==================== block 1
### The metal 3 layer, block 1

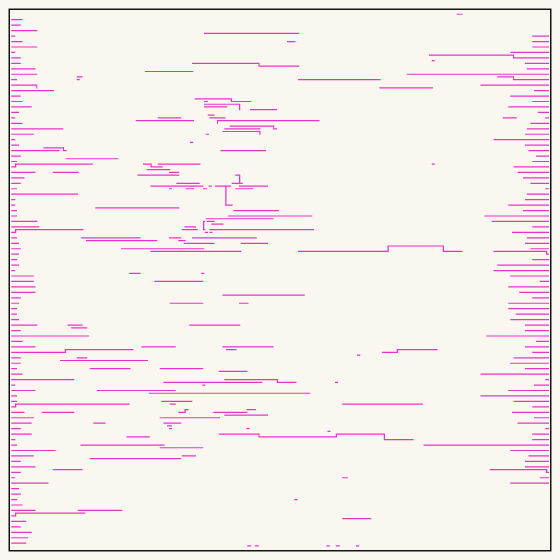

### src/rtl/cpu_defs.sv
// Shared definitions for the MIPS core front end.
// Contents: next-PC select encodings, IF/ID exception codes, default
// address map constants, the IF/ID record layout and the fetch
// address-error predicate.
package cpu_defs;

  typedef enum logic [1:0] {
    NPC_SEQ = 2'd0,
    NPC_BR  = 2'd1,
    NPC_J   = 2'd2,
    NPC_JR  = 2'd3
  } npc_sel_e;

  localparam logic [4:0] EXC_NONE = 5'd0;
  localparam logic [4:0] EXC_ADEL = 5'd4;

  localparam logic [31:0] PC_RESET   = 32'h0000_3000;
  localparam logic [31:0] HANDLER_PC = 32'h0000_4180;
  localparam logic [31:0] IM_BASE    = 32'h0000_3000;
  localparam logic [31:0] IM_TOP     = 32'h0000_6FFC;

  typedef struct packed {
    logic [31:0] instr;
    logic [31:0] pc;
    logic [31:0] pc4;
    logic [4:0]  exc;
    logic        bd;
  } if_id_t;

  // AdEL on instruction fetch: word misalignment or outside the IM window
  // (unsigned compare, bounds inclusive).
  function automatic logic fetch_addr_err(input logic [31:0] pc,
                                          input logic [31:0] lo,
                                          input logic [31:0] hi);
    return (pc[1:0] != 2'b00) || (pc < lo) || (pc > hi);
  endfunction

endpackage

### src/rtl/fetch_stage_if.sv
// Signal bundle between the fetch stage and the rest of the core.
// slave  : the fetch stage (consumes redirects/stall/IM data, drives
//          fetch address and the IF/ID register contents)
// master : the surrounding core (hazard unit, D stage, CP0, IM)
interface fetch_stage_if;
  logic        stall;
  logic [1:0]  npc_sel;
  logic [31:0] branch;
  logic [31:0] jump;
  logic [31:0] jr_target;
  logic        br_d;
  logic        int_req;
  logic        eret;
  logic [31:0] epc;
  logic [31:0] instr_in;
  logic [31:0] pc_f;
  logic [31:0] instr_d;
  logic [31:0] pc_d;
  logic [31:0] pc4_d;
  logic [4:0]  exc_d;
  logic        bd_d;

  modport slave (
    input  stall, npc_sel, branch, jump, jr_target, br_d,
           int_req, eret, epc, instr_in,
    output pc_f, instr_d, pc_d, pc4_d, exc_d, bd_d
  );

  modport master (
    output stall, npc_sel, branch, jump, jr_target, br_d,
           int_req, eret, epc, instr_in,
    input  pc_f, instr_d, pc_d, pc4_d, exc_d, bd_d
  );
endinterface

### src/rtl/if_id_reg.sv
// IF/ID pipeline register.
// Ports: clk, reset (sync, active-high, clears), en (load when high),
//        flush (clears, beats en), d (next record), q (registered record).
module if_id_reg
  import cpu_defs::*;
(
  input  logic   clk,
  input  logic   reset,
  input  logic   en,
  input  logic   flush,
  input  if_id_t d,
  output if_id_t q
);

  always_ff @(posedge clk) begin
    if (reset || flush) begin
      q <= '0;
    end else if (en) begin
      q <= d;
    end
  end

endmodule

### src/rtl/fetch_stage.sv
// Instruction-fetch stage: architectural fetch PC, next-PC selection and
// the IF/ID register, with AdEL detection carried along the instruction.
// Ports: clk, reset (sync, active-high); fif (fetch_stage_if.slave):
//   in : stall, npc_sel, branch, jump, jr_target, br_d, int_req, eret,
//        epc, instr_in
//   out: pc_f, instr_d, pc_d, pc4_d, exc_d, bd_d
module fetch_stage #(
  parameter logic [31:0] PC_RESET   = cpu_defs::PC_RESET,
  parameter logic [31:0] HANDLER_PC = cpu_defs::HANDLER_PC,
  parameter logic [31:0] IM_BASE    = cpu_defs::IM_BASE,
  parameter logic [31:0] IM_TOP     = cpu_defs::IM_TOP
) (
  input  logic          clk,
  input  logic          reset,
  fetch_stage_if.slave  fif
);

  logic [31:0]      pc_p0;
  logic [31:0]      pc4_p0;
  logic [31:0]      pc_nxt;
  logic [31:0]      fetch_word_p0;
  logic             adel_p0;
  cpu_defs::if_id_t ifid_nxt;
  cpu_defs::if_id_t ifid_p1;

  // ---- stage p0: fetch address, AdEL check, next-PC mux ----
  assign pc4_p0        = pc_p0 + 32'd4;
  assign adel_p0       = cpu_defs::fetch_addr_err(pc_p0, IM_BASE, IM_TOP);
  // A faulting fetch never lets IM data into the pipe; it travels as a nop.
  assign fetch_word_p0 = adel_p0 ? 32'h0 : fif.instr_in;

  always_comb begin
    pc_nxt = pc4_p0;
    if (fif.int_req) begin
      pc_nxt = HANDLER_PC;
    end else if (fif.eret) begin
      pc_nxt = fif.epc;
    end else if (fif.stall) begin
      pc_nxt = pc_p0;
    end else begin
      case (cpu_defs::npc_sel_e'(fif.npc_sel))
        cpu_defs::NPC_SEQ: pc_nxt = pc4_p0;
        cpu_defs::NPC_BR:  pc_nxt = fif.branch;
        cpu_defs::NPC_J:   pc_nxt = fif.jump;
        cpu_defs::NPC_JR:  pc_nxt = fif.jr_target;
        default:           pc_nxt = pc4_p0;
      endcase
    end
  end

  always_ff @(posedge clk) begin
    if (reset) begin
      pc_p0 <= PC_RESET;
    end else begin
      pc_p0 <= pc_nxt;
    end
  end

  always_comb begin
    ifid_nxt       = '0;
    ifid_nxt.instr = fetch_word_p0;
    ifid_nxt.pc    = pc_p0;
    ifid_nxt.pc4   = pc4_p0;
    ifid_nxt.exc   = adel_p0 ? cpu_defs::EXC_ADEL : cpu_defs::EXC_NONE;
    ifid_nxt.bd    = fif.br_d;
  end

  // ---- stage p1: IF/ID register ----
  // Exception entry and eret both discard the fetched word; eret has no
  // delay slot, so nothing behind it survives.
  if_id_reg u_if_id (
    .clk   (clk),
    .reset (reset),
    .en    (!fif.stall),
    .flush (fif.int_req || fif.eret),
    .d     (ifid_nxt),
    .q     (ifid_p1)
  );

  assign fif.pc_f    = pc_p0;
  assign fif.instr_d = ifid_p1.instr;
  assign fif.pc_d    = ifid_p1.pc;
  assign fif.pc4_d   = ifid_p1.pc4;
  assign fif.exc_d   = ifid_p1.exc;
  assign fif.bd_d    = ifid_p1.bd;

endmodule

### src/flat_wrapper.sv
// flat-port wrapper written by rule: the top's interface ports become plain ports
module fetch_stage_flat 
#(
  parameter logic [31:0] PC_RESET   = cpu_defs::PC_RESET,
  parameter logic [31:0] HANDLER_PC = cpu_defs::HANDLER_PC,
  parameter logic [31:0] IM_BASE    = cpu_defs::IM_BASE,
  parameter logic [31:0] IM_TOP     = cpu_defs::IM_TOP
)
  (clk, reset, fif_stall, fif_npc_sel, fif_branch, fif_jump, fif_jr_target, fif_br_d, fif_int_req, fif_eret, fif_epc, fif_instr_in, fif_pc_f, fif_instr_d, fif_pc_d, fif_pc4_d, fif_exc_d, fif_bd_d);
  fetch_stage_if fif_i ();
  input  logic clk;
  input  logic reset;
  input wire logic [$bits(fif_i.stall)-1:0] fif_stall;
  input wire logic [$bits(fif_i.npc_sel)-1:0] fif_npc_sel;
  input wire logic [$bits(fif_i.branch)-1:0] fif_branch;
  input wire logic [$bits(fif_i.jump)-1:0] fif_jump;
  input wire logic [$bits(fif_i.jr_target)-1:0] fif_jr_target;
  input wire logic [$bits(fif_i.br_d)-1:0] fif_br_d;
  input wire logic [$bits(fif_i.int_req)-1:0] fif_int_req;
  input wire logic [$bits(fif_i.eret)-1:0] fif_eret;
  input wire logic [$bits(fif_i.epc)-1:0] fif_epc;
  input wire logic [$bits(fif_i.instr_in)-1:0] fif_instr_in;
  output wire logic [$bits(fif_i.pc_f)-1:0] fif_pc_f;
  output wire logic [$bits(fif_i.instr_d)-1:0] fif_instr_d;
  output wire logic [$bits(fif_i.pc_d)-1:0] fif_pc_d;
  output wire logic [$bits(fif_i.pc4_d)-1:0] fif_pc4_d;
  output wire logic [$bits(fif_i.exc_d)-1:0] fif_exc_d;
  output wire logic [$bits(fif_i.bd_d)-1:0] fif_bd_d;
  assign fif_i.stall = fif_stall;
  assign fif_i.npc_sel = fif_npc_sel;
  assign fif_i.branch = fif_branch;
  assign fif_i.jump = fif_jump;
  assign fif_i.jr_target = fif_jr_target;
  assign fif_i.br_d = fif_br_d;
  assign fif_i.int_req = fif_int_req;
  assign fif_i.eret = fif_eret;
  assign fif_i.epc = fif_epc;
  assign fif_i.instr_in = fif_instr_in;
  assign fif_pc_f = fif_i.pc_f;
  assign fif_instr_d = fif_i.instr_d;
  assign fif_pc_d = fif_i.pc_d;
  assign fif_pc4_d = fif_i.pc4_d;
  assign fif_exc_d = fif_i.exc_d;
  assign fif_bd_d = fif_i.bd_d;
  fetch_stage #(.PC_RESET(PC_RESET), .HANDLER_PC(HANDLER_PC), .IM_BASE(IM_BASE), .IM_TOP(IM_TOP)) u_core (.clk(clk), .reset(reset), .fif(fif_i));
endmodule
### config.mk
export PLATFORM = sky130hd
export DESIGN_NAME = fetch_stage_flat
export DESIGN_NICKNAME = d
export VERILOG_FILES = /design/src/rtl/cpu_defs.sv /design/src/rtl/fetch_stage_if.sv /design/src/rtl/if_id_reg.sv /design/src/rtl/fetch_stage.sv /design/src/flat_wrapper.sv
export SDC_FILE = /design/constraint.sdc
export NUM_CORES = 1
export LEC_CHECK = 0
export CAP_MARGIN = 20
export CORE_MARGIN = 1
export CORE_UTILIZATION = 38
export CTS_CLUSTER_DIAMETER = 60
export DETAILED_ROUTE_END_ITERATION = 16
export PLACE_DENSITY = 0.86
export SYNTH_ARGS = -nofsm -noshare
export SYNTH_HDL_FRONTEND = slang
export SYNTH_SLANG_ARGS = --single-unit
### constraint.sdc
create_clock -name clk -period 1.8 [get_ports clk]
set_input_delay 0.36 -clock clk [delete_from_list [all_inputs] [get_ports clk]]
set_output_delay 0.36 -clock clk [all_outputs]
set_load 0.05 [all_outputs]
==================== block 2
### config.mk
export PLATFORM = sky130hd
export DESIGN_NAME = cpu_output_uart_tx_flat
export DESIGN_NICKNAME = d
export VERILOG_FILES = /design/src/rtl/cpu_output_uart_tx_if.sv /design/src/rtl/cpu_output_uart_tx.sv /design/src/flat_wrapper.sv
export SDC_FILE = /design/constraint.sdc
export NUM_CORES = 1
export LEC_CHECK = 0
export ABC_AREA = 0
export CORE_MARGIN = 2
export CORE_UTILIZATION = 55
export DETAILED_ROUTE_END_ITERATION = 10
export GPL_ROUTABILITY_DRIVEN = 0
export PLACE_DENSITY = 0.75
export SYNTH_ARGS = -nofsm -noshare
export SYNTH_HDL_FRONTEND = slang
export SYNTH_SLANG_ARGS = --single-unit
### constraint.sdc
create_clock -name clk -period 10.05 [get_ports clk]
set_input_delay 1.5075 -clock clk [delete_from_list [all_inputs] [get_ports clk]]
set_output_delay 1.5075 -clock clk [all_outputs]
set_load 0.02 [all_outputs]
### src/rtl/cpu_output_uart_tx_if.sv
// Bundle of CPU output-stream inputs and UART/status outputs for cpu_output_uart_tx.
// The master side drives the CPU stream. The slave side is the UART sink.
interface cpu_output_uart_tx_if;
    logic        output_valid;
    logic [63:0] output_data;
    logic        halt;
    logic        tx;
    logic        busy;
    logic        overflow;
    logic        done;

    modport master (
        output output_valid, output_data, halt,
        input  tx, busy, overflow, done
    );

    modport slave (
        input  output_valid, output_data, halt,
        output tx, busy, overflow, done
    );
endinterface

### src/rtl/cpu_output_uart_tx.sv
// Captures 64-bit CPU output words into a FIFO and prints each one as "0x%016x\n" on an 8N1 UART.
// Tracks halt and raises a sticky done once every accepted word has been fully sent.
module cpu_output_uart_tx #(
    parameter int CLKS_PER_BIT = 16,
    parameter int FIFO_DEPTH   = 8
) (
    input  logic                  clk,
    input  logic                  reset,
    cpu_output_uart_tx_if.slave   bus
);
    localparam int                PTR_W     = $clog2(FIFO_DEPTH);
    localparam int                CNT_W     = $clog2(FIFO_DEPTH + 1);
    localparam int                BAUD_W    = $clog2(CLKS_PER_BIT);
    localparam logic [BAUD_W-1:0] BAUD_LAST = BAUD_W'(CLKS_PER_BIT - 1);
    localparam logic [CNT_W-1:0]  CNT_FULL  = CNT_W'(FIFO_DEPTH);
    localparam logic [4:0]        LAST_CHAR = 5'd18;

    typedef enum logic [1:0] {IDLE, START, DATA, STOP} state_e;

    logic [63:0]       mem_q [FIFO_DEPTH];
    logic [PTR_W-1:0]  wr_ptr_q, rd_ptr_q;
    logic [CNT_W-1:0]  count_q, count_d;
    state_e            state_q, state_d;
    logic [63:0]       shift_q, shift_d;
    logic [4:0]        char_q, char_d;
    logic [2:0]        bit_q, bit_d;
    logic [BAUD_W-1:0] baud_q, baud_d;
    logic              tx_q, tx_d;
    logic              halt_seen_q, overflow_q, done_q;
    logic              push, pop, fifo_empty, fifo_full, baud_wrap;
    logic [7:0]        cur_char;
    logic [3:0]        nib;

    assign fifo_empty = (count_q == '0);
    assign fifo_full  = (count_q == CNT_FULL);
    assign push       = bus.output_valid && !fifo_full && !halt_seen_q;
    assign baud_wrap  = (baud_q == BAUD_LAST);

    assign bus.tx       = tx_q;
    assign bus.busy     = !fifo_empty || (state_q != IDLE);
    assign bus.overflow = overflow_q;
    assign bus.done     = done_q;

    // Character 0 is '0', 1 is 'x', 2..17 are the hex nibbles MSB first, and 18 is LF.
    always_comb begin
        nib      = shift_q[63:60];
        cur_char = 8'h0A;
        if (char_q == 5'd0)            cur_char = 8'h30;
        else if (char_q == 5'd1)       cur_char = 8'h78;
        else if (char_q < LAST_CHAR)   cur_char = (nib < 4'd10) ? {4'h3, nib} : 8'h57 + {4'h0, nib};
    end

    // NOTE: every always_comb output gets a default first so no path can infer a latch.
    always_comb begin
        state_d = state_q;
        shift_d = shift_q;
        char_d  = char_q;
        bit_d   = bit_q;
        baud_d  = baud_q;
        pop     = 1'b0;
        tx_d    = 1'b1;
        unique case (state_q)
            IDLE: begin
                if (!fifo_empty) begin
                    pop     = 1'b1;
                    shift_d = mem_q[rd_ptr_q];
                    char_d  = '0;
                    baud_d  = '0;
                    state_d = START;
                end
            end
            START: begin
                tx_d = 1'b0;
                if (baud_wrap) begin
                    baud_d  = '0;
                    bit_d   = '0;
                    state_d = DATA;
                end else begin
                    baud_d = baud_q + BAUD_W'(1);
                end
            end
            DATA: begin
                tx_d = cur_char[bit_q];
                if (baud_wrap) begin
                    baud_d = '0;
                    if (bit_q == 3'd7) state_d = STOP;
                    else               bit_d   = bit_q + 3'd1;
                end else begin
                    baud_d = baud_q + BAUD_W'(1);
                end
            end
            STOP: begin
                if (baud_wrap) begin
                    baud_d = '0;
                    if (char_q < LAST_CHAR) begin
                        if (char_q >= 5'd2) shift_d = {shift_q[59:0], 4'h0};
                        char_d  = char_q + 5'd1;
                        state_d = START;
                    end else if (!fifo_empty) begin
                        pop     = 1'b1;
                        shift_d = mem_q[rd_ptr_q];
                        char_d  = '0;
                        state_d = START;
                    end else begin
                        state_d = IDLE;
                    end
                end else begin
                    baud_d = baud_q + BAUD_W'(1);
                end
            end
            default: state_d = IDLE;
        endcase
    end

    always_comb begin
        count_d = count_q;
        unique case ({push, pop})
            2'b10:   count_d = count_q + CNT_W'(1);
            2'b01:   count_d = count_q - CNT_W'(1);
            default: count_d = count_q;
        endcase
    end

    // NOTE: FIFO storage has no reset; the cleared pointers and count make old contents unreachable.
    always_ff @(posedge clk) begin
        if (push) mem_q[wr_ptr_q] <= bus.output_data;
    end

    // NOTE: registers use non-blocking assignments so every flop samples pre-edge values.
    always_ff @(posedge clk or posedge reset) begin
        if (reset) begin
            wr_ptr_q    <= '0;
            rd_ptr_q    <= '0;
            count_q     <= '0;
            state_q     <= IDLE;
            shift_q     <= '0;
            char_q      <= '0;
            bit_q       <= '0;
            baud_q      <= '0;
            tx_q        <= 1'b1;
            halt_seen_q <= 1'b0;
            overflow_q  <= 1'b0;
            done_q      <= 1'b0;
        end else begin
            if (push) wr_ptr_q <= wr_ptr_q + PTR_W'(1);
            if (pop)  rd_ptr_q <= rd_ptr_q + PTR_W'(1);
            count_q <= count_d;
            state_q <= state_d;
            shift_q <= shift_d;
            char_q  <= char_d;
            bit_q   <= bit_d;
            baud_q  <= baud_d;
            tx_q    <= tx_d;
            if (bus.halt) halt_seen_q <= 1'b1;
            if (bus.output_valid && fifo_full && !halt_seen_q) overflow_q <= 1'b1;
            if (halt_seen_q && fifo_empty && state_q == IDLE) done_q <= 1'b1;
        end
    end
endmodule

### src/flat_wrapper.sv
// flat-port wrapper written by rule: the top's interface ports become plain ports
module cpu_output_uart_tx_flat 
#(
    parameter int CLKS_PER_BIT = 16,
    parameter int FIFO_DEPTH   = 8
)
  (clk, reset, bus_output_valid, bus_output_data, bus_halt, bus_tx, bus_busy, bus_overflow, bus_done);
  cpu_output_uart_tx_if bus_i ();
  input  logic clk;
  input  logic reset;
  input wire logic [$bits(bus_i.output_valid)-1:0] bus_output_valid;
  input wire logic [$bits(bus_i.output_data)-1:0] bus_output_data;
  input wire logic [$bits(bus_i.halt)-1:0] bus_halt;
  output wire logic [$bits(bus_i.tx)-1:0] bus_tx;
  output wire logic [$bits(bus_i.busy)-1:0] bus_busy;
  output wire logic [$bits(bus_i.overflow)-1:0] bus_overflow;
  output wire logic [$bits(bus_i.done)-1:0] bus_done;
  assign bus_i.output_valid = bus_output_valid;
  assign bus_i.output_data = bus_output_data;
  assign bus_i.halt = bus_halt;
  assign bus_tx = bus_i.tx;
  assign bus_busy = bus_i.busy;
  assign bus_overflow = bus_i.overflow;
  assign bus_done = bus_i.done;
  cpu_output_uart_tx #(.CLKS_PER_BIT(CLKS_PER_BIT), .FIFO_DEPTH(FIFO_DEPTH)) u_core (.clk(clk), .reset(reset), .bus(bus_i));
endmodule
==================== block 3
## config.mk

```make
export PLATFORM = sky130hd
export DESIGN_NAME = thresholding_stream_ctrl
export DESIGN_NICKNAME = d
export VERILOG_FILES = /design/src/rtl/thresholding_pkg.sv /design/src/rtl/thresholding_ofifo.sv /design/src/rtl/thresholding_stream_ctrl.sv
export SDC_FILE = /design/constraint.sdc
export NUM_CORES = 1
export LEC_CHECK = 0
export ABC_AREA = 1
export CORE_ASPECT_RATIO = 2
export CORE_MARGIN = 1
export CORE_UTILIZATION = 35
export DETAILED_ROUTE_END_ITERATION = 16
export RECOVER_POWER = 50
export SLEW_MARGIN = 20
export SYNTH_ARGS = -nofsm -noshare
export SYNTH_HDL_FRONTEND = slang
export SYNTH_SLANG_ARGS = --single-unit
```

## constraint.sdc

```tcl
create_clock -name clk -period 2 [get_ports clk]
set_input_delay 0.4 -clock clk [delete_from_list [all_inputs] [get_ports clk]]
set_output_delay 0.4 -clock clk [all_outputs]
set_load 0.01 [all_outputs]
```

## src/rtl/thresholding_pkg.sv

```systemverilog
`default_nettype none
// thresholding_pkg: shared types and sizing helpers for the thresholding stream controller.
package thresholding_pkg;

  typedef enum logic [1:0] {
    CFG_IDLE   = 2'd0,
    CFG_DRAIN  = 2'd1,
    CFG_LOAD   = 2'd2,
    CFG_SETTLE = 2'd3
  } cfg_state_e;

  // Channel index width; a single channel still needs one bit on the ports.
  function automatic int c_bits(input int c);
    return (c > 1) ? $clog2(c) : 1;
  endfunction

  function automatic int thresh_cnt(input int n);
    return (1 << n) - 1;
  endfunction

endpackage
`default_nettype wire

```

## src/rtl/thresholding_ofifo.sv

```systemverilog
`default_nettype none
// thresholding_ofifo: first-word-fall-through FIFO with occupancy count.
module thresholding_ofifo #(
  parameter int WIDTH = 8,
  parameter int DEPTH = 8,
  localparam int AW = $clog2(DEPTH)
) (
  input  logic             clk,
  input  logic             rst,
  input  logic             push,
  input  logic [WIDTH-1:0] din,
  input  logic             pop,
  output logic [WIDTH-1:0] dout,
  output logic             empty,
  output logic             full,
  output logic [AW:0]      count
);

  logic [WIDTH-1:0] mem [DEPTH];
  logic [AW-1:0]    wr_ptr;
  logic [AW-1:0]    rd_ptr;
  logic [AW:0]      cnt;
  logic             do_pop;

  assign do_pop = pop && (cnt != '0);
  assign empty  = (cnt == '0);
  assign full   = (cnt == (AW+1)'(DEPTH));
  assign count  = cnt;
  assign dout   = empty ? '0 : mem[rd_ptr];

  always_ff @(posedge clk) begin
    if (push) mem[wr_ptr] <= din;
  end

  always_ff @(posedge clk or posedge rst) begin
    if (rst) begin
      wr_ptr <= '0;
      rd_ptr <= '0;
      cnt    <= '0;
    end else begin
      if (push)   wr_ptr <= wr_ptr + 1'b1;
      if (do_pop) rd_ptr <= rd_ptr + 1'b1;
      case ({push, do_pop})
        2'b10:   cnt <= cnt + 1'b1;
        2'b01:   cnt <= cnt - 1'b1;
        default: cnt <= cnt;
      endcase
    end
  end

endmodule
`default_nettype wire

```

## src/rtl/thresholding_stream_ctrl.sv

```systemverilog
`default_nettype none
// thresholding_stream_ctrl: credit-based AXI-Stream front/back end for the thresholding core.
// Threshold loader sequencer is built only when THRESHOLDING_CFG_LOADER_EN is defined.
module thresholding_stream_ctrl
  import thresholding_pkg::*;
#(
  parameter int N          = 4,
  parameter int M          = 8,
  parameter int C          = 1,
  parameter int O_BITS     = 4,
  parameter int FIFO_DEPTH = 8,
  localparam int C_BITS    = c_bits(C),
  localparam int TWA_W     = $clog2(C) + N
) (
  input  logic              clk,
  input  logic              rst,
  input  logic              s_tvalid,
  output logic              s_tready,
  input  logic [M-1:0]      s_tdata,
  output logic              m_tvalid,
  input  logic              m_tready,
  output logic [O_BITS-1:0] m_tdata,
  output logic [C_BITS-1:0] m_tchan,
  output logic              core_en,
  output logic              core_ivld,
  output logic [C_BITS-1:0] core_icnl,
  output logic [M-1:0]      core_idat,
  input  logic              core_ovld,
  input  logic [C_BITS-1:0] core_ocnl,
  input  logic [O_BITS-1:0] core_odat,
  input  logic              cfg_tvalid,
  output logic              cfg_tready,
  input  logic [M-1:0]      cfg_tdata,
  output logic              core_twe,
  output logic [TWA_W-1:0]  core_twa,
  output logic [M-1:0]      core_twd,
  output logic              cfg_done
);

  localparam int CNT_W = $clog2(FIFO_DEPTH) + 1;

  logic [C_BITS-1:0] chan;
  logic [CNT_W-1:0]  inflight;
  logic [CNT_W-1:0]  occ;
  logic              accept;
  logic              pop;
  logic              credit_ok;
  logic              cfg_block;
  logic              fifo_empty;
  logic              fifo_full;

  // Every accepted beat reserves a FIFO slot until its result lands, so a push never overflows.
  assign credit_ok = ({1'b0, occ} + {1'b0, inflight}) < (CNT_W+1)'(FIFO_DEPTH);
  assign s_tready  = !rst && credit_ok && !cfg_block;
  assign accept    = s_tvalid && s_tready;
  assign core_en   = !rst;
  assign core_ivld = accept;
  assign core_icnl = accept ? chan : '0;
  assign core_idat = accept ? s_tdata : '0;
  assign m_tvalid  = !fifo_empty;
  assign pop       = m_tvalid && m_tready;

  always_ff @(posedge clk or posedge rst) begin
    if (rst) begin
      chan     <= '0;
      inflight <= '0;
    end else begin
      if (accept) chan <= (chan == C_BITS'(C-1)) ? '0 : chan + 1'b1;
      case ({accept, core_ovld})
        2'b10:   inflight <= inflight + 1'b1;
        2'b01:   inflight <= inflight - 1'b1;
        default: inflight <= inflight;
      endcase
    end
  end

  thresholding_ofifo #(
    .WIDTH(C_BITS + O_BITS),
    .DEPTH(FIFO_DEPTH)
  ) u_ofifo (
    .clk  (clk),
    .rst  (rst),
    .push (core_ovld),
    .din  ({core_ocnl, core_odat}),
    .pop  (pop),
    .dout ({m_tchan, m_tdata}),
    .empty(fifo_empty),
    .full (fifo_full),
    .count(occ)
  );

  a_no_overflow : assert property (@(posedge clk) disable iff (rst)
    !(core_ovld && fifo_full && !pop));

`ifdef THRESHOLDING_CFG_LOADER_EN
  localparam logic [1:0] ST_IDLE   = 2'(CFG_IDLE);
  localparam logic [1:0] ST_DRAIN  = 2'(CFG_DRAIN);
  localparam logic [1:0] ST_LOAD   = 2'(CFG_LOAD);
  localparam logic [1:0] ST_SETTLE = 2'(CFG_SETTLE);

  logic [1:0]        state;
  logic [C_BITS-1:0] cnl;
  logic [N-1:0]      j;

  assign cfg_block  = (state != ST_IDLE);
  assign cfg_tready = (state == ST_LOAD);
  assign cfg_done   = (state == ST_SETTLE);

  always_ff @(posedge clk or posedge rst) begin
    if (rst) begin
      state    <= ST_IDLE;
      cnl      <= '0;
      j        <= '0;
      core_twe <= 1'b0;
      core_twa <= '0;
      core_twd <= '0;
    end else begin
      core_twe <= 1'b0;
      case (state)
        ST_IDLE:  if (cfg_tvalid) state <= ST_DRAIN;
        // Thresholds may only change once no beat is still inside the core.
        ST_DRAIN: if (inflight == '0) state <= ST_LOAD;
        ST_LOAD: begin
          if (cfg_tvalid) begin
            core_twe <= 1'b1;
            core_twd <= cfg_tdata;
            core_twa <= TWA_W'({cnl, j});
            if (j == N'(thresh_cnt(N) - 1)) begin
              j <= '0;
              if (cnl == C_BITS'(C-1)) begin
                cnl   <= '0;
                state <= ST_SETTLE;
              end else begin
                cnl <= cnl + 1'b1;
              end
            end else begin
              j <= j + 1'b1;
            end
          end
        end
        default:  state <= ST_IDLE;
      endcase
    end
  end
`else
  logic unused_cfg;

  assign unused_cfg = ^{cfg_tvalid, cfg_tdata};
  assign cfg_block  = 1'b0;
  assign cfg_tready = 1'b0;
  assign cfg_done   = 1'b0;
  assign core_twe   = 1'b0;
  assign core_twa   = '0;
  assign core_twd   = '0;
`endif

endmodule
`default_nettype wire

```

==================== block 4
### src/rtl/pe_row_pkg.sv
// rtl/pe_row_pkg.sv - shared constants, FSM state type and saturating add for pe_row_sched
package pe_row_pkg;

    localparam int LEN_MAX  = 64;
    localparam int GRP_MAX  = 16;
    localparam int PIPE_LAT = 3;
    localparam int RES_W    = 9;
    localparam int ACC_W    = 16;

    typedef enum logic [2:0] {
        ST_IDLE   = 3'd0,
        ST_WREQ   = 3'd1,
        ST_WLOAD  = 3'd2,
        ST_STREAM = 3'd3,
        ST_DRAIN  = 3'd4,
        ST_FIN    = 3'd5
    } state_e;

    // Operands are sign-extended to 32 bits by the caller; result clamps to a w-bit signed range.
    function automatic logic signed [31:0] sat_add(
        input logic signed [31:0] a,
        input logic signed [31:0] b,
        input int                 w
    );
        logic signed [31:0] s;
        logic signed [31:0] hi;
        logic signed [31:0] lo;
        s  = a + b;
        hi = (32'sd1 <<< (w - 1)) - 32'sd1;
        lo = -hi - 32'sd1;
        if (s > hi) begin
            return hi;
        end
        if (s < lo) begin
            return lo;
        end
        return s;
    endfunction

endpackage

### src/rtl/pe_row_tagpipe.sv
// rtl/pe_row_tagpipe.sv - shift register of {valid, pos, last_grp} matching the PE row latency
module pe_row_tagpipe
    import pe_row_pkg::*;
#(
    parameter int DEPTH = PIPE_LAT,
    parameter int POS_W = 6
) (
    input  logic             clk,
    input  logic             rst_n,
    input  logic             in_valid,
    input  logic [POS_W-1:0] in_pos,
    input  logic             in_last,
    output logic             out_valid,
    output logic [POS_W-1:0] out_pos,
    output logic             out_last,
    output logic             any_valid
);

    logic [DEPTH-1:0] vld_q;
    logic [DEPTH-1:0] last_q;
    logic [POS_W-1:0] pos_q [DEPTH];

    always_ff @(posedge clk or negedge rst_n) begin
        if (!rst_n) begin
            vld_q  <= '0;
            last_q <= '0;
            for (int i = 0; i < DEPTH; i++) begin
                pos_q[i] <= '0;
            end
        end else begin
            vld_q[0]  <= in_valid;
            last_q[0] <= in_last;
            pos_q[0]  <= in_pos;
            for (int i = 1; i < DEPTH; i++) begin
                vld_q[i]  <= vld_q[i-1];
                last_q[i] <= last_q[i-1];
                pos_q[i]  <= pos_q[i-1];
            end
        end
    end

    assign out_valid = vld_q[DEPTH-1];
    assign out_pos   = pos_q[DEPTH-1];
    assign out_last  = last_q[DEPTH-1];
    assign any_valid = |vld_q;

endmodule

### src/rtl/pe_row_sched.sv
// rtl/pe_row_sched.sv - sequences one PE row through groups x positions and accumulates psums
module pe_row_sched
    import pe_row_pkg::*;
#(
    parameter int LEN_MAX  = pe_row_pkg::LEN_MAX,
    parameter int GRP_MAX  = pe_row_pkg::GRP_MAX,
    parameter int PIPE_LAT = pe_row_pkg::PIPE_LAT,
    parameter int RES_W    = pe_row_pkg::RES_W,
    parameter int ACC_W    = pe_row_pkg::ACC_W
) (
    input  logic                           clk,
    input  logic                           rst_n,
    input  logic                           start,
    input  logic [$clog2(LEN_MAX+1)-1:0]   cfg_len,
    input  logic [$clog2(GRP_MAX+1)-1:0]   cfg_groups,
    output logic                           busy,
    output logic                           done,
    output logic                           w_req,
    output logic [$clog2(GRP_MAX)-1:0]     w_grp,
    input  logic                           w_ack,
    output logic                           new_weight_val,
    input  logic                           slide_valid,
    output logic                           slide_en,
    output logic [$clog2(LEN_MAX)-1:0]     slide_pos,
    input  logic                           row_out_val,
    input  logic signed [RES_W-1:0]        row_result,
    output logic                           out_valid,
    output logic [$clog2(LEN_MAX)-1:0]     out_idx,
    output logic signed [ACC_W-1:0]        out_data
);

    localparam int LEN_W  = $clog2(LEN_MAX + 1);
    localparam int GCNT_W = $clog2(GRP_MAX + 1);
    localparam int GRP_W  = $clog2(GRP_MAX);
    localparam int POS_W  = $clog2(LEN_MAX);

    state_e state_q;
    state_e state_d;

    logic [LEN_W-1:0]  len_q;
    logic [GCNT_W-1:0] groups_q;
    logic [GRP_W-1:0]  grp_q;
    logic [POS_W-1:0]  pos_q;
    logic [LEN_W-1:0]  len_clamp;
    logic [GCNT_W-1:0] groups_clamp;
    logic              last_pos;
    logic              last_grp;
    logic              cfg_empty;

    logic              tag_valid;
    logic [POS_W-1:0]  tag_pos;
    logic              tag_last;
    logic              pipe_busy;

    logic signed [ACC_W-1:0] psum [LEN_MAX];
    logic signed [31:0]      acc_ext;
    logic signed [31:0]      row_ext;
    logic signed [ACC_W-1:0] sum;

    always_comb begin
        len_clamp    = (cfg_len > LEN_W'(LEN_MAX)) ? LEN_W'(LEN_MAX) : cfg_len;
        groups_clamp = (cfg_groups > GCNT_W'(GRP_MAX)) ? GCNT_W'(GRP_MAX) : cfg_groups;
        cfg_empty    = (cfg_len == '0) || (cfg_groups == '0);
        last_pos     = (LEN_W'(pos_q) == len_q - LEN_W'(1));
        last_grp     = (GCNT_W'(grp_q) == groups_q - GCNT_W'(1));
    end

    always_ff @(posedge clk or negedge rst_n) begin
        if (!rst_n) begin
            state_q <= ST_IDLE;
        end else begin
            state_q <= state_d;
        end
    end

    always_comb begin
        state_d = state_q;
        case (state_q)
            ST_IDLE: begin
                if (start) begin
                    state_d = cfg_empty ? ST_FIN : ST_WREQ;
                end
            end
            ST_WREQ: begin
                if (w_ack) begin
                    state_d = ST_WLOAD;
                end
            end
            ST_WLOAD: begin
                state_d = ST_STREAM;
            end
            ST_STREAM: begin
                if (slide_valid && last_pos) begin
                    state_d = ST_DRAIN;
                end
            end
            // Weights may only change once every in-flight tag has retired.
            ST_DRAIN: begin
                if (!pipe_busy) begin
                    state_d = last_grp ? ST_FIN : ST_WREQ;
                end
            end
            ST_FIN: begin
                state_d = ST_IDLE;
            end
            default: begin
                state_d = ST_IDLE;
            end
        endcase
    end

    always_comb begin
        busy           = (state_q != ST_IDLE) && (state_q != ST_FIN);
        done           = (state_q == ST_FIN);
        w_req          = (state_q == ST_WREQ);
        new_weight_val = (state_q == ST_WLOAD);
        slide_en       = (state_q == ST_STREAM) && slide_valid;
        slide_pos      = pos_q;
        w_grp          = grp_q;
    end

    always_ff @(posedge clk or negedge rst_n) begin
        if (!rst_n) begin
            len_q    <= '0;
            groups_q <= '0;
            grp_q    <= '0;
            pos_q    <= '0;
        end else begin
            if ((state_q == ST_IDLE) && start) begin
                len_q    <= len_clamp;
                groups_q <= groups_clamp;
                grp_q    <= '0;
            end
            if (state_q == ST_WLOAD) begin
                pos_q <= '0;
            end else if (slide_en && !last_pos) begin
                pos_q <= pos_q + POS_W'(1);
            end
            if ((state_q == ST_DRAIN) && !pipe_busy && !last_grp) begin
                grp_q <= grp_q + GRP_W'(1);
            end
        end
    end

    pe_row_tagpipe #(
        .DEPTH (PIPE_LAT),
        .POS_W (POS_W)
    ) u_tagpipe (
        .clk       (clk),
        .rst_n     (rst_n),
        .in_valid  (slide_en),
        .in_pos    (pos_q),
        .in_last   (last_grp),
        .out_valid (tag_valid),
        .out_pos   (tag_pos),
        .out_last  (tag_last),
        .any_valid (pipe_busy)
    );

    // An unprimed row contributes nothing to the running sum.
    always_comb begin
        acc_ext = 32'(psum[tag_pos]);
        row_ext = row_out_val ? 32'(row_result) : 32'sd0;
        sum     = ACC_W'(sat_add(acc_ext, row_ext, ACC_W));
    end

    always_ff @(posedge clk or negedge rst_n) begin
        if (!rst_n) begin
            for (int i = 0; i < LEN_MAX; i++) begin
                psum[i] <= '0;
            end
            out_valid <= 1'b0;
            out_idx   <= '0;
            out_data  <= '0;
        end else begin
            out_valid <= 1'b0;
            if (tag_valid) begin
                if (tag_last) begin
                    psum[tag_pos] <= '0;
                    out_valid     <= 1'b1;
                    out_idx       <= tag_pos;
                    out_data      <= sum;
                end else begin
                    psum[tag_pos] <= sum;
                end
            end
        end
    end

endmodule

### config.mk
export PLATFORM = sky130hd
export DESIGN_NAME = pe_row_sched
export DESIGN_NICKNAME = d
export VERILOG_FILES = /design/src/rtl/pe_row_pkg.sv /design/src/rtl/pe_row_tagpipe.sv /design/src/rtl/pe_row_sched.sv
export SDC_FILE = /design/constraint.sdc
export NUM_CORES = 2
export LEC_CHECK = 0
export CORE_MARGIN = 10
export CORE_UTILIZATION = 55
export DETAILED_ROUTE_END_ITERATION = 12
export DONT_BUFFER_PORTS = 1
export PLACE_DENSITY = 0.7
export SLEW_MARGIN = 20
export SYNTH_ARGS = -nofsm -noshare
export SYNTH_HDL_FRONTEND = slang
export SYNTH_SLANG_ARGS = --single-unit
### constraint.sdc
create_clock -name clk -period 9.33 [get_ports clk]
set_clock_uncertainty 0.15 [all_clocks]
set_input_delay 0.933 -clock clk [delete_from_list [all_inputs] [get_ports clk]]
set_output_delay 0.933 -clock clk [all_outputs]
set_load 0.02 [all_outputs]
### Power grid, block 3

Bar = 20 um. Pins as bars on the die edge.
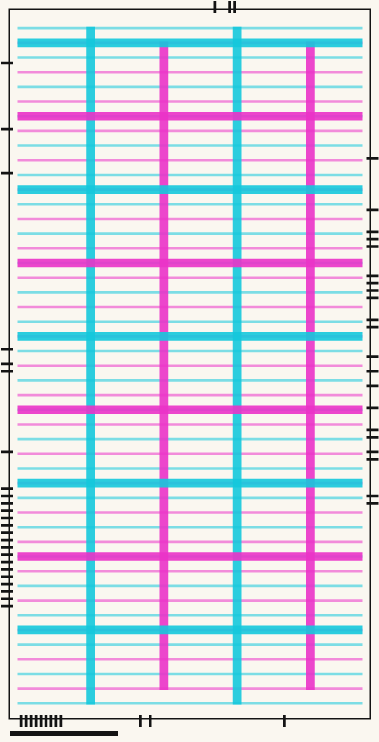
Key: VSS = cyan; VDD = magenta
9 straps on met5. 4 straps on met4. 60 signal pins sit on the boundary.
core area: 8000 um^2
Die Span X: 66.6 um

==> results.yml, block 3 <==
# implementation run metrics
synth:
  ys_cells: 330
  edf_count: 40
  synthXorXnorAreaFrac_pct: 3.30
  ys_sh_mux_pct: 0
  adder_share_pct: 6.08
  synth_seq_share_pct: 53.1
sta:
  setup-violations-final: 13
  post-route-period-util_pct: 111
  fin_skew_ps: 5.47
  slew_violations: 0
  layout_setup_ws_ps: -224
worst_setup_path:
  cp_num_cells: 12
  end_kind: "flip-flop"
  worstPathCellList: "ha_1 -> nor2_1 -> nand2_1 -> a21oi_4 -> nand2_4 -> buf_6 -> ha_4 -> ha_4 -> buf_4 -> buf_6 -> xor2_2 -> o21ai_1"
  r2r-start: "u_ofifo.count[3]"
global_routing:
  grtUsageMet2_pct: 27.0
  first_global_vias: 2123
layout:
  largest_reg_flops: 40
  final_core_util_pct: 48.2
  regMostFlops: "u_ofifo.mem"
pwr:
  p_seq_share_pct: 29.6
  p_int_uw: 3400
  total_power_uw: 5360
  ir_drop_mv: 0.716
  clockPowerShare_pct: 20.8
  powerClk_uw: 1120
status:
  violations: "setup timing"
  outcome: "finished with violations"
cts:
  cts-buffers-inserted: 5
  cts.clk_slew.worst_paths_ps: 70
  cts.sinks: 54
routing:
  wl_met2_um: 3480
  drc_errors: 0
  ant_nets: 0
  avgRoutedWirePerCell_um: 12.0
  topRoutingLayerUsed: "met4"
  dr_total_vias: 2195
floorplanning:
  taps: 96
min_path:
  min-delay-start: "u_ofifo.wr_ptr[0]"
run:
  max_cap_viol_count: 0
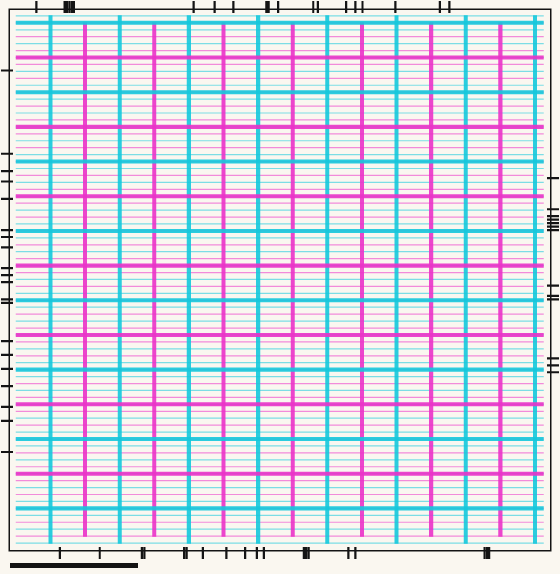
*Power grid, block 2*
Bar = 50 um. Pins as bars on the die edge.
Key: VDD = magenta; VSS = cyan
The core has 76 rows. 15 straps on met5. 15 straps on met4. 77 met1 rails follow the rows. 72 signal pins sit on the boundary.

==> results.yml, block 2 <==
# implementation run metrics
worst_setup_path:
  required_ps: 8540
  critPathLaunchType: "flip-flop"
  path_class: "reg -> out"
cts:
  post_cts_buffers: 0
  cts.clk_slew.worst_paths_ps: 60
sta:
  period_needed_ps: 4200
  fin_tns_setup_ps: 0
  hold_viol: 0
pwr:
  leakagePower_uw: 0.00900
  p_seq_share_pct: 43.2
  comb_cell_power_uw: 1900
  power_frac_comb_pct: 25.8
synth:
  synth_seq_share_pct: 74.5
  area_leaders: "edfxtp_1 (65%), mux4_2 (12%), dfrtp_1 (9.6%), mux2i_1 (2.8%), o221a_2 (2.1%)"
  synthArstFlopShare_pct: 15.2
layout:
  design.seq.count: 604
  regArea_um2: 17700
  n_clock_buffer: 73
  seq-cell-share_pct: 65.4
min_path:
  whs_path_depth: 1
placed_design:
  dp_slack_ps: 5600
routing:
  ant_nets: 0
  wl_met1_um: 19100
global_routing:
  grtUsageMet2_pct: 34.7
  grt_pass1_wl_um: 70400
status:
  outcome: "finished, final reports clean"
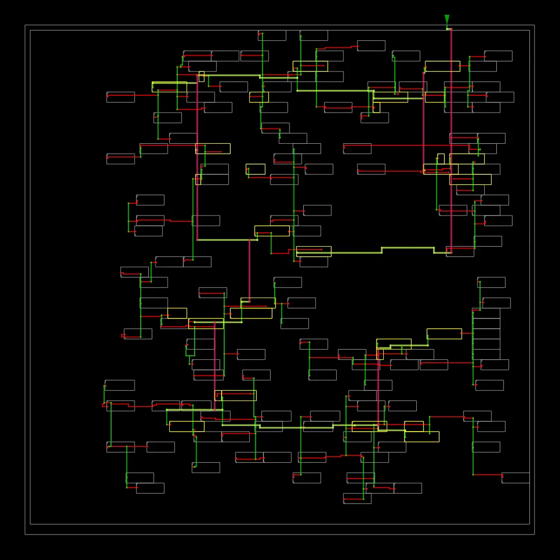
*Clock wiring as the flow saved it, block 1*
CTS Buf Count: 17
clk latency late pin: 430 ps
clock buf count: 24
CTS Sinks: 128
Clock Skew: 8.91 ps

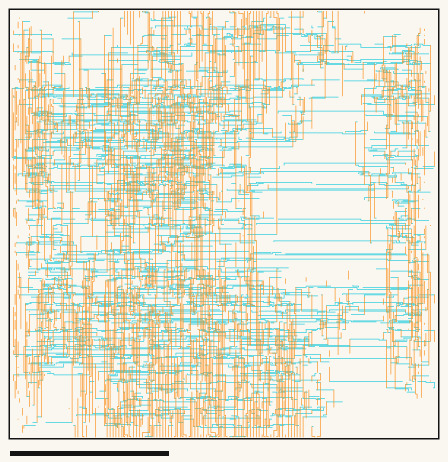
*Routed metal, one color a layer, block 1*
Bar = 50 um. Two of the layers only.
Key: metal 1 = cyan [wire length 9790 um]; metal 2 = orange [wire length 11700 um]
WL final: 24500 um
global-route usage over all layers: 26.6%
routed length per placed instance: 18.4 um
via count: 7174

About 'The metal 3 layer' of block 1:
The longest straight run is 40.0 um. The wires run mostly horizontal. 255 nets have wire on it. The layer carries 2210 um of wire. The layer holds 9.0% of the routed length.

==> results.yml, block 1 <==
# implementation run metrics
status:
  outcome: "finished, final reports clean"
global_routing:
  grt_overflow: 0
floorplanning:
  die_w_um: 135
layout:
  seq-cell-share_pct: 23.9
  largest_reg_flops: 96
  area_growth_pct: 60.7
  layoutNonFillerInstCount: 1327
  fin_area_um2: 10800
worst_setup_path:
  r2r-start: "u_core.fif.pc_f[5]"
  rrSetupSlack_ps: 50
  crit_path_end: "u_core.u_if_id.q[36]"
  cp_num_cells: 6
  path_delay_family: "simple AND/OR/NAND/NOR gates"
  startpoint: "u_core.fif.pc_f[5]"
synth:
  yosys.area_share.aoi_pct: 19.5
  ys_cells: 792
  yosysMostFrequentCell: "dfxtp_1"
  flop_cell: "dfxtp_1"
cts:
  clock_path_buffers: 2
  post_cts_resize_count: 2
sta:
  whs_ps: 411
pwr:
  comb_cell_power_uw: 1630
  p_seq_share_pct: 36.9
  power_frac_comb_pct: 20.4
  switchingPower_uw: 2090
routing:
  first_pass_iters: 5
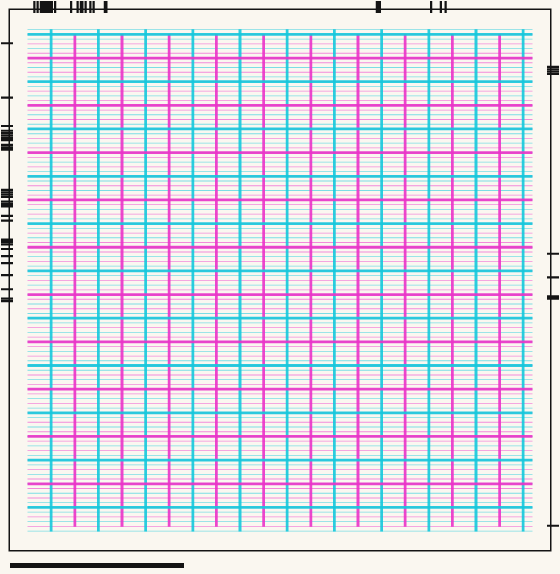
*Power grid, block 4*
Bar = 100 um. Pins as bars on the die edge.
Key: VSS = cyan; VDD = magenta
65 signal pins sit on the boundary. 21 straps on met4.

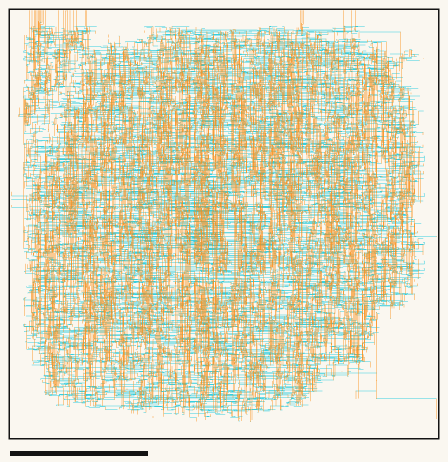
*Routed metal, one color a layer, block 4*
Bar = 100 um. Two of the layers only.
Key: metal 2 = orange [wire length 66.2 mm]; metal 1 = cyan [wire length 62.5 mm]

==> results.yml, block 4 <==
# implementation run metrics
status:
  outcome: "finished, final reports clean"
run:
  warnings: 43
pwr:
  leakagePower_uw: 0.0237
  p_seq_share_pct: 28.9
  power_leader: "combinational logic"
worst_setup_path:
  crit_path_end: "psum[486]"
  cpMaxStageDelayCell: "o32a_2"
  worstPathCellList: "nor2_1 -> and2_4 -> buf_4 -> a22oi_1 -> a31oi_1 -> a21oi_1 -> nand4_1 -> ha_1 -> a21oi_2 -> nand2_2 -> a211oi_4 -> o21ai_0 -> nor2_1 -> fa_1 -> inv_1 -> nand2_1 -> o32a_2 -> buf_4 -> o21ai_1"
routing:
  topRoutingLayerUsed: "met5"
  wl_met1_um: 62500
synth:
  flop_cell: "dfrtp_1"
  ys_cells: 4690
  synthCells: 4690
  ys_sh_mux_pct: 0.480
sta:
  layout_setup_ws_ps: 1510
layout:
  clockNetworkAreaShare_pct: 7.59
  final_core_util_pct: 61.7
floorplanning:
  rows: 106
  chipArea_um2: 96400
cts:
  cts_tree: "done"
  post_cts_resize_count: 0
  clkLatencyLatePin_ps: 710
placed_design:
  numPortBuffers: 0
  placed_cells: 5496

==================== block 5
### Clock wiring as the flow saved it, block 5

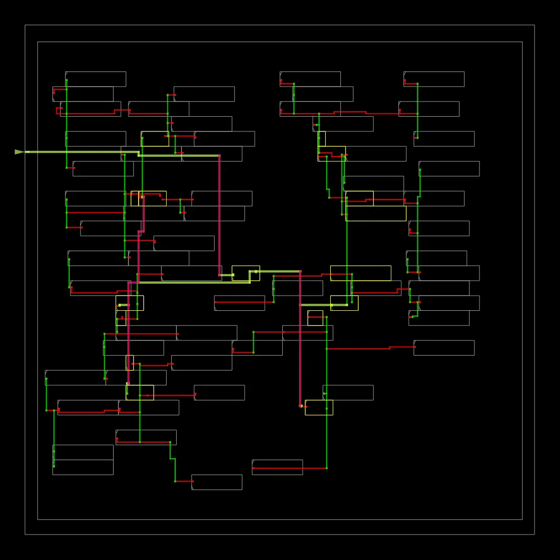

**config.mk**
```make
export PLATFORM = sky130hd
export DESIGN_NAME = serial_add_sequencer
export DESIGN_NICKNAME = d
export VERILOG_FILES = /design/src/rtl/serial_add_pkg.sv /design/src/rtl/serial_seq_fifo.sv /design/src/rtl/serial_add_sequencer.sv
export SDC_FILE = /design/constraint.sdc
export NUM_CORES = 1
export LEC_CHECK = 0
export CORE_MARGIN = 2
export CORE_UTILIZATION = 30
export CTS_CLUSTER_DIAMETER = 80
export CTS_CLUSTER_SIZE = 28
export DETAILED_ROUTE_END_ITERATION = 12
export SETUP_SLACK_MARGIN = 0.05
export SYNTH_ARGS = -nofsm -noshare
export SYNTH_HDL_FRONTEND = slang
export SYNTH_SLANG_ARGS = --single-unit
```
**constraint.sdc**
```tcl
create_clock -name clk -period 3.6 [get_ports clk]
set_clock_uncertainty 0.2 [all_clocks]
set_input_delay 0.72 -clock clk [delete_from_list [all_inputs] [get_ports clk]]
set_output_delay 0.72 -clock clk [all_outputs]
set_load 0.01 [all_outputs]
```
**src/rtl/serial_add_pkg.sv**
```systemverilog
`default_nettype none
// ============================================================================
// Module      : serial_add_pkg
// Description : Shared types and helpers for the bit-serial adder sequencer.
// Revision    : 1.0 - initial release
// ============================================================================
package serial_add_pkg;

    localparam int unsigned DEF_WORDWIDTH = 8;

    typedef enum logic [0:0] {
        IDLE = 1'b0,
        BUSY = 1'b1
    } seq_state_t;

    // Result record at the default word width; the top declares its own
    // width-parameterised copy with the same field order.
    typedef struct packed {
        logic                     cout;
        logic [DEF_WORDWIDTH-1:0] sum;
    } add_res_t;

    // Adder period in clocks: one done pulse every WORDWIDTH+3 cycles.
    function automatic int unsigned add_period(input int unsigned width);
        return width + 3;
    endfunction

endpackage
`default_nettype wire

```
**src/rtl/serial_seq_fifo.sv**
```systemverilog
`default_nettype none
// ============================================================================
// Module      : serial_seq_fifo
// Description : Generic synchronous FIFO with occupancy count output.
// Revision    : 1.0 - initial release
// ============================================================================
module serial_seq_fifo #(
    parameter int WIDTH = 8,
    parameter int DEPTH = 2
) (
    input  logic                       clk,
    input  logic                       rst_n,
    input  logic                       push_i,
    input  logic [WIDTH-1:0]           wdata_i,
    input  logic                       pop_i,
    output logic [WIDTH-1:0]           rdata_o,
    output logic [$clog2(DEPTH):0]     count_o
);

    localparam int AW = $clog2(DEPTH);
    localparam int CW = AW + 1;

    logic [WIDTH-1:0] mem_q [DEPTH];
    logic [AW-1:0]    wr_ptr_q;
    logic [AW-1:0]    rd_ptr_q;
    logic [CW-1:0]    count_q;
    logic             push_ok_w;
    logic             pop_ok_w;

    // A full FIFO refuses a push even when a pop frees a slot this cycle.
    assign push_ok_w = push_i && (count_q != CW'(DEPTH));
    assign pop_ok_w  = pop_i  && (count_q != '0);

    always_ff @(posedge clk or negedge rst_n) begin
        if (!rst_n) begin
            wr_ptr_q <= '0;
            rd_ptr_q <= '0;
            count_q  <= '0;
        end else begin
            if (push_ok_w) begin
                wr_ptr_q <= wr_ptr_q + AW'(1);
            end
            if (pop_ok_w) begin
                rd_ptr_q <= rd_ptr_q + AW'(1);
            end
            count_q <= count_q + CW'(push_ok_w) - CW'(pop_ok_w);
        end
    end

    always_ff @(posedge clk) begin
        if (push_ok_w) begin
            mem_q[wr_ptr_q] <= wdata_i;
        end
    end

    assign rdata_o = (count_q == '0) ? '0 : mem_q[rd_ptr_q];
    assign count_o = count_q;

endmodule
`default_nettype wire

```
**src/rtl/serial_add_sequencer.sv**
```systemverilog
`default_nettype none
// ============================================================================
// Module      : serial_add_sequencer
// Description : Feeds operand pairs to a free-running bit-serial adder and
//               collects its results in order. Optional sticky overflow flag
//               enabled by defining SERIAL_ADD_SEQ_OVF_EN.
// Revision    : 1.0 - initial release
// ============================================================================
module serial_add_sequencer
    import serial_add_pkg::*;
#(
    parameter int WORDWIDTH = 8,
    parameter int OP_DEPTH  = 2,
    parameter int RES_DEPTH = 2
) (
    input  logic                 clk,
    input  logic                 rst_n,
    input  logic                 op_valid,
    output logic                 op_ready,
    input  logic [WORDWIDTH-1:0] op_a,
    input  logic [WORDWIDTH-1:0] op_b,
    output logic [WORDWIDTH-1:0] add_a,
    output logic [WORDWIDTH-1:0] add_b,
    input  logic                 add_done,
    input  logic [WORDWIDTH-1:0] add_sum,
    input  logic                 add_cout,
    output logic                 res_valid,
    input  logic                 res_ready,
    output logic [WORDWIDTH-1:0] res_sum,
    output logic                 res_cout,
    output logic                 busy
`ifdef SERIAL_ADD_SEQ_OVF_EN
    ,
    input  logic                 ovf_clr,
    output logic                 ovf_sticky
`endif
);

    localparam int OCW = $clog2(OP_DEPTH) + 1;
    localparam int RCW = $clog2(RES_DEPTH) + 1;

    typedef struct packed {
        logic                 cout;
        logic [WORDWIDTH-1:0] sum;
    } res_rec_t;

    seq_state_t             state_q;
    logic [OCW-1:0]         op_count_w;
    logic [2*WORDWIDTH-1:0] op_head_w;
    logic [RCW-1:0]         res_count_w;
    logic [RCW-1:0]         res_next_w;
    res_rec_t               res_head_w;
    res_rec_t               res_wdata_w;
    logic                   op_push_w;
    logic                   res_pop_w;
    logic                   capture_w;
    logic                   issue_w;

    assign op_ready  = (op_count_w != OCW'(OP_DEPTH));
    assign op_push_w = op_valid && op_ready;
    assign res_valid = (res_count_w != '0);
    assign res_pop_w = res_valid && res_ready;

    // Credit check uses the result occupancy after this cycle's capture and
    // pop, so the op issued now always has a slot when it completes.
    assign capture_w  = add_done && (state_q == BUSY);
    assign res_next_w = res_count_w + RCW'(capture_w) - RCW'(res_pop_w);
    assign issue_w    = add_done && (op_count_w != '0)
                        && (res_next_w < RCW'(RES_DEPTH));

    assign add_a = issue_w ? op_head_w[2*WORDWIDTH-1:WORDWIDTH] : '0;
    assign add_b = issue_w ? op_head_w[WORDWIDTH-1:0]           : '0;

    assign res_wdata_w.cout = add_cout;
    assign res_wdata_w.sum  = add_sum;
    assign res_sum  = res_head_w.sum;
    assign res_cout = res_head_w.cout;

    assign busy = (state_q == BUSY) || (op_count_w != '0) || (res_count_w != '0);

    always_ff @(posedge clk or negedge rst_n) begin
        if (!rst_n) begin
            state_q <= IDLE;
        end else if (add_done) begin
            state_q <= issue_w ? BUSY : IDLE;
        end
    end

    serial_seq_fifo #(
        .WIDTH (2*WORDWIDTH),
        .DEPTH (OP_DEPTH)
    ) u_op_fifo (
        .clk     (clk),
        .rst_n   (rst_n),
        .push_i  (op_push_w),
        .wdata_i ({op_a, op_b}),
        .pop_i   (issue_w),
        .rdata_o (op_head_w),
        .count_o (op_count_w)
    );

    serial_seq_fifo #(
        .WIDTH (WORDWIDTH+1),
        .DEPTH (RES_DEPTH)
    ) u_res_fifo (
        .clk     (clk),
        .rst_n   (rst_n),
        .push_i  (capture_w),
        .wdata_i (res_wdata_w),
        .pop_i   (res_pop_w),
        .rdata_o (res_head_w),
        .count_o (res_count_w)
    );

`ifdef SERIAL_ADD_SEQ_OVF_EN
    logic ovf_q;

    // Set has priority over a clear arriving in the same cycle.
    always_ff @(posedge clk or negedge rst_n) begin
        if (!rst_n) begin
            ovf_q <= 1'b0;
        end else if (capture_w && add_cout) begin
            ovf_q <= 1'b1;
        end else if (ovf_clr) begin
            ovf_q <= 1'b0;
        end
    end

    assign ovf_sticky = ovf_q;
`endif

endmodule
`default_nettype wire

```
==================== block 6
===== src/rtl/register_file.sv =====
// register_file: 16 x 16-bit general-purpose registers for the byte_unit CPU.
// Two combinational read ports with write-first bypass from the write-back
// stage, plus a debug-dump engine that streams every register out over a
// valid/ready handshake.
//
// Dump engine states
//   state  | meaning
//   IDLE   | no dump in progress, waiting for dbg_dump_req
//   SEND   | presenting reg[dbg_idx], advancing on each accepted beat
//   DONE   | one-cycle gap after the last beat before returning to IDLE
module register_file #(
    parameter int DATA_W  = 16,
    parameter int NREGS   = 16,
    parameter int R0_ZERO = 1
) (
    input  logic                     clk,
    input  logic                     rstn,
    input  logic                     suspend_cpu,
    input  logic                     wb_reg_write,
    input  logic [$clog2(NREGS)-1:0] wb_rd_id,
    input  logic [DATA_W-1:0]        wb_regfile_writeback,
    input  logic [$clog2(NREGS)-1:0] id_rs1_id,
    input  logic [$clog2(NREGS)-1:0] id_rs2_id,
    output logic [DATA_W-1:0]        rf_rs1_data,
    output logic [DATA_W-1:0]        rf_rs2_data,
    input  logic                     dbg_dump_req,
    output logic                     dbg_valid,
    input  logic                     dbg_ready,
    output logic [$clog2(NREGS)-1:0] dbg_idx,
    output logic [DATA_W-1:0]        dbg_data,
    output logic                     dbg_last,
    output logic                     dbg_busy
);

    localparam int ID_W = $clog2(NREGS);
    localparam logic [ID_W-1:0] LAST_IDX = ID_W'(NREGS - 1);

    localparam logic [1:0] S_IDLE = 2'd0;
    localparam logic [1:0] S_SEND = 2'd1;
    localparam logic [1:0] S_DONE = 2'd2;

    logic [DATA_W-1:0] regs [NREGS];
    logic [1:0]        state;
    logic              wr_en;
    logic              r0_hit1;
    logic              r0_hit2;
    logic              r0_hitd;
    logic              byp1;
    logic              byp2;
    logic              bypd;

    // A write is architecturally visible only when not suspended and not
    // aimed at a hard-wired zero register.
    assign wr_en = wb_reg_write && !suspend_cpu &&
                   !((R0_ZERO != 0) && (wb_rd_id == '0));

    assign r0_hit1 = (R0_ZERO != 0) && (id_rs1_id == '0);
    assign r0_hit2 = (R0_ZERO != 0) && (id_rs2_id == '0);
    assign r0_hitd = (R0_ZERO != 0) && (dbg_idx == '0);

    assign byp1 = wr_en && (wb_rd_id == id_rs1_id);
    assign byp2 = wr_en && (wb_rd_id == id_rs2_id);
    assign bypd = wr_en && (wb_rd_id == dbg_idx);

    // Write-first reads: the value being written this cycle wins over storage.
    assign rf_rs1_data = r0_hit1 ? '0 : (byp1 ? wb_regfile_writeback : regs[id_rs1_id]);
    assign rf_rs2_data = r0_hit2 ? '0 : (byp2 ? wb_regfile_writeback : regs[id_rs2_id]);
    assign dbg_data    = r0_hitd ? '0 : (bypd ? wb_regfile_writeback : regs[dbg_idx]);

    assign dbg_valid = (state == S_SEND);
    assign dbg_last  = dbg_valid && (dbg_idx == LAST_IDX);
    assign dbg_busy  = (state != S_IDLE);

    // Register storage: clear all on reset, otherwise accept the write-back.
    always_ff @(posedge clk) begin
        if (!rstn) begin
            for (int i = 0; i < NREGS; i++) begin
                regs[i] <= '0;
            end
        end else if (wr_en) begin
            regs[wb_rd_id] <= wb_regfile_writeback;
        end
    end

    // Dump engine: walks dbg_idx through every register, one accepted beat each.
    always_ff @(posedge clk) begin
        if (!rstn) begin
            state   <= S_IDLE;
            dbg_idx <= '0;
        end else begin
            case (state)
                S_IDLE: begin
                    dbg_idx <= '0;
                    if (dbg_dump_req) begin
                        state <= S_SEND;
                    end
                end
                S_SEND: begin
                    if (dbg_ready) begin
                        if (dbg_idx == LAST_IDX) begin
                            state   <= S_DONE;
                            dbg_idx <= '0;
                        end else begin
                            dbg_idx <= dbg_idx + ID_W'(1);
                        end
                    end
                end
                S_DONE: begin
                    state   <= S_IDLE;
                    dbg_idx <= '0;
                end
                default: begin
                    state   <= S_IDLE;
                    dbg_idx <= '0;
                end
            endcase
        end
    end

endmodule


===== config.mk =====
export PLATFORM = sky130hd
export DESIGN_NAME = register_file
export DESIGN_NICKNAME = d
export VERILOG_FILES = /design/src/rtl/register_file.sv
export SDC_FILE = /design/constraint.sdc
export NUM_CORES = 1
export LEC_CHECK = 0
export CAP_MARGIN = 10
export CELL_PAD_IN_SITES_DETAIL_PLACEMENT = 1
export CELL_PAD_IN_SITES_GLOBAL_PLACEMENT = 2
export CORE_MARGIN = 5
export CORE_UTILIZATION = 48
export DETAILED_ROUTE_END_ITERATION = 8
export GPL_ROUTABILITY_DRIVEN = 0
export PLACE_DENSITY_LB_ADDON = 0.25
export SLEW_MARGIN = 25
export SYNTH_ARGS = -nofsm -noshare
export SYNTH_HDL_FRONTEND = slang
export SYNTH_SLANG_ARGS = --single-unit

===== constraint.sdc =====
create_clock -name clk -period 5 [get_ports clk]
set_clock_uncertainty 0.1 [all_clocks]
set_input_delay 1 -clock clk [delete_from_list [all_inputs] [get_ports clk]]
set_output_delay 1 -clock clk [all_outputs]
set_load 0.02 [all_outputs]

==================== block 7
[config.mk]
export PLATFORM = sky130hd
export DESIGN_NAME = sram_wb_master
export DESIGN_NICKNAME = d
export VERILOG_FILES = /design/src/rtl/sram_wb_master_pkg.sv /design/src/rtl/sram_wb_master.sv
export SDC_FILE = /design/constraint.sdc
export NUM_CORES = 1
export LEC_CHECK = 0
export ABC_AREA = 1
export CAP_MARGIN = 20
export CORE_MARGIN = 2
export CORE_UTILIZATION = 35
export CTS_BUF_LIST = sky130_fd_sc_hd__clkbuf_8
export DETAILED_ROUTE_END_ITERATION = 10
export PLACE_DENSITY = 0.74
export SLEW_MARGIN = 15
export SYNTH_ARGS = -nofsm -noshare
export SYNTH_HDL_FRONTEND = slang
export SYNTH_SLANG_ARGS = --single-unit
[constraint.sdc]
create_clock -name wb_clk_i -period 4.4 [get_ports wb_clk_i]
set_clock_uncertainty 0.05 [all_clocks]
set_input_delay 0.66 -clock wb_clk_i [delete_from_list [all_inputs] [get_ports wb_clk_i]]
set_output_delay 0.66 -clock wb_clk_i [all_outputs]
set_load 0.005 [all_outputs]
[src/rtl/sram_wb_master_pkg.sv]
// rtl/sram_wb_master_pkg.sv - shared types and sizing helpers for the SRAM Wishbone block master
package sram_wb_master_pkg;

  typedef enum logic [1:0] {
    IDLE  = 2'd0,
    WDATA = 2'd1,
    REQ   = 2'd2,
    RDOUT = 2'd3
  } state_t;

  localparam int TIMEOUT_DEFAULT = 16;
  localparam int TO_WD           = $clog2(TIMEOUT_DEFAULT + 1);

  // Counter width able to hold the value TIMEOUT itself.
  function automatic int to_wd(input int timeout);
    return $clog2(timeout + 1);
  endfunction

endpackage

[src/rtl/sram_wb_master.sv]
// rtl/sram_wb_master.sv - command-driven Wishbone classic initiator for single-word block reads/writes
module sram_wb_master
  import sram_wb_master_pkg::*;
#(
  parameter int ADDR_WD = 8,
  parameter int DATA_WD = 32,
  parameter int TIMEOUT = 16
) (
  input  logic                 wb_clk_i,
  input  logic                 rst_i,
  input  logic                 cmd_valid_i,
  output logic                 cmd_ready_o,
  input  logic                 cmd_we_i,
  input  logic [ADDR_WD-1:0]   cmd_addr_i,
  input  logic [ADDR_WD-1:0]   cmd_len_i,
  input  logic [DATA_WD/8-1:0] cmd_sel_i,
  input  logic [DATA_WD-1:0]   wr_data_i,
  input  logic                 wr_valid_i,
  output logic                 wr_ready_o,
  output logic [DATA_WD-1:0]   rd_data_o,
  output logic                 rd_valid_o,
  input  logic                 rd_ready_i,
  output logic                 wb_cyc_o,
  output logic                 wb_stb_o,
  output logic                 wb_we_o,
  output logic [ADDR_WD-1:0]   wb_adr_o,
  output logic [DATA_WD-1:0]   wb_dat_o,
  output logic [DATA_WD/8-1:0] wb_sel_o,
  input  logic [DATA_WD-1:0]   wb_dat_i,
  input  logic                 wb_ack_i,
  output logic                 busy_o,
  output logic                 done_o,
  output logic                 err_o
);

  localparam int SEL_WD = DATA_WD / 8;
  localparam int CNT_WD = to_wd(TIMEOUT);
  localparam logic [CNT_WD-1:0] CNT_LAST = CNT_WD'(TIMEOUT - 1);

  state_t               state_q, state_n;
  logic [ADDR_WD-1:0]   adr_q, adr_n;
  logic [ADDR_WD-1:0]   rem_q, rem_n;
  logic                 we_q, we_n;
  logic [SEL_WD-1:0]    sel_q, sel_n;
  logic [DATA_WD-1:0]   dat_q, dat_n;
  logic                 stb_q, stb_n;
  logic [DATA_WD-1:0]   rd_data_q, rd_data_n;
  logic                 rd_valid_q, rd_valid_n;
  logic                 done_q, done_n;
  logic                 err_q, err_n;
  logic [CNT_WD-1:0]    cnt_q, cnt_n;

  logic                 last_word;
  assign last_word = (rem_q == '0);

  always_ff @(posedge wb_clk_i or posedge rst_i) begin
    if (rst_i) begin
      state_q    <= IDLE;
      adr_q      <= '0;
      rem_q      <= '0;
      we_q       <= 1'b0;
      sel_q      <= '0;
      dat_q      <= '0;
      stb_q      <= 1'b0;
      rd_data_q  <= '0;
      rd_valid_q <= 1'b0;
      done_q     <= 1'b0;
      err_q      <= 1'b0;
      cnt_q      <= '0;
    end else begin
      state_q    <= state_n;
      adr_q      <= adr_n;
      rem_q      <= rem_n;
      we_q       <= we_n;
      sel_q      <= sel_n;
      dat_q      <= dat_n;
      stb_q      <= stb_n;
      rd_data_q  <= rd_data_n;
      rd_valid_q <= rd_valid_n;
      done_q     <= done_n;
      err_q      <= err_n;
      cnt_q      <= cnt_n;
    end
  end

  always_comb begin
    state_n    = state_q;
    adr_n      = adr_q;
    rem_n      = rem_q;
    we_n       = we_q;
    sel_n      = sel_q;
    dat_n      = dat_q;
    stb_n      = stb_q;
    rd_data_n  = rd_data_q;
    rd_valid_n = rd_valid_q;
    done_n     = 1'b0;
    err_n      = err_q;
    cnt_n      = cnt_q;

    unique case (state_q)
      IDLE: begin
        if (cmd_valid_i) begin
          adr_n = cmd_addr_i;
          rem_n = cmd_len_i;
          we_n  = cmd_we_i;
          sel_n = cmd_sel_i;
          err_n = 1'b0;
          if (cmd_we_i) begin
            state_n = WDATA;
          end else begin
            // Reads hit the bus on the accept edge itself.
            state_n = REQ;
            stb_n   = 1'b1;
            cnt_n   = '0;
          end
        end
      end

      WDATA: begin
        if (wr_valid_i) begin
          dat_n   = wr_data_i;
          state_n = REQ;
          stb_n   = 1'b1;
          cnt_n   = '0;
        end
      end

      REQ: begin
        if (wb_ack_i) begin
          stb_n = 1'b0;
          if (!we_q) begin
            rd_data_n  = wb_dat_i;
            rd_valid_n = 1'b1;
            state_n    = RDOUT;
          end else if (last_word) begin
            done_n  = 1'b1;
            state_n = IDLE;
          end else begin
            adr_n   = adr_q + ADDR_WD'(1);
            rem_n   = rem_q - ADDR_WD'(1);
            state_n = WDATA;
          end
        end else if (cnt_q == CNT_LAST) begin
          // Slave never answered: abandon the rest of the block.
          stb_n   = 1'b0;
          err_n   = 1'b1;
          done_n  = 1'b1;
          state_n = IDLE;
        end else begin
          cnt_n = cnt_q + CNT_WD'(1);
        end
      end

      RDOUT: begin
        if (rd_ready_i) begin
          rd_valid_n = 1'b0;
          if (last_word) begin
            done_n  = 1'b1;
            state_n = IDLE;
          end else begin
            adr_n   = adr_q + ADDR_WD'(1);
            rem_n   = rem_q - ADDR_WD'(1);
            state_n = REQ;
            stb_n   = 1'b1;
            cnt_n   = '0;
          end
        end
      end

      default: state_n = IDLE;
    endcase
  end

  assign cmd_ready_o = (state_q == IDLE);
  assign wr_ready_o  = (state_q == WDATA);
  assign busy_o      = (state_q != IDLE);

  assign wb_cyc_o    = stb_q;
  assign wb_stb_o    = stb_q;
  assign wb_we_o     = we_q;
  assign wb_adr_o    = adr_q;
  assign wb_dat_o    = dat_q;
  assign wb_sel_o    = sel_q;

  assign rd_data_o   = rd_data_q;
  assign rd_valid_o  = rd_valid_q;
  assign done_o      = done_q;
  assign err_o       = err_q;

endmodule

### Clock wiring as the flow saved it, block 7

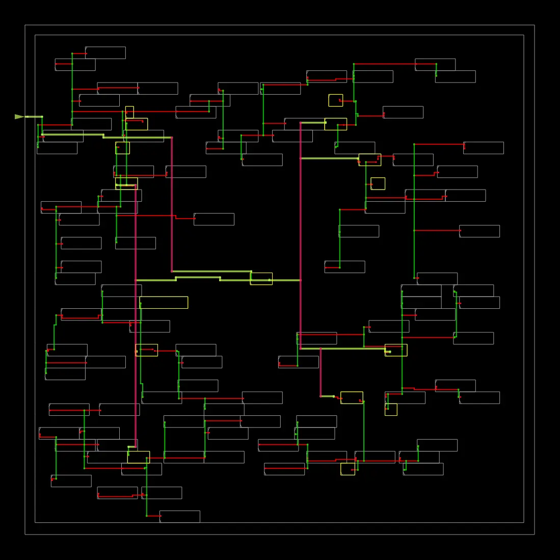
clock network power: 601 uW
clock buf count: 9
registers: 96
CTS Sinks: 96
CTS Buf Count: 9

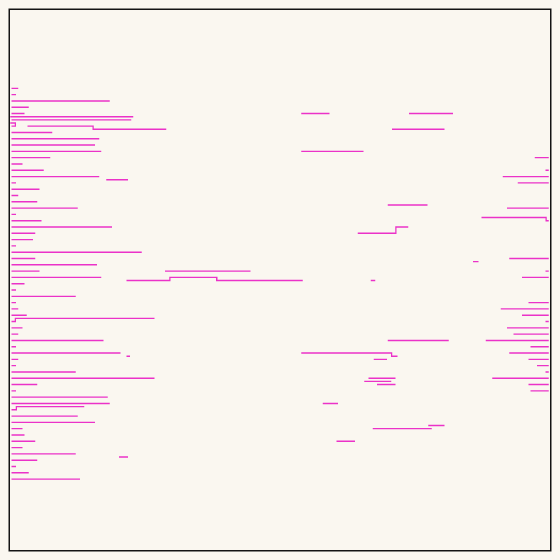
*The metal 3 layer, block 7*
The layer holds 8.7% of the routed length. The wires run mostly horizontal. The longest straight run is 30.6 um. 101 nets have wire on it. The layer carries 986 um of wire.
via count: 3659
GR Layer Usage met3: 6.59%
WL final: 11300 um

==> results.yml, block 7 <==
# implementation run metrics
status:
  outcome: "finished, final reports clean"
pwr:
  power_leader: "combinational logic"
  p_seq_uw: 1590
  ir_drop_mv: 0.354
  total_power_uw: 4490
worst_setup_path:
  reg2reg_depth: 10
  crit-reg2reg-capture: "rem_q[2]"
  startpoint: "state_q[1]"
  crit_path_end: "cmd_ready_o"
  cp_num_cells: 3
routing:
  vias_per_cell: 4.66
  first_pass_iters: 4
floorplanning:
  initial_utilization_pct: 35.6
  taps: 172
  rows: 41
layout:
  largest_cell_class: "flip-flops and latches"
  fin_area_um2: 6550
synth:
  yosys.area_share.aoi_pct: 3.25
  ys_sh_mux_pct: 17.5
  synth_cell_types: 27
cts:
  cts_tree: "done"
  cts.clk_slew.worst_paths_ps: 100
  post_cts_hold_buffer_count: 0
  post_cts_buffers: 0
  clkLatencyLatePin_ps: 370
sta:
  fin_tns_setup_ps: 0
  worst_slew_margin_rel_pct: 38.3
global_routing:
  antenna_found_initial: 0
placed_design:
  placed_area_um2: 6350
  dp_slack_ps: 1860
min_path:
  whs_path_depth: 2
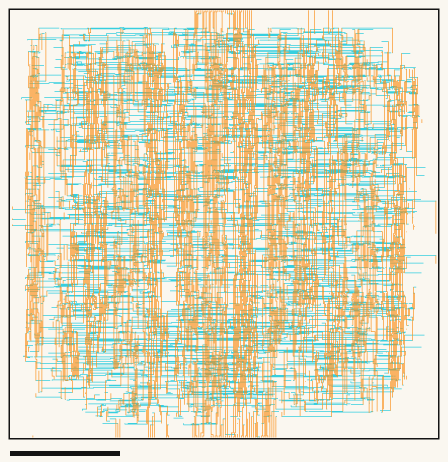
*Routed metal, one color a layer, block 6*
Bar = 50 um. Two of the layers only.
Key: metal 2 = orange [wire length 27.6 mm]; metal 1 = cyan [wire length 21.9 mm]

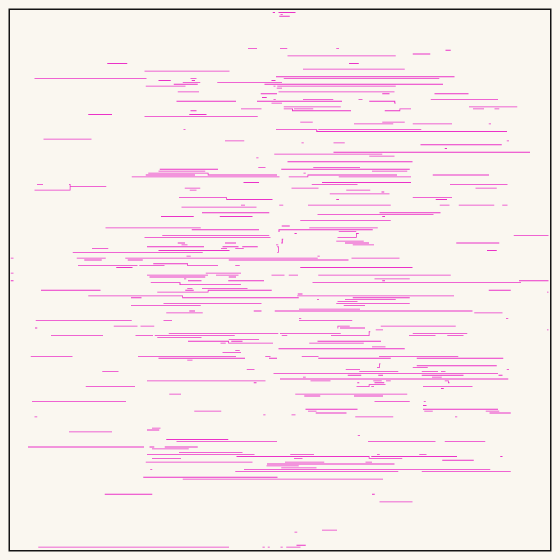
*The metal 3 layer, block 6*
The layer carries 5400 um of wire. The longest straight run is 88.3 um. The layer holds 9.5% of the routed length. 194 nets have wire on it.
WL final: 56900 um
GR Layer Usage met3: 5.68%

==> results.yml, block 6 <==
# implementation run metrics
routing:
  avgRoutedWirePerCell_um: 33.9
  drt_iter0_drc: 1290
layout:
  clockNetworkAreaShare_pct: 4.85
  fill_cells: 3192
  nMultiInputCombCells: 740
  final_net_count: 1241
pwr:
  p_seq_uw: 2670
  power_leader: "sequential cells"
  p_seq_share_pct: 46.3
synth:
  area_leaders: "edfxtp_1 (47%), mux4_2 (27%), and2_1 (9.4%), a22oi_1 (4.4%), a22o_1 (2.6%)"
  synthXorXnorAreaFrac_pct: 0.805
  flop_cell: "edfxtp_1"
worst_setup_path:
  critPathLaunchType: "input port"
  cp_num_buf_inv: 3
  crit_path_end: "rf_rs1_data[5]"
sta:
  max_freq_ghz: 0.207
  setup-violations-final: 0
  rsz0062_at_grt: "no"
  fin_tns_setup_ps: 0
cts:
  cts.clk_slew.worst_paths_ps: 60
  clkLatencyLatePin_ps: 560
status:
  outcome: "finished, final reports clean"
floorplanning:
  core_um2: 33500
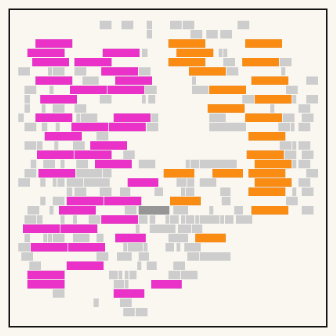
*Hierarchy map of the flops, block 5*
Other sequential cells in the stronger gray, the rest of the logic in the fainter gray.
Key: u_res_fifo = orange [flops 22]; u_op_fifo = magenta [flops 36]
Another 1 sequential cells are not colored.

Notes on 'Clock wiring as the flow saved it' of block 5 above:
CTS Sinks: 59
clock network power: 633 uW
CTS Buf Count: 9

==> results.yml, block 5 <==
# implementation run metrics
min_path:
  min-delay-start: "u_res_fifo.wr_ptr_q"
  hp-class: "reg -> reg"
worst_setup_path:
  path_class: "in -> out"
  crit-reg2reg-capture: "u_op_fifo.count_o[1]"
  critPathLaunchType: "input port"
  crit_fanout: 8
layout:
  final_cell_mix: "edfxtp_1 (50), clkdlybuf4s50_1 (41), mux2i_1 (25), nor2_1 (24), inv_1 (10)"
  final-nonclk-buf-share_pct: 17.4
  buffers_excl_clock: 67
  layoutNonFillerInstCount: 332
  nMultiInputCombCells: 78
  inv_count: 10
sta:
  slew_violations: 0
  whs_ps: 287
  worst_slew_margin_rel_pct: 48.6
pwr:
  leakagePower_uw: 0.00133
  total_power_uw: 2830
  p_seq_uw: 1050
  clockPowerShare_pct: 22.4
  power_leader: "combinational logic"
synth:
  area_leaders: "edfxtp_1 (63%), mux2i_1 (11%), dfrtp_1 (9.5%), nor2_1 (4.4%), xnor2_1 (2.2%)"
  adder_share_pct: 2.11
  common_cells: "edfxtp_1 (50), nor2_1 (28), mux2i_1 (25), inv_1 (10), dfrtp_1 (9)"
  synthCells: 150
  ys_chip_area_um2: 2370
  yosys.area_share.aoi_pct: 1.43
cts:
  clkLatencyLatePin_ps: 330
  clock-root-buffer: "clkbuf_8"
  clock_path_buffers: 2
placed_design:
  placed_area_um2: 3070
  placed_cells: 309
routing:
  wl_met3_um: 289
  wl_met2_um: 2210
  topRoutingLayerUsed: "met4"
global_routing:
  grtUsageMet2_pct: 18.7
  met1_usage_pct: 13.5
status:
  outcome: "finished, final reports clean"

==================== block 8
### Power grid, block 8

Bar = 50 um. Pins as bars on the die edge.
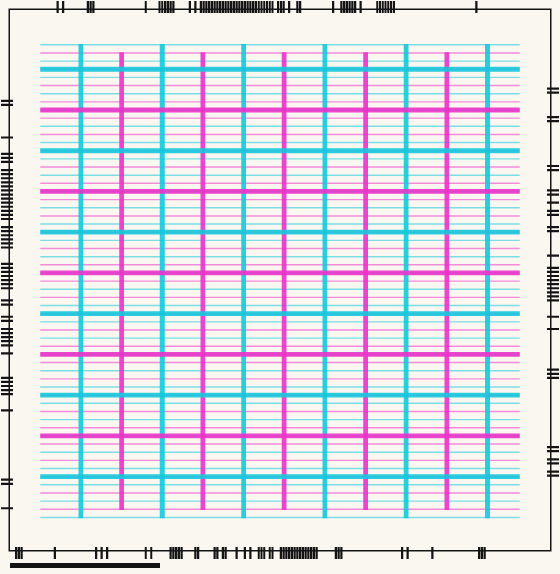

`src/rtl/framebuffer_axi_pkg.sv`:
```
// rtl/framebuffer_axi_pkg.sv - shared types and constants for the framebuffer AXI write master
package framebuffer_axi_pkg;

  typedef enum logic [1:0] {IDLE, ADDR, DATA, RESP} state_e;

  localparam logic [1:0] AXI_BURST_INCR = 2'b01;
  localparam logic [1:0] AXI_RESP_OKAY  = 2'b00;
  localparam int         BOUNDARY_4K    = 4096;

  function automatic logic [2:0] axi_size(input int strb_width);
    logic [2:0] sz;
    sz = '0;
    for (int i = 0; i < 8; i++) begin
      if ((1 << i) == strb_width) sz = 3'(i);
    end
    return sz;
  endfunction

endpackage

```
`src/rtl/framebuffer_burst_len_calc.sv`:
```
// rtl/framebuffer_burst_len_calc.sv - burst length = min(remaining, MAX_BURST_LEN, beats to next 4 KiB page)
module framebuffer_burst_len_calc
  import framebuffer_axi_pkg::*;
#(
  parameter int ADDR_WIDTH    = 32,
  parameter int MAX_BURST_LEN = 16,
  parameter int AWSIZE        = 2
) (
  input  logic [11:0]           addr_i,
  input  logic [ADDR_WIDTH-1:0] remaining_i,
  output logic [7:0]            awlen_o
);

  localparam logic [12:0] BOUNDARY = 13'(BOUNDARY_4K);

  logic [12:0]           to_boundary;
  logic [ADDR_WIDTH-1:0] len;

  always_comb begin
    to_boundary = (BOUNDARY - {1'b0, addr_i}) >> AWSIZE;
    len = remaining_i;
    if (len > ADDR_WIDTH'(MAX_BURST_LEN)) len = ADDR_WIDTH'(MAX_BURST_LEN);
    if (len > ADDR_WIDTH'(to_boundary))   len = ADDR_WIDTH'(to_boundary);
    awlen_o = 8'(len - ADDR_WIDTH'(1));
  end

endmodule

```
`src/rtl/framebuffer_axi_write_master.sv`:
```
// rtl/framebuffer_axi_write_master.sv - framebuffer stream to AXI4 INCR write bursts, one burst outstanding
// Optional tlast consistency check: FB_AXI_TLAST_CHECK_EN.
module framebuffer_axi_write_master
  import framebuffer_axi_pkg::*;
#(
  parameter int DATA_WIDTH    = 32,
  parameter int ADDR_WIDTH    = 32,
  parameter int MAX_BURST_LEN = 16,
  localparam int STRB_WIDTH   = DATA_WIDTH / 8
) (
  input  logic                  clk,
  input  logic                  reset,
  input  logic                  s_avalid,
  output logic                  s_aready,
  input  logic [ADDR_WIDTH-1:0] s_aaddr,
  input  logic [ADDR_WIDTH-1:0] s_abeats,
  input  logic                  s_axis_tvalid,
  output logic                  s_axis_tready,
  input  logic                  s_axis_tlast,
  input  logic [DATA_WIDTH-1:0] s_axis_tdata,
  input  logic [STRB_WIDTH-1:0] s_axis_tstrb,
  output logic                  m_axi_awvalid,
  input  logic                  m_axi_awready,
  output logic [ADDR_WIDTH-1:0] m_axi_awaddr,
  output logic [7:0]            m_axi_awlen,
  output logic [2:0]            m_axi_awsize,
  output logic [1:0]            m_axi_awburst,
  output logic                  m_axi_wvalid,
  input  logic                  m_axi_wready,
  output logic [DATA_WIDTH-1:0] m_axi_wdata,
  output logic [STRB_WIDTH-1:0] m_axi_wstrb,
  output logic                  m_axi_wlast,
  input  logic                  m_axi_bvalid,
  output logic                  m_axi_bready,
  input  logic [1:0]            m_axi_bresp,
  output logic                  busy,
  output logic                  error
);

  localparam logic [2:0]            AWSIZE    = axi_size(STRB_WIDTH);
  localparam int                    SZ        = $clog2(STRB_WIDTH);
  localparam logic [ADDR_WIDTH-1:0] ADDR_MASK = ~ADDR_WIDTH'(STRB_WIDTH - 1);

  state_e                state_q, state_d;
  logic [ADDR_WIDTH-1:0] addr_q, addr_d;
  logic [ADDR_WIDTH-1:0] remaining_q, remaining_d;
  logic [7:0]            awlen_q, awlen_d;
  logic [7:0]            beat_q, beat_d;
  logic                  error_q, error_d;

  logic                  accept, aw_hs, w_hs, b_hs;
  logic [ADDR_WIDTH-1:0] burst_beats, addr_next, rem_next, calc_rem;
  logic [11:0]           calc_addr;
  logic [7:0]            calc_awlen;

  assign accept      = (state_q == IDLE) && s_avalid && (s_abeats != '0);
  assign aw_hs       = (state_q == ADDR) && m_axi_awready;
  assign w_hs        = m_axi_wvalid && m_axi_wready;
  assign b_hs        = (state_q == RESP) && m_axi_bvalid;
  assign burst_beats = ADDR_WIDTH'(awlen_q) + ADDR_WIDTH'(1);
  assign addr_next   = addr_q + (burst_beats << SZ);
  assign rem_next    = remaining_q - burst_beats;

  // Length of the next burst is computed from whatever address/count is about to be loaded.
  assign calc_addr = (state_q == IDLE) ? (s_aaddr[11:0] & ADDR_MASK[11:0]) : addr_next[11:0];
  assign calc_rem  = (state_q == IDLE) ? s_abeats : rem_next;

  framebuffer_burst_len_calc #(
    .ADDR_WIDTH   (ADDR_WIDTH),
    .MAX_BURST_LEN(MAX_BURST_LEN),
    .AWSIZE       (SZ)
  ) u_len_calc (
    .addr_i     (calc_addr),
    .remaining_i(calc_rem),
    .awlen_o    (calc_awlen)
  );

  always_ff @(posedge clk or posedge reset) begin
    if (reset) state_q <= IDLE;
    else       state_q <= state_d;
  end

  always_comb begin
    state_d = state_q;
    case (state_q)
      IDLE:    if (accept) state_d = ADDR;
      ADDR:    if (m_axi_awready) state_d = DATA;
      DATA:    if (w_hs && m_axi_wlast) state_d = RESP;
      RESP:    if (m_axi_bvalid) state_d = (rem_next != '0) ? ADDR : IDLE;
      default: state_d = IDLE;
    endcase
  end

  always_comb begin
    s_aready      = 1'b0;
    busy          = 1'b1;
    m_axi_awvalid = 1'b0;
    m_axi_wvalid  = 1'b0;
    m_axi_wlast   = 1'b0;
    s_axis_tready = 1'b0;
    m_axi_bready  = 1'b0;
    case (state_q)
      IDLE: begin
        s_aready = 1'b1;
        busy     = 1'b0;
      end
      ADDR: m_axi_awvalid = 1'b1;
      DATA: begin
        m_axi_wvalid  = s_axis_tvalid;
        s_axis_tready = m_axi_wready;
        m_axi_wlast   = (beat_q == awlen_q);
      end
      RESP:    m_axi_bready = 1'b1;
      default: busy = 1'b1;
    endcase
  end

  assign m_axi_awaddr  = addr_q;
  assign m_axi_awlen   = awlen_q;
  assign m_axi_awsize  = AWSIZE;
  assign m_axi_awburst = AXI_BURST_INCR;
  assign m_axi_wdata   = s_axis_tdata;
  assign m_axi_wstrb   = s_axis_tstrb;
  assign error         = error_q;

  always_comb begin
    addr_d      = addr_q;
    remaining_d = remaining_q;
    awlen_d     = awlen_q;
    beat_d      = beat_q;
    error_d     = error_q;
    if (accept) begin
      addr_d      = s_aaddr & ADDR_MASK;
      remaining_d = s_abeats;
      awlen_d     = calc_awlen;
      error_d     = 1'b0;
    end
    if (aw_hs) beat_d = 8'd0;
    if (w_hs)  beat_d = beat_q + 8'd1;
`ifdef FB_AXI_TLAST_CHECK_EN
    // tlast must mark exactly the final beat of the whole commit.
    if (w_hs && (s_axis_tlast != ((remaining_q == burst_beats) && m_axi_wlast))) error_d = 1'b1;
`endif
    if (b_hs) begin
      addr_d      = addr_next;
      remaining_d = rem_next;
      awlen_d     = calc_awlen;
      if (m_axi_bresp != AXI_RESP_OKAY) error_d = 1'b1;
    end
  end

`ifndef FB_AXI_TLAST_CHECK_EN
  logic unused_tlast;
  assign unused_tlast = s_axis_tlast;
`endif

  always_ff @(posedge clk or posedge reset) begin
    if (reset) begin
      addr_q      <= '0;
      remaining_q <= '0;
      awlen_q     <= '0;
      beat_q      <= '0;
      error_q     <= 1'b0;
    end else begin
      addr_q      <= addr_d;
      remaining_q <= remaining_d;
      awlen_q     <= awlen_d;
      beat_q      <= beat_d;
      error_q     <= error_d;
    end
  end

endmodule

```
`config.mk`:
```
export PLATFORM = sky130hd
export DESIGN_NAME = framebuffer_axi_write_master
export DESIGN_NICKNAME = d
export VERILOG_FILES = /design/src/rtl/framebuffer_axi_pkg.sv /design/src/rtl/framebuffer_burst_len_calc.sv /design/src/rtl/framebuffer_axi_write_master.sv
export SDC_FILE = /design/constraint.sdc
export NUM_CORES = 1
export LEC_CHECK = 0
export CORE_MARGIN = 10
export CORE_UTILIZATION = 30
export DETAILED_ROUTE_END_ITERATION = 7
export GPL_TIMING_DRIVEN = 0
export PLACE_DENSITY = 0.63
export SYNTH_ARGS = -nofsm -noshare
export SYNTH_HDL_FRONTEND = slang
export SYNTH_SLANG_ARGS = --single-unit
```
`constraint.sdc`:
```
create_clock -name clk -period 10.3 [get_ports clk]
set_input_delay 2.575 -clock clk [delete_from_list [all_inputs] [get_ports clk]]
set_output_delay 2.575 -clock clk [all_outputs]
set_load 0.05 [all_outputs]
```
==================== block 9
**src/rtl/booth_mul_pkg.sv**
```systemverilog
// Shared types and helpers for the iterative radix-4 Booth multiplier.
package booth_mul_pkg;

  typedef enum logic [1:0] {
    IDLE = 2'd0,
    RUN  = 2'd1,
    DONE = 2'd2
  } state_t;

  // Magnitude select (one-hot: x1 or x2, neither means 0) plus negate bit.
  typedef struct packed {
    logic neg;
    logic two;
    logic one;
  } booth_digit_t;

  function automatic int digit_count(input int width);
    return width / 2 + 1;
  endfunction

endpackage

```
**src/rtl/booth_r4_digit_enc.sv**
```systemverilog
// Radix-4 Booth recoder: 3-bit multiplier window to a digit in {-2..+2}.
module booth_r4_digit_enc
  import booth_mul_pkg::*;
(
  input  logic [2:0]   window,
  output booth_digit_t digit
);

  // 3'b111 maps to a plain zero so no negated-zero term ever reaches the adder.
  always_comb begin
    digit = '0;
    case (window)
      3'b001, 3'b010: digit.one = 1'b1;
      3'b011:         digit.two = 1'b1;
      3'b100:         begin digit.two = 1'b1; digit.neg = 1'b1; end
      3'b101, 3'b110: begin digit.one = 1'b1; digit.neg = 1'b1; end
      default:        digit = '0;
    endcase
  end

endmodule

```
**src/rtl/booth_mul_iter.sv**
```systemverilog
// Iterative radix-4 Booth multiplier retiring one digit per clock.
// Flag registers are built only when BOOTH_MUL_FLAGS_EN is defined.
module booth_mul_iter
  import booth_mul_pkg::*;
#(
  parameter int WIDTH = 16
) (
  input  logic               clk,
  input  logic               rst,
  input  logic               in_valid,
  output logic               in_ready,
  input  logic [WIDTH-1:0]   a,
  input  logic [WIDTH-1:0]   b,
  input  logic               alu_signed,
  output logic               out_valid,
  input  logic               out_ready,
  output logic [2*WIDTH-1:0] product,
  output logic               neg_flag,
  output logic               zero_flag
);

  localparam int D     = digit_count(WIDTH);
  localparam int PW    = 2 * WIDTH;
  localparam int MW    = WIDTH + 3;
  localparam int CNT_W = $clog2(D);
  localparam logic [CNT_W-1:0] LAST = CNT_W'(D - 1);

  state_t            state_q, state_d;
  logic              in_ready_q, in_ready_d;
  logic [CNT_W-1:0]  cnt_q, cnt_d;
  logic [PW-1:0]     acc_q, acc_d;
  logic [PW-1:0]     mcand_q, mcand_d;
  logic [MW-1:0]     mplr_q, mplr_d;
  logic [PW-1:0]     product_q, product_d;

  booth_digit_t      digit;
  logic [PW-1:0]     mag;
  logic [PW-1:0]     term;
  logic [PW-1:0]     sum;
  logic              accept;
  logic              finish;

  booth_r4_digit_enc u_enc (
    .window (mplr_q[2:0]),
    .digit  (digit)
  );

  assign accept = (state_q == IDLE) && in_valid && in_ready_q;
  assign finish = (state_q == RUN) && (cnt_q == LAST);

  // The multiplicand shifts left by two each cycle, so it already carries 4^i.
  always_comb begin
    mag = '0;
    if (digit.two) begin
      mag = mcand_q << 1;
    end else if (digit.one) begin
      mag = mcand_q;
    end
    term = digit.neg ? ('0 - mag) : mag;
    sum  = acc_q + term;
  end

  always_comb begin
    state_d   = state_q;
    cnt_d     = cnt_q;
    acc_d     = acc_q;
    mcand_d   = mcand_q;
    mplr_d    = mplr_q;
    product_d = product_q;
    case (state_q)
      IDLE: begin
        if (accept) begin
          acc_d   = '0;
          cnt_d   = '0;
          mcand_d = {{WIDTH{alu_signed & a[WIDTH-1]}}, a};
          mplr_d  = {{2{alu_signed & b[WIDTH-1]}}, b, 1'b0};
          state_d = RUN;
        end
      end
      RUN: begin
        acc_d   = sum;
        mcand_d = mcand_q << 2;
        mplr_d  = mplr_q >> 2;
        cnt_d   = cnt_q + CNT_W'(1);
        if (finish) begin
          product_d = sum;
          state_d   = DONE;
        end
      end
      DONE: begin
        if (out_ready) begin
          state_d = IDLE;
        end
      end
      default: state_d = IDLE;
    endcase
    in_ready_d = (state_d == IDLE);
  end

  always_ff @(posedge clk or posedge rst) begin
    if (rst) begin
      state_q    <= IDLE;
      in_ready_q <= 1'b0;
      cnt_q      <= '0;
      acc_q      <= '0;
      mcand_q    <= '0;
      mplr_q     <= '0;
      product_q  <= '0;
    end else begin
      state_q    <= state_d;
      in_ready_q <= in_ready_d;
      cnt_q      <= cnt_d;
      acc_q      <= acc_d;
      mcand_q    <= mcand_d;
      mplr_q     <= mplr_d;
      product_q  <= product_d;
    end
  end

  assign in_ready  = in_ready_q;
  assign out_valid = (state_q == DONE);
  assign product   = product_q;

`ifdef BOOTH_MUL_FLAGS_EN
  logic signed_q, signed_d;
  logic neg_q, neg_d;
  logic zero_q, zero_d;

  always_comb begin
    signed_d = signed_q;
    neg_d    = neg_q;
    zero_d   = zero_q;
    if (accept) begin
      signed_d = alu_signed;
    end
    if (finish) begin
      neg_d  = signed_q & sum[PW-1];
      zero_d = (sum == '0);
    end
  end

  always_ff @(posedge clk or posedge rst) begin
    if (rst) begin
      signed_q <= 1'b0;
      neg_q    <= 1'b0;
      zero_q   <= 1'b0;
    end else begin
      signed_q <= signed_d;
      neg_q    <= neg_d;
      zero_q   <= zero_d;
    end
  end

  assign neg_flag  = neg_q;
  assign zero_flag = zero_q;
`else
  assign neg_flag  = 1'b0;
  assign zero_flag = 1'b0;
`endif

endmodule

```
**config.mk**
```make
export PLATFORM = sky130hd
export DESIGN_NAME = booth_mul_iter
export DESIGN_NICKNAME = d
export VERILOG_FILES = /design/src/rtl/booth_mul_pkg.sv /design/src/rtl/booth_r4_digit_enc.sv /design/src/rtl/booth_mul_iter.sv
export SDC_FILE = /design/constraint.sdc
export NUM_CORES = 1
export LEC_CHECK = 0
export ABC_AREA = 1
export CORE_MARGIN = 2
export CORE_UTILIZATION = 37
export DETAILED_ROUTE_END_ITERATION = 16
export PLACE_DENSITY = 0.58
export SYNTH_ARGS = -nofsm -noshare
export SYNTH_HDL_FRONTEND = slang
export SYNTH_HIERARCHICAL = 1
export SYNTH_SLANG_ARGS = --single-unit
```
**constraint.sdc**
```tcl
create_clock -name clk -period 4.4 [get_ports clk]
set_clock_uncertainty 0.15 [all_clocks]
set_input_delay 0.88 -clock clk [delete_from_list [all_inputs] [get_ports clk]]
set_output_delay 0.88 -clock clk [all_outputs]
set_load 0.1 [all_outputs]
```
==================== block 10
==> src/rtl/countdown_ctrl.sv <==
// Run/pause/clear sequencer for a two-digit BCD countdown with expiry detection
// and a blink flag for the seven-segment scan logic while the count sits at 00.
module countdown_ctrl #(
    parameter int INIT_TENS   = 3,
    parameter int INIT_ONES   = 0,
    parameter int BLINK_TICKS = 1
) (
    input  logic       clk,
    input  logic       rst,
    input  logic       tick,
    input  logic       btn_start,
    input  logic       btn_clear,
    output logic [3:0] tens,
    output logic [3:0] ones,
    output logic       running,
    output logic       done,
    output logic       blank,
    output logic [1:0] dbg_state
);

    // Inputs are single-cycle pulses sampled on every clk edge; there is no
    // valid/ready handshake, a pulse held for N cycles acts as N pulses.

    localparam logic [3:0] PRE_TENS    = 4'(INIT_TENS);
    localparam logic [3:0] PRE_ONES    = 4'(INIT_ONES);
    localparam logic       PRESET_ZERO = (INIT_TENS == 0) && (INIT_ONES == 0);
    localparam int         CW          = (BLINK_TICKS > 1) ? $clog2(BLINK_TICKS) : 1;
    localparam logic [CW-1:0] BLINK_LAST = CW'(BLINK_TICKS - 1);

    typedef enum logic [1:0] {
        S_IDLE  = 2'd0,
        S_RUN   = 2'd1,
        S_PAUSE = 2'd2,
        S_DONE  = 2'd3
    } state_t;

    state_t        state_q;
    logic [3:0]    tens_q;
    logic [3:0]    ones_q;
    logic [CW-1:0] blink_cnt_q;
    logic          blank_q;
    logic          running_q;
    logic          done_q;

    logic [3:0]    tens_d;
    logic [3:0]    ones_d;
    logic          dec_zero;

    // Decremented BCD pair; only consumed in RUN, where the value is never 00.
    always_comb begin
        tens_d = tens_q;
        ones_d = ones_q - 4'd1;
        if (ones_q == 4'd0) begin
            ones_d = 4'd9;
            tens_d = tens_q - 4'd1;
        end
        dec_zero = (tens_d == 4'd0) && (ones_d == 4'd0);
    end

    always_ff @(posedge clk) begin
        if (rst) begin
            state_q     <= S_IDLE;
            tens_q      <= PRE_TENS;
            ones_q      <= PRE_ONES;
            blink_cnt_q <= '0;
            blank_q     <= 1'b0;
            running_q   <= 1'b0;
            done_q      <= 1'b0;
        end else if (btn_clear) begin
            state_q     <= S_IDLE;
            tens_q      <= PRE_TENS;
            ones_q      <= PRE_ONES;
            blink_cnt_q <= '0;
            blank_q     <= 1'b0;
            running_q   <= 1'b0;
            done_q      <= 1'b0;
        end else begin
            case (state_q)
                S_IDLE: begin
                    if (btn_start) begin
                        if (PRESET_ZERO) begin
                            state_q     <= S_DONE;
                            done_q      <= 1'b1;
                            blank_q     <= 1'b0;
                            blink_cnt_q <= '0;
                        end else begin
                            state_q   <= S_RUN;
                            running_q <= 1'b1;
                        end
                    end
                end
                S_RUN: begin
                    // A tick and a start in the same cycle both apply; expiry beats pause.
                    if (tick) begin
                        tens_q <= tens_d;
                        ones_q <= ones_d;
                        if (dec_zero) begin
                            state_q     <= S_DONE;
                            running_q   <= 1'b0;
                            done_q      <= 1'b1;
                            blank_q     <= 1'b0;
                            blink_cnt_q <= '0;
                        end else if (btn_start) begin
                            state_q   <= S_PAUSE;
                            running_q <= 1'b0;
                        end
                    end else if (btn_start) begin
                        state_q   <= S_PAUSE;
                        running_q <= 1'b0;
                    end
                end
                S_PAUSE: begin
                    if (btn_start) begin
                        state_q   <= S_RUN;
                        running_q <= 1'b1;
                    end
                end
                S_DONE: begin
                    if (tick) begin
                        if (blink_cnt_q == BLINK_LAST) begin
                            blank_q     <= ~blank_q;
                            blink_cnt_q <= '0;
                        end else begin
                            blink_cnt_q <= blink_cnt_q + CW'(1);
                        end
                    end
                end
                default: begin
                    state_q <= S_IDLE;
                end
            endcase
        end
    end

    assign tens      = tens_q;
    assign ones      = ones_q;
    assign running   = running_q;
    assign done      = done_q;
    assign blank     = blank_q;
    assign dbg_state = state_q;

endmodule

==> config.mk <==
export PLATFORM = sky130hd
export DESIGN_NAME = countdown_ctrl
export DESIGN_NICKNAME = d
export VERILOG_FILES = /design/src/rtl/countdown_ctrl.sv
export SDC_FILE = /design/constraint.sdc
export NUM_CORES = 1
export LEC_CHECK = 0
export ABC_CLOCK_PERIOD_IN_PS = 1400
export CORE_MARGIN = 10
export CORE_UTILIZATION = 43
export CTS_BUF_LIST = sky130_fd_sc_hd__clkbuf_2 sky130_fd_sc_hd__clkbuf_4 sky130_fd_sc_hd__clkbuf_8
export DETAILED_ROUTE_END_ITERATION = 6
export PLACE_DENSITY_LB_ADDON = 0.05
export RECOVER_POWER = 100
export SYNTH_ARGS = -nofsm -noshare
export SYNTH_HDL_FRONTEND = slang
export SYNTH_SLANG_ARGS = --single-unit
==> constraint.sdc <==
create_clock -name clk -period 1.4 [get_ports clk]
set_input_delay 0.28 -clock clk [delete_from_list [all_inputs] [get_ports clk]]
set_output_delay 0.28 -clock clk [all_outputs]
set_load 0.05 [all_outputs]
==================== block 11
File: config.mk
export PLATFORM = sky130hd
export DESIGN_NAME = io_controller
export DESIGN_NICKNAME = d
export VERILOG_FILES = /design/src/rtl/io_ctrl_pkg.sv /design/src/rtl/bin2bcd_seq.sv /design/src/rtl/io_controller.sv
export SDC_FILE = /design/constraint.sdc
export NUM_CORES = 1
export LEC_CHECK = 0
export CORE_MARGIN = 4
export CORE_UTILIZATION = 35
export CTS_BUF_LIST = sky130_fd_sc_hd__clkbuf_8
export DETAILED_ROUTE_END_ITERATION = 12
export GPL_ROUTABILITY_DRIVEN = 0
export HOLD_SLACK_MARGIN = 0.08
export SYNTH_ARGS = -nofsm -noshare
export SYNTH_HDL_FRONTEND = slang
export SYNTH_HIERARCHICAL = 1
export SYNTH_SLANG_ARGS = --single-unit
File: constraint.sdc
create_clock -name clk -period 3.5 [get_ports clk]
set_input_delay 0.7 -clock clk [delete_from_list [all_inputs] [get_ports clk]]
set_output_delay 0.7 -clock clk [all_outputs]
set_load 0.02 [all_outputs]
File: src/rtl/io_ctrl_pkg.sv
// Shared types and constants for the IN/OUT sequencer and its serial binary-to-BCD converter.
package io_ctrl_pkg;

  typedef enum logic [2:0] {
    IDLE     = 3'd0,
    IN_WAIT  = 3'd1,
    IN_LOAD  = 3'd2,
    OUT_LOAD = 3'd3,
    CONV     = 3'd4
  } io_state_t;

  localparam logic [3:0] BCD_ADD3 = 4'd5;

  // Smallest digit count D with 10^D > 2^(width-1), i.e. enough for any magnitude.
  function automatic int digits_for(input int width);
    longint unsigned lim;
    longint unsigned pw;
    int d;
    lim = 64'd1 << (width - 1);
    pw  = 64'd1;
    d   = 0;
    for (int i = 0; i < 20; i++) begin
      if (pw <= lim) begin
        pw = pw * 64'd10;
        d  = d + 1;
      end
    end
    return d;
  endfunction

endpackage

File: src/rtl/bin2bcd_seq.sv
// Serial double-dabble converter: one shift-add-3 step per cycle, DATA_W steps per conversion.
module bin2bcd_seq
  import io_ctrl_pkg::*;
#(
  parameter int DATA_W = 32,
  parameter int DIGITS = 10
) (
  input  logic                  clk,
  input  logic                  rst_n,
  input  logic                  start,
  input  logic [DATA_W-1:0]     operand,
  output logic                  busy,
  output logic                  done,
  output logic [4*DIGITS-1:0]   bcd
);

  localparam int              CNT_W    = $clog2(DATA_W + 1);
  localparam logic [CNT_W-1:0] CNT_LOAD = CNT_W'(DATA_W);

  logic [CNT_W-1:0]    cnt_q, cnt_d;
  logic [DATA_W-1:0]   mag_q, mag_d;
  logic [4*DIGITS-1:0] work_q, work_d;
  logic [4*DIGITS-1:0] bcd_q, bcd_d;
  logic [4*DIGITS-1:0] adj;

  always_comb begin
    adj = work_q;
    for (int i = 0; i < DIGITS; i++) begin
      if (work_q[4*i +: 4] >= BCD_ADD3) adj[4*i +: 4] = work_q[4*i +: 4] + 4'd3;
    end
  end

  // Down-counter: terminal count 1 marks the final step.
  assign busy = (cnt_q != '0);
  assign done = (cnt_q == CNT_W'(1));
  assign bcd  = bcd_q;

  always_comb begin
    cnt_d  = cnt_q;
    mag_d  = mag_q;
    work_d = work_q;
    bcd_d  = bcd_q;
    if (start) begin
      cnt_d  = CNT_LOAD;
      mag_d  = operand;
      work_d = '0;
    end else if (busy) begin
      cnt_d           = cnt_q - CNT_W'(1);
      {work_d, mag_d} = {adj[4*DIGITS-2:0], mag_q, 1'b0};
      if (done) bcd_d = {adj[4*DIGITS-2:0], mag_q[DATA_W-1]};
    end
  end

  always_ff @(posedge clk or negedge rst_n) begin
    if (!rst_n) begin
      cnt_q  <= '0;
      mag_q  <= '0;
      work_q <= '0;
      bcd_q  <= '0;
    end else begin
      cnt_q  <= cnt_d;
      mag_q  <= mag_d;
      work_q <= work_d;
      bcd_q  <= bcd_d;
    end
  end

endmodule

File: src/rtl/io_controller.sv
// IN/OUT sequencer: stalls the CPU for IN until a confirm press, strobes IO load flags, drives BCD display.
// Optional button debouncer enabled by defining IO_DEBOUNCE_EN.
//
// state    | meaning
// IDLE     | no IO in progress
// IN_WAIT  | IN requested, waiting for confirm button rising edge
// IN_LOAD  | pulse io_flag_input, latch sign-extended switches
// OUT_LOAD | pulse io_flag_output, latch out_data
// CONV     | BCD conversion running, display keeps previous value
module io_controller
  import io_ctrl_pkg::*;
#(
  parameter int DATA_W     = 32,
  parameter int SW_W       = 16,
  parameter int DIGITS     = 10,
  parameter int DEB_CYCLES = 250000
) (
  input  logic                clk,
  input  logic                rst_n,
  input  logic                in_req,
  input  logic                out_req,
  input  logic [DATA_W-1:0]   out_data,
  input  logic [SW_W-1:0]     switches,
  input  logic                btn_confirm,
  output logic                halt,
  output logic                io_flag_input,
  output logic                io_flag_output,
  output logic [4*DIGITS-1:0] bcd,
  output logic                negative,
  output logic                disp_valid,
  output logic                waiting_input
);

  if (DIGITS < digits_for(DATA_W) || DEB_CYCLES < 1 || SW_W >= DATA_W) begin : g_bad_cfg
    $error("io_controller: illegal DIGITS, DEB_CYCLES or SW_W");
  end

  io_state_t           state_q, state_d;
  logic                sync1_q, sync2_q, lvl_prev_q;
  logic                btn_lvl, btn_rise;
  logic                sign_q, sign_d;
  logic                negative_q, negative_d;
  logic                disp_valid_q, disp_valid_d;
  logic                start;
  logic [DATA_W-1:0]   op, mag;
  logic                conv_busy, conv_done;

  always_ff @(posedge clk or negedge rst_n) begin
    if (!rst_n) begin
      sync1_q    <= 1'b0;
      sync2_q    <= 1'b0;
      lvl_prev_q <= 1'b0;
    end else begin
      sync1_q    <= btn_confirm;
      sync2_q    <= sync1_q;
      lvl_prev_q <= btn_lvl;
    end
  end

`ifdef IO_DEBOUNCE_EN
  localparam int               DEB_W    = $clog2(DEB_CYCLES + 1);
  localparam logic [DEB_W-1:0] DEB_LOAD = DEB_W'(DEB_CYCLES - 1);

  logic             deb_q, deb_d;
  logic [DEB_W-1:0] deb_cnt_q, deb_cnt_d;

  // Level flips only after DEB_CYCLES consecutive cycles of disagreement.
  always_comb begin
    deb_d     = deb_q;
    deb_cnt_d = DEB_LOAD;
    if (sync2_q != deb_q) begin
      if (deb_cnt_q == '0) deb_d = sync2_q;
      else                 deb_cnt_d = deb_cnt_q - DEB_W'(1);
    end
  end

  always_ff @(posedge clk or negedge rst_n) begin
    if (!rst_n) begin
      deb_q     <= 1'b0;
      deb_cnt_q <= '0;
    end else begin
      deb_q     <= deb_d;
      deb_cnt_q <= deb_cnt_d;
    end
  end

  assign btn_lvl = deb_q;
`else
  assign btn_lvl = sync2_q;
`endif

  assign btn_rise = btn_lvl & ~lvl_prev_q;

  always_comb begin
    state_d        = state_q;
    start          = 1'b0;
    op             = out_data;
    sign_d         = sign_q;
    negative_d     = negative_q;
    disp_valid_d   = disp_valid_q;
    halt           = 1'b0;
    io_flag_input  = 1'b0;
    io_flag_output = 1'b0;
    waiting_input  = 1'b0;
    case (state_q)
      IDLE: begin
        halt = in_req | out_req;
        if (in_req)       state_d = IN_WAIT;
        else if (out_req) state_d = OUT_LOAD;
      end
      IN_WAIT: begin
        halt          = 1'b1;
        waiting_input = 1'b1;
        if (btn_rise) state_d = IN_LOAD;
      end
      IN_LOAD: begin
        io_flag_input = 1'b1;
        start         = 1'b1;
        op            = {{(DATA_W-SW_W){switches[SW_W-1]}}, switches};
        sign_d        = op[DATA_W-1];
        state_d       = CONV;
      end
      OUT_LOAD: begin
        io_flag_output = 1'b1;
        start          = 1'b1;
        sign_d         = out_data[DATA_W-1];
        state_d        = CONV;
      end
      CONV: begin
        halt = in_req | out_req;
        if (conv_done) begin
          negative_d   = sign_q;
          disp_valid_d = 1'b1;
        end
        // Falling out on !busy as well keeps the FSM from sticking if the converter is ever idle here.
        if (conv_done || !conv_busy) state_d = IDLE;
      end
      default: state_d = IDLE;
    endcase
  end

  assign mag = op[DATA_W-1] ? (~op + DATA_W'(1)) : op;

  always_ff @(posedge clk or negedge rst_n) begin
    if (!rst_n) begin
      state_q      <= IDLE;
      sign_q       <= 1'b0;
      negative_q   <= 1'b0;
      disp_valid_q <= 1'b0;
    end else begin
      state_q      <= state_d;
      sign_q       <= sign_d;
      negative_q   <= negative_d;
      disp_valid_q <= disp_valid_d;
    end
  end

  bin2bcd_seq #(
    .DATA_W (DATA_W),
    .DIGITS (DIGITS)
  ) u_bin2bcd (
    .clk     (clk),
    .rst_n   (rst_n),
    .start   (start),
    .operand (mag),
    .busy    (conv_busy),
    .done    (conv_done),
    .bcd     (bcd)
  );

  assign negative   = negative_q;
  assign disp_valid = disp_valid_q;

endmodule
### The metal 3 layer, block 8

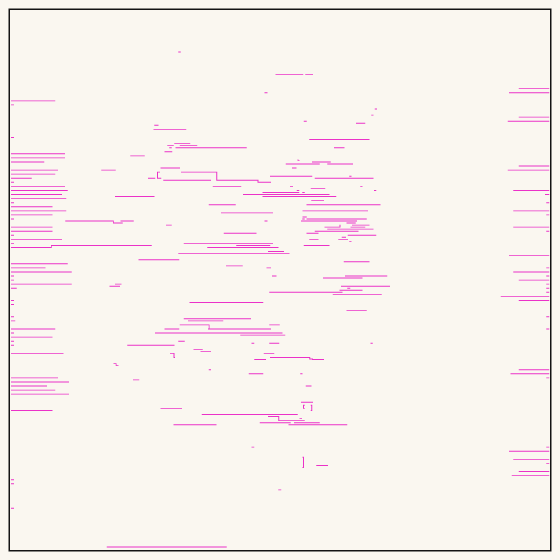
The layer carries 1930 um of wire. 176 nets have wire on it. The longest straight run is 42.3 um. The wires run mostly horizontal.

About 'Power grid' of block 8:
Key: VDD = magenta; VSS = cyan
11 straps on met5. 199 signal pins sit on the boundary. 59 met1 rails follow the rows.

==> results.yml, block 8 <==
# implementation run metrics
status:
  outcome: "finished, final reports clean"
routing:
  wl_met3_um: 1930
  vias_per_cell: 5.55
  drc_errors: 0
synth:
  adder_share_pct: 6.69
  ys_cells: 980
  top_logic_kind: "AND-OR/OR-AND gates"
  synth.top_cell.area_share_pct: 26.3
  flop_cell: "dfrtp_1"
  syn_avg_cell_area_um2: 7.86
layout:
  seq-cell-share_pct: 20.1
  antenna_cells: 1
  design.seq.count: 81
  logic_area_um2: 5010
  final_core_util_pct: 39.9
  regArea_um2: 2030
  drive_gt1_share_pct: 9.90
  inv_count: 43
  layout_top_cell: "clkdlybuf4s50_1"
  final_net_count: 1307
sta:
  max_freq_ghz: 0.123
floorplanning:
  taps: 330
  die_w_um: 180
  core_um2: 25300
cts:
  cts.clk_slew.worst_paths_ps: 70
worst_setup_path:
  reg2reg_depth: 29
  required_ps: 10590
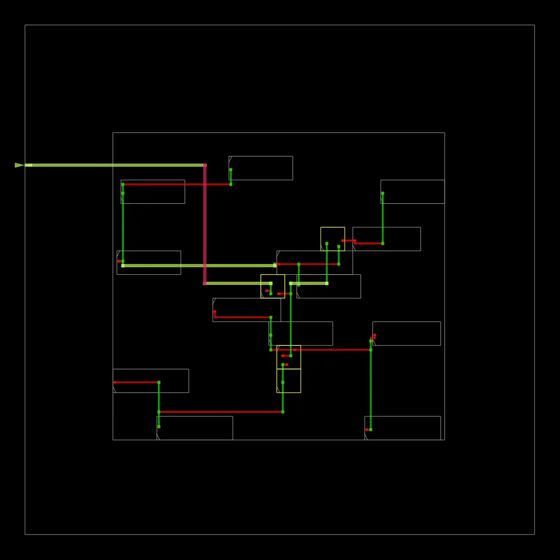
*Clock wiring as the flow saved it, block 10*
registers: 13
CTS Buf Count: 3

==> results.yml, block 10 <==
# implementation run metrics
status:
  outcome: "finished, final reports clean"
layout:
  buffers_excl_clock: 31
  layout_top_cell: "buf_4"
  largest_cell_class: "logic gates"
  seq-cell-share_pct: 26.5
  final_cell_mix: "buf_4 (11), buf_12 (8), clkbuf_2 (8), nor2_1 (6), dfxtp_1 (6)"
synth:
  synthArstFlopShare_pct: 0
  ys_sh_mux_pct: 1.56
  synth_warnings: 0
  edf_count: 0
  syn_avg_cell_area_um2: 8.79
  common_cells: "dfxtp_1 (13), a21oi_1 (6), nor2_1 (6), inv_1 (5), nand2_1 (4)"
  syn_area_um2: 642
  fp_nets: 79
  area_leaders: "dfxtp_1 (41%), a21oi_1 (4.7%), nor2_1 (3.5%), a41o_1 (3.1%), inv_1 (2.9%)"
floorplanning:
  initial_utilization_pct: 47.5
  die_h_um: 58.6
routing:
  totalWireLength_um: 1880
sta:
  whs_ps: 449
  max_freq_ghz: 0.718
  setup-violations-final: 0
worst_setup_path:
  crit_path_end: "tens[2]"
  cp_num_buf_inv: 1
placed_design:
  dp_slack_ps: -267
  placed_cells: 116
global_routing:
  grt_overflow: 0
  first_global_vias: 652
cts:
  post_cts_resize_count: 0
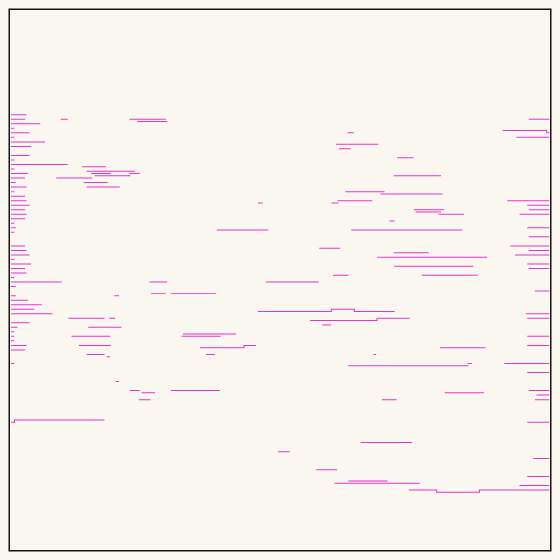
*The metal 3 layer, block 11*
124 nets have wire on it. The layer holds 5.1% of the routed length. The layer carries 1170 um of wire.

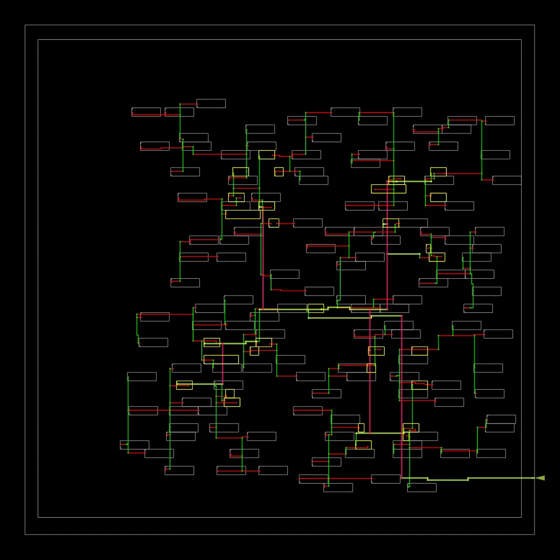
*Clock wiring as the flow saved it, block 11*
Clock Skew: 10.4 ps
CTS Sinks: 127
clk latency late pin: 440 ps
CTS Buf Count: 17
clock buf count: 19

==> results.yml, block 11 <==
# implementation run metrics
placed_design:
  numPortBuffers: 98
  placed_cells: 1337
sta:
  setup-violations-final: 0
  slew_violations: 0
  whs_ps: 241
layout:
  buffers_excl_clock: 122
  nMultiInputCombCells: 733
  drive_gt1_share_pct: 8.68
  inv_count: 36
  clockNetworkAreaShare_pct: 4.05
  final-nonclk-buf-share_pct: 11.8
  regArea_um2: 3180
global_routing:
  top_usage_layer: "met2"
  grt_overflow: 0
cts:
  clock_path_buffers: 2
  clock-root-buffer: "clkbuf_8"
status:
  outcome: "finished, final reports clean"
worst_setup_path:
  cpMaxStageDelayCell: "clkdlybuf4s50_1"
  cp.arrival_ps: 2540
  end_kind: "output port"
floorplanning:
  die_w_um: 162
  pin_count: 99
  rows: 56
synth:
  adder_share_pct: 3.60
  top_logic_kind: "simple AND/OR/NAND/NOR gates"
  synth_cell_types: 64
  fp_nets: 1045
  synthCells: 968
  syn_avg_cell_area_um2: 8.62
  ys_cells: 968
routing:
  avgRoutedWirePerCell_um: 17.0
  wl_met2_um: 10400
run:
  warnings: 40
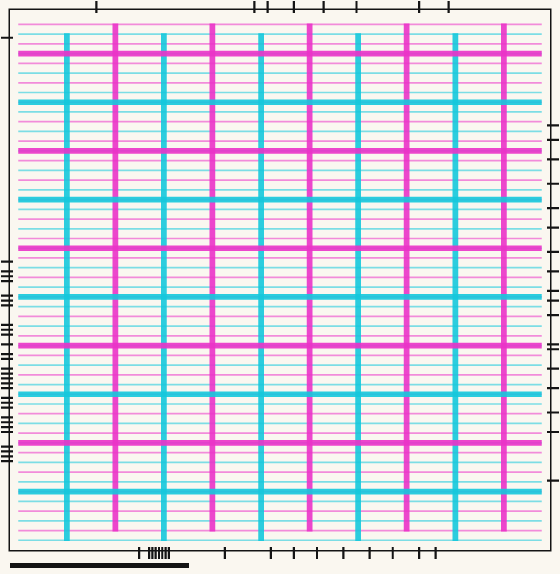
*Power grid, block 9*
Bar = 50 um. Pins as bars on the die edge.
Key: VDD = magenta; VSS = cyan
10 straps on met4. 54 met1 rails follow the rows.
DIE HEIGHT: 151 um

==> results.yml, block 9 <==
# implementation run metrics
synth:
  yosysMostFrequentCell: "nand2_1"
  edf_count: 0
  synthArstFlopShare_pct: 100
  synth-simple-area-share_pct: 33.6
  flop_cell: "dfrtp_1"
cts:
  clock_path_buffers: 2
  post_cts_hold_buffer_count: 0
  htreeDepth: 4
layout:
  buffers_excl_clock: 86
  design.seq.count: 121
  final-nonclk-buf-share_pct: 8.73
  final_cell_mix: "nand2_1 (351), nor2_1 (129), dfrtp_1 (121), nand3_1 (111), inv_1 (77)"
worst_setup_path:
  cp_num_buf_inv: 3
  critPathLaunchType: "flip-flop"
floorplanning:
  die_w_um: 151
  taps: 275
run:
  warnings: 35
sta:
  slew_violations: 0
  period_needed_ps: 4060
routing:
  totalWireLength_um: 21900
  wl_met2_um: 9730
  first_pass_iters: 5
status:
  outcome: "finished, final reports clean"
placed_design:
  globalplace.congestion: 0.903
global_routing:
  met1_usage_pct: 28.7
  first_global_vias: 6959

==> notes/layouts.md <==
Pictures saved along the way, in no particular order.

Routed metal, one color a layer.
Plate I
Bar = 50 um. Two of the layers only.
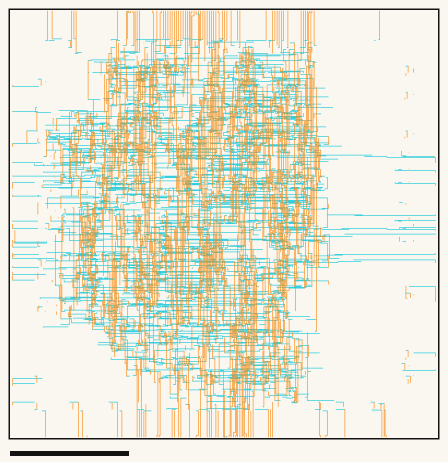
Plate II
Bar = 20 um. Two of the layers only.
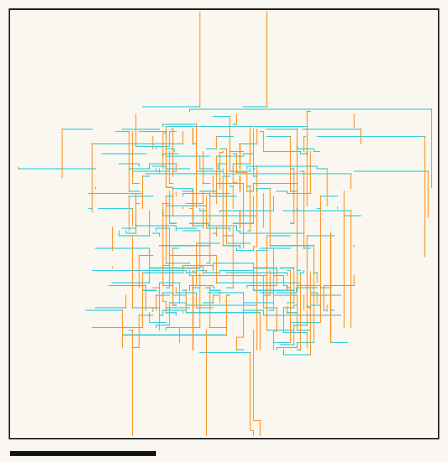
Plate III
Bar = 50 um. Two of the layers only.
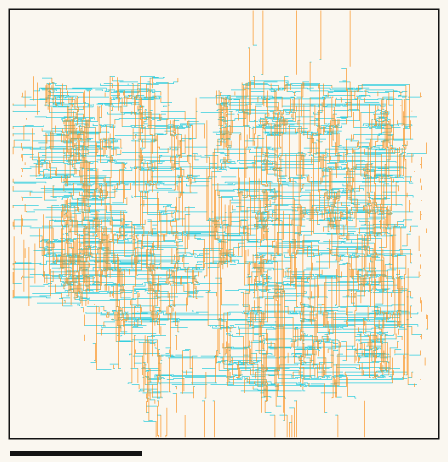
Plate IV
Bar = 50 um. Two of the layers only.
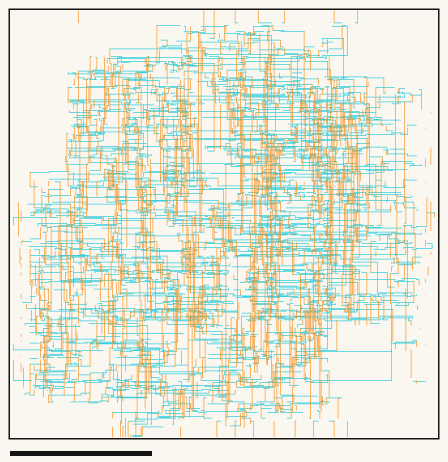
The one with the smallest die is Plate II.
The one with the largest die is Plate I.
- Plate II = block 10
- Plate IV = block 9
- Plate I = block 8
- Plate III = block 11



## Gallery

Power grid.
panel A
Bar = 20 um. Pins as bars on the die edge.
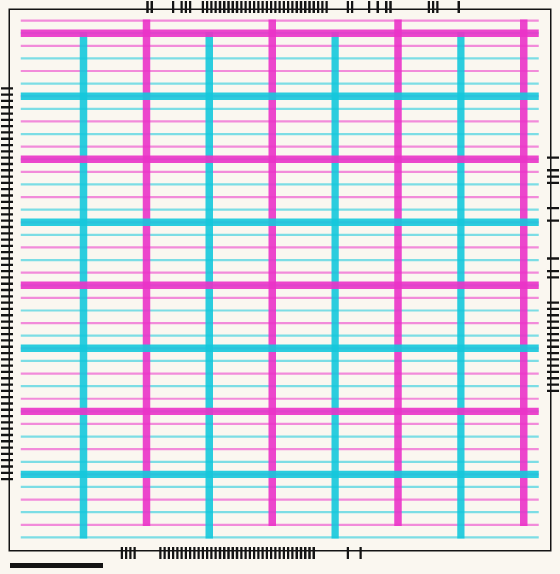
panel B
Bar = 50 um. Pins as bars on the die edge.
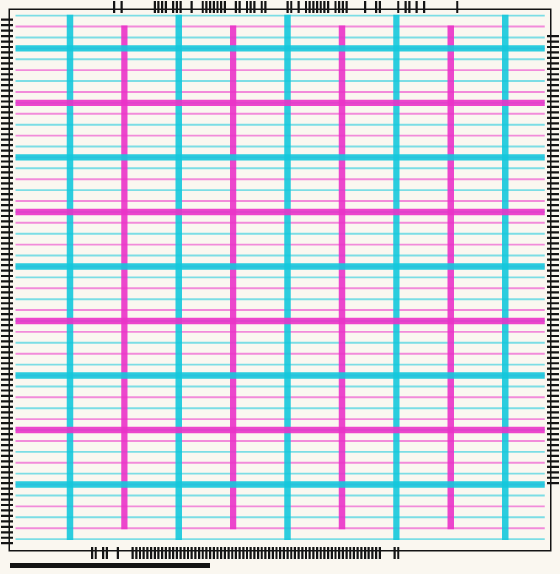
panel C
Bar = 20 um. Pins as bars on the die edge.
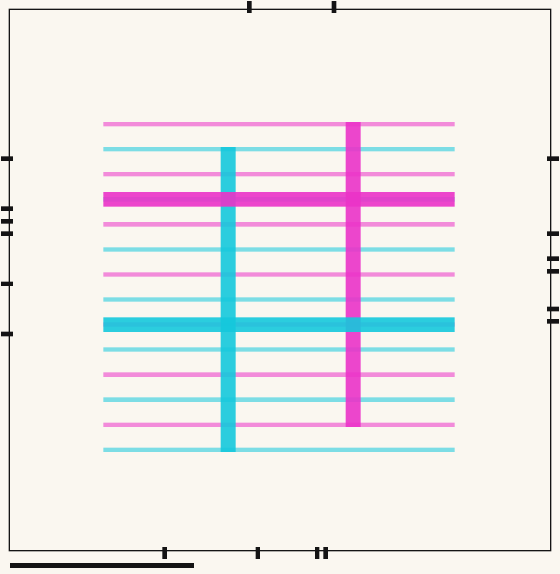
panel D
Bar = 50 um. Pins as bars on the die edge.
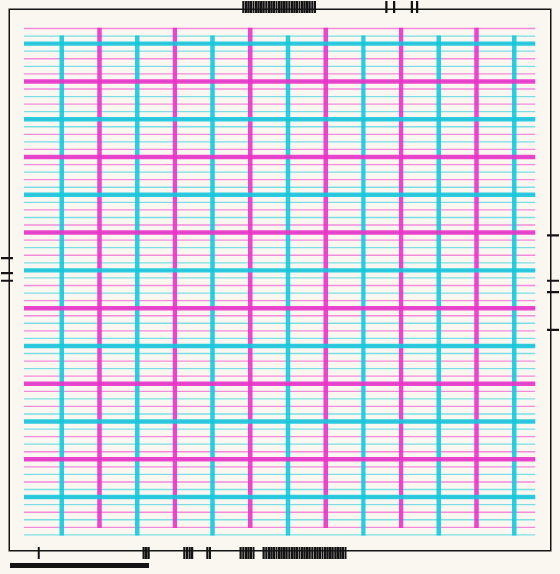
panel E
Bar = 20 um. Pins as bars on the die edge.
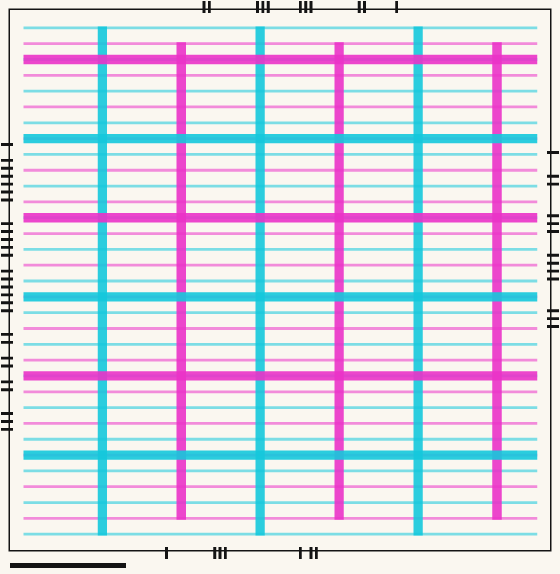
panel F
Bar = 50 um. Pins as bars on the die edge.
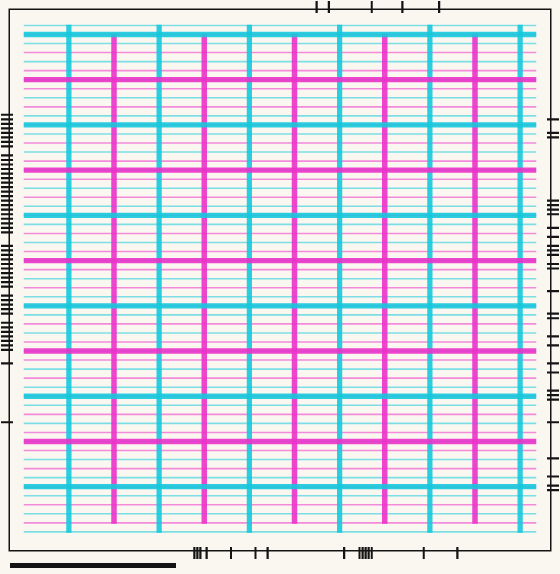
Of these, smallest die: panel C
Of these, most pins: panel B
For block 7, see panel A.
For block 11, see panel F.
For block 5, see panel E.
For block 6, see panel D.
For block 1, see panel B.
For block 10, see panel C.

Key to panel A:
Key: VSS = cyan; VDD = magenta
The core has 41 rows. 8 straps on met5. 8 straps on met4.


==> screenshots <==
M2 wires.
image #1
Bar = 50 um.
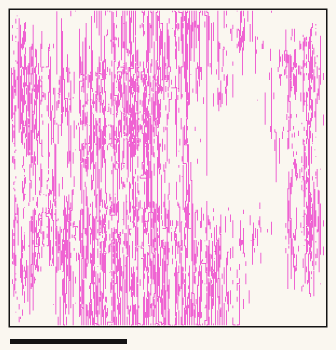
image #2
Bar = 50 um.
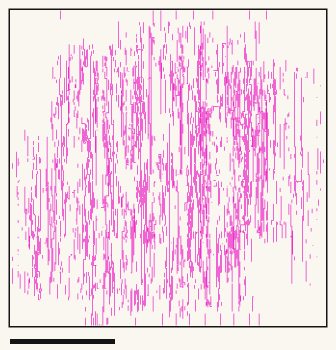
image #3
Bar = 50 um.
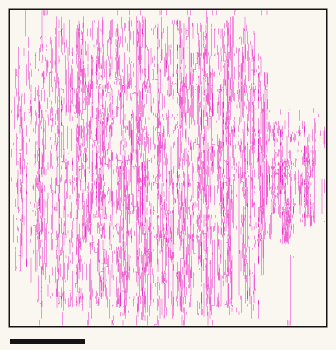
image #4
Bar = 50 um.
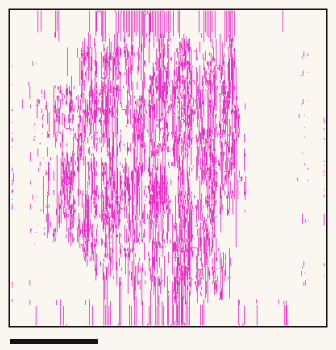
image #5
Bar = 50 um.
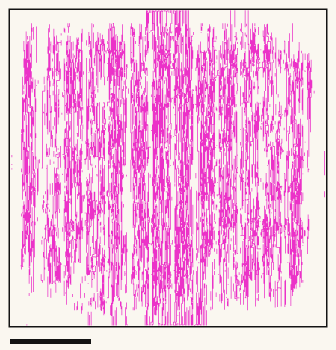
image #6
Bar = 100 um.
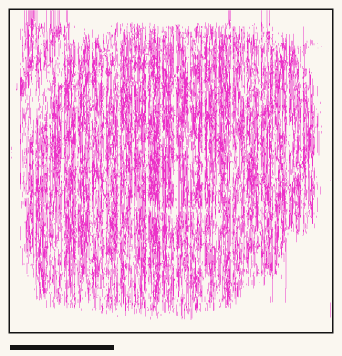
Of these, smallest die: image #1
Of these, largest die: image #6
block 2 -> image #3
block 8 -> image #4
block 1 -> image #1
block 9 -> image #2
block 4 -> image #6
block 6 -> image #5

Key to image #1:
1088 nets have wire on it. The wires run mostly vertical. The layer carries 11700 um of wire. The longest straight run is 68.2 um. The layer holds 48% of the routed length.

Power and IR drop assume default switching activity.
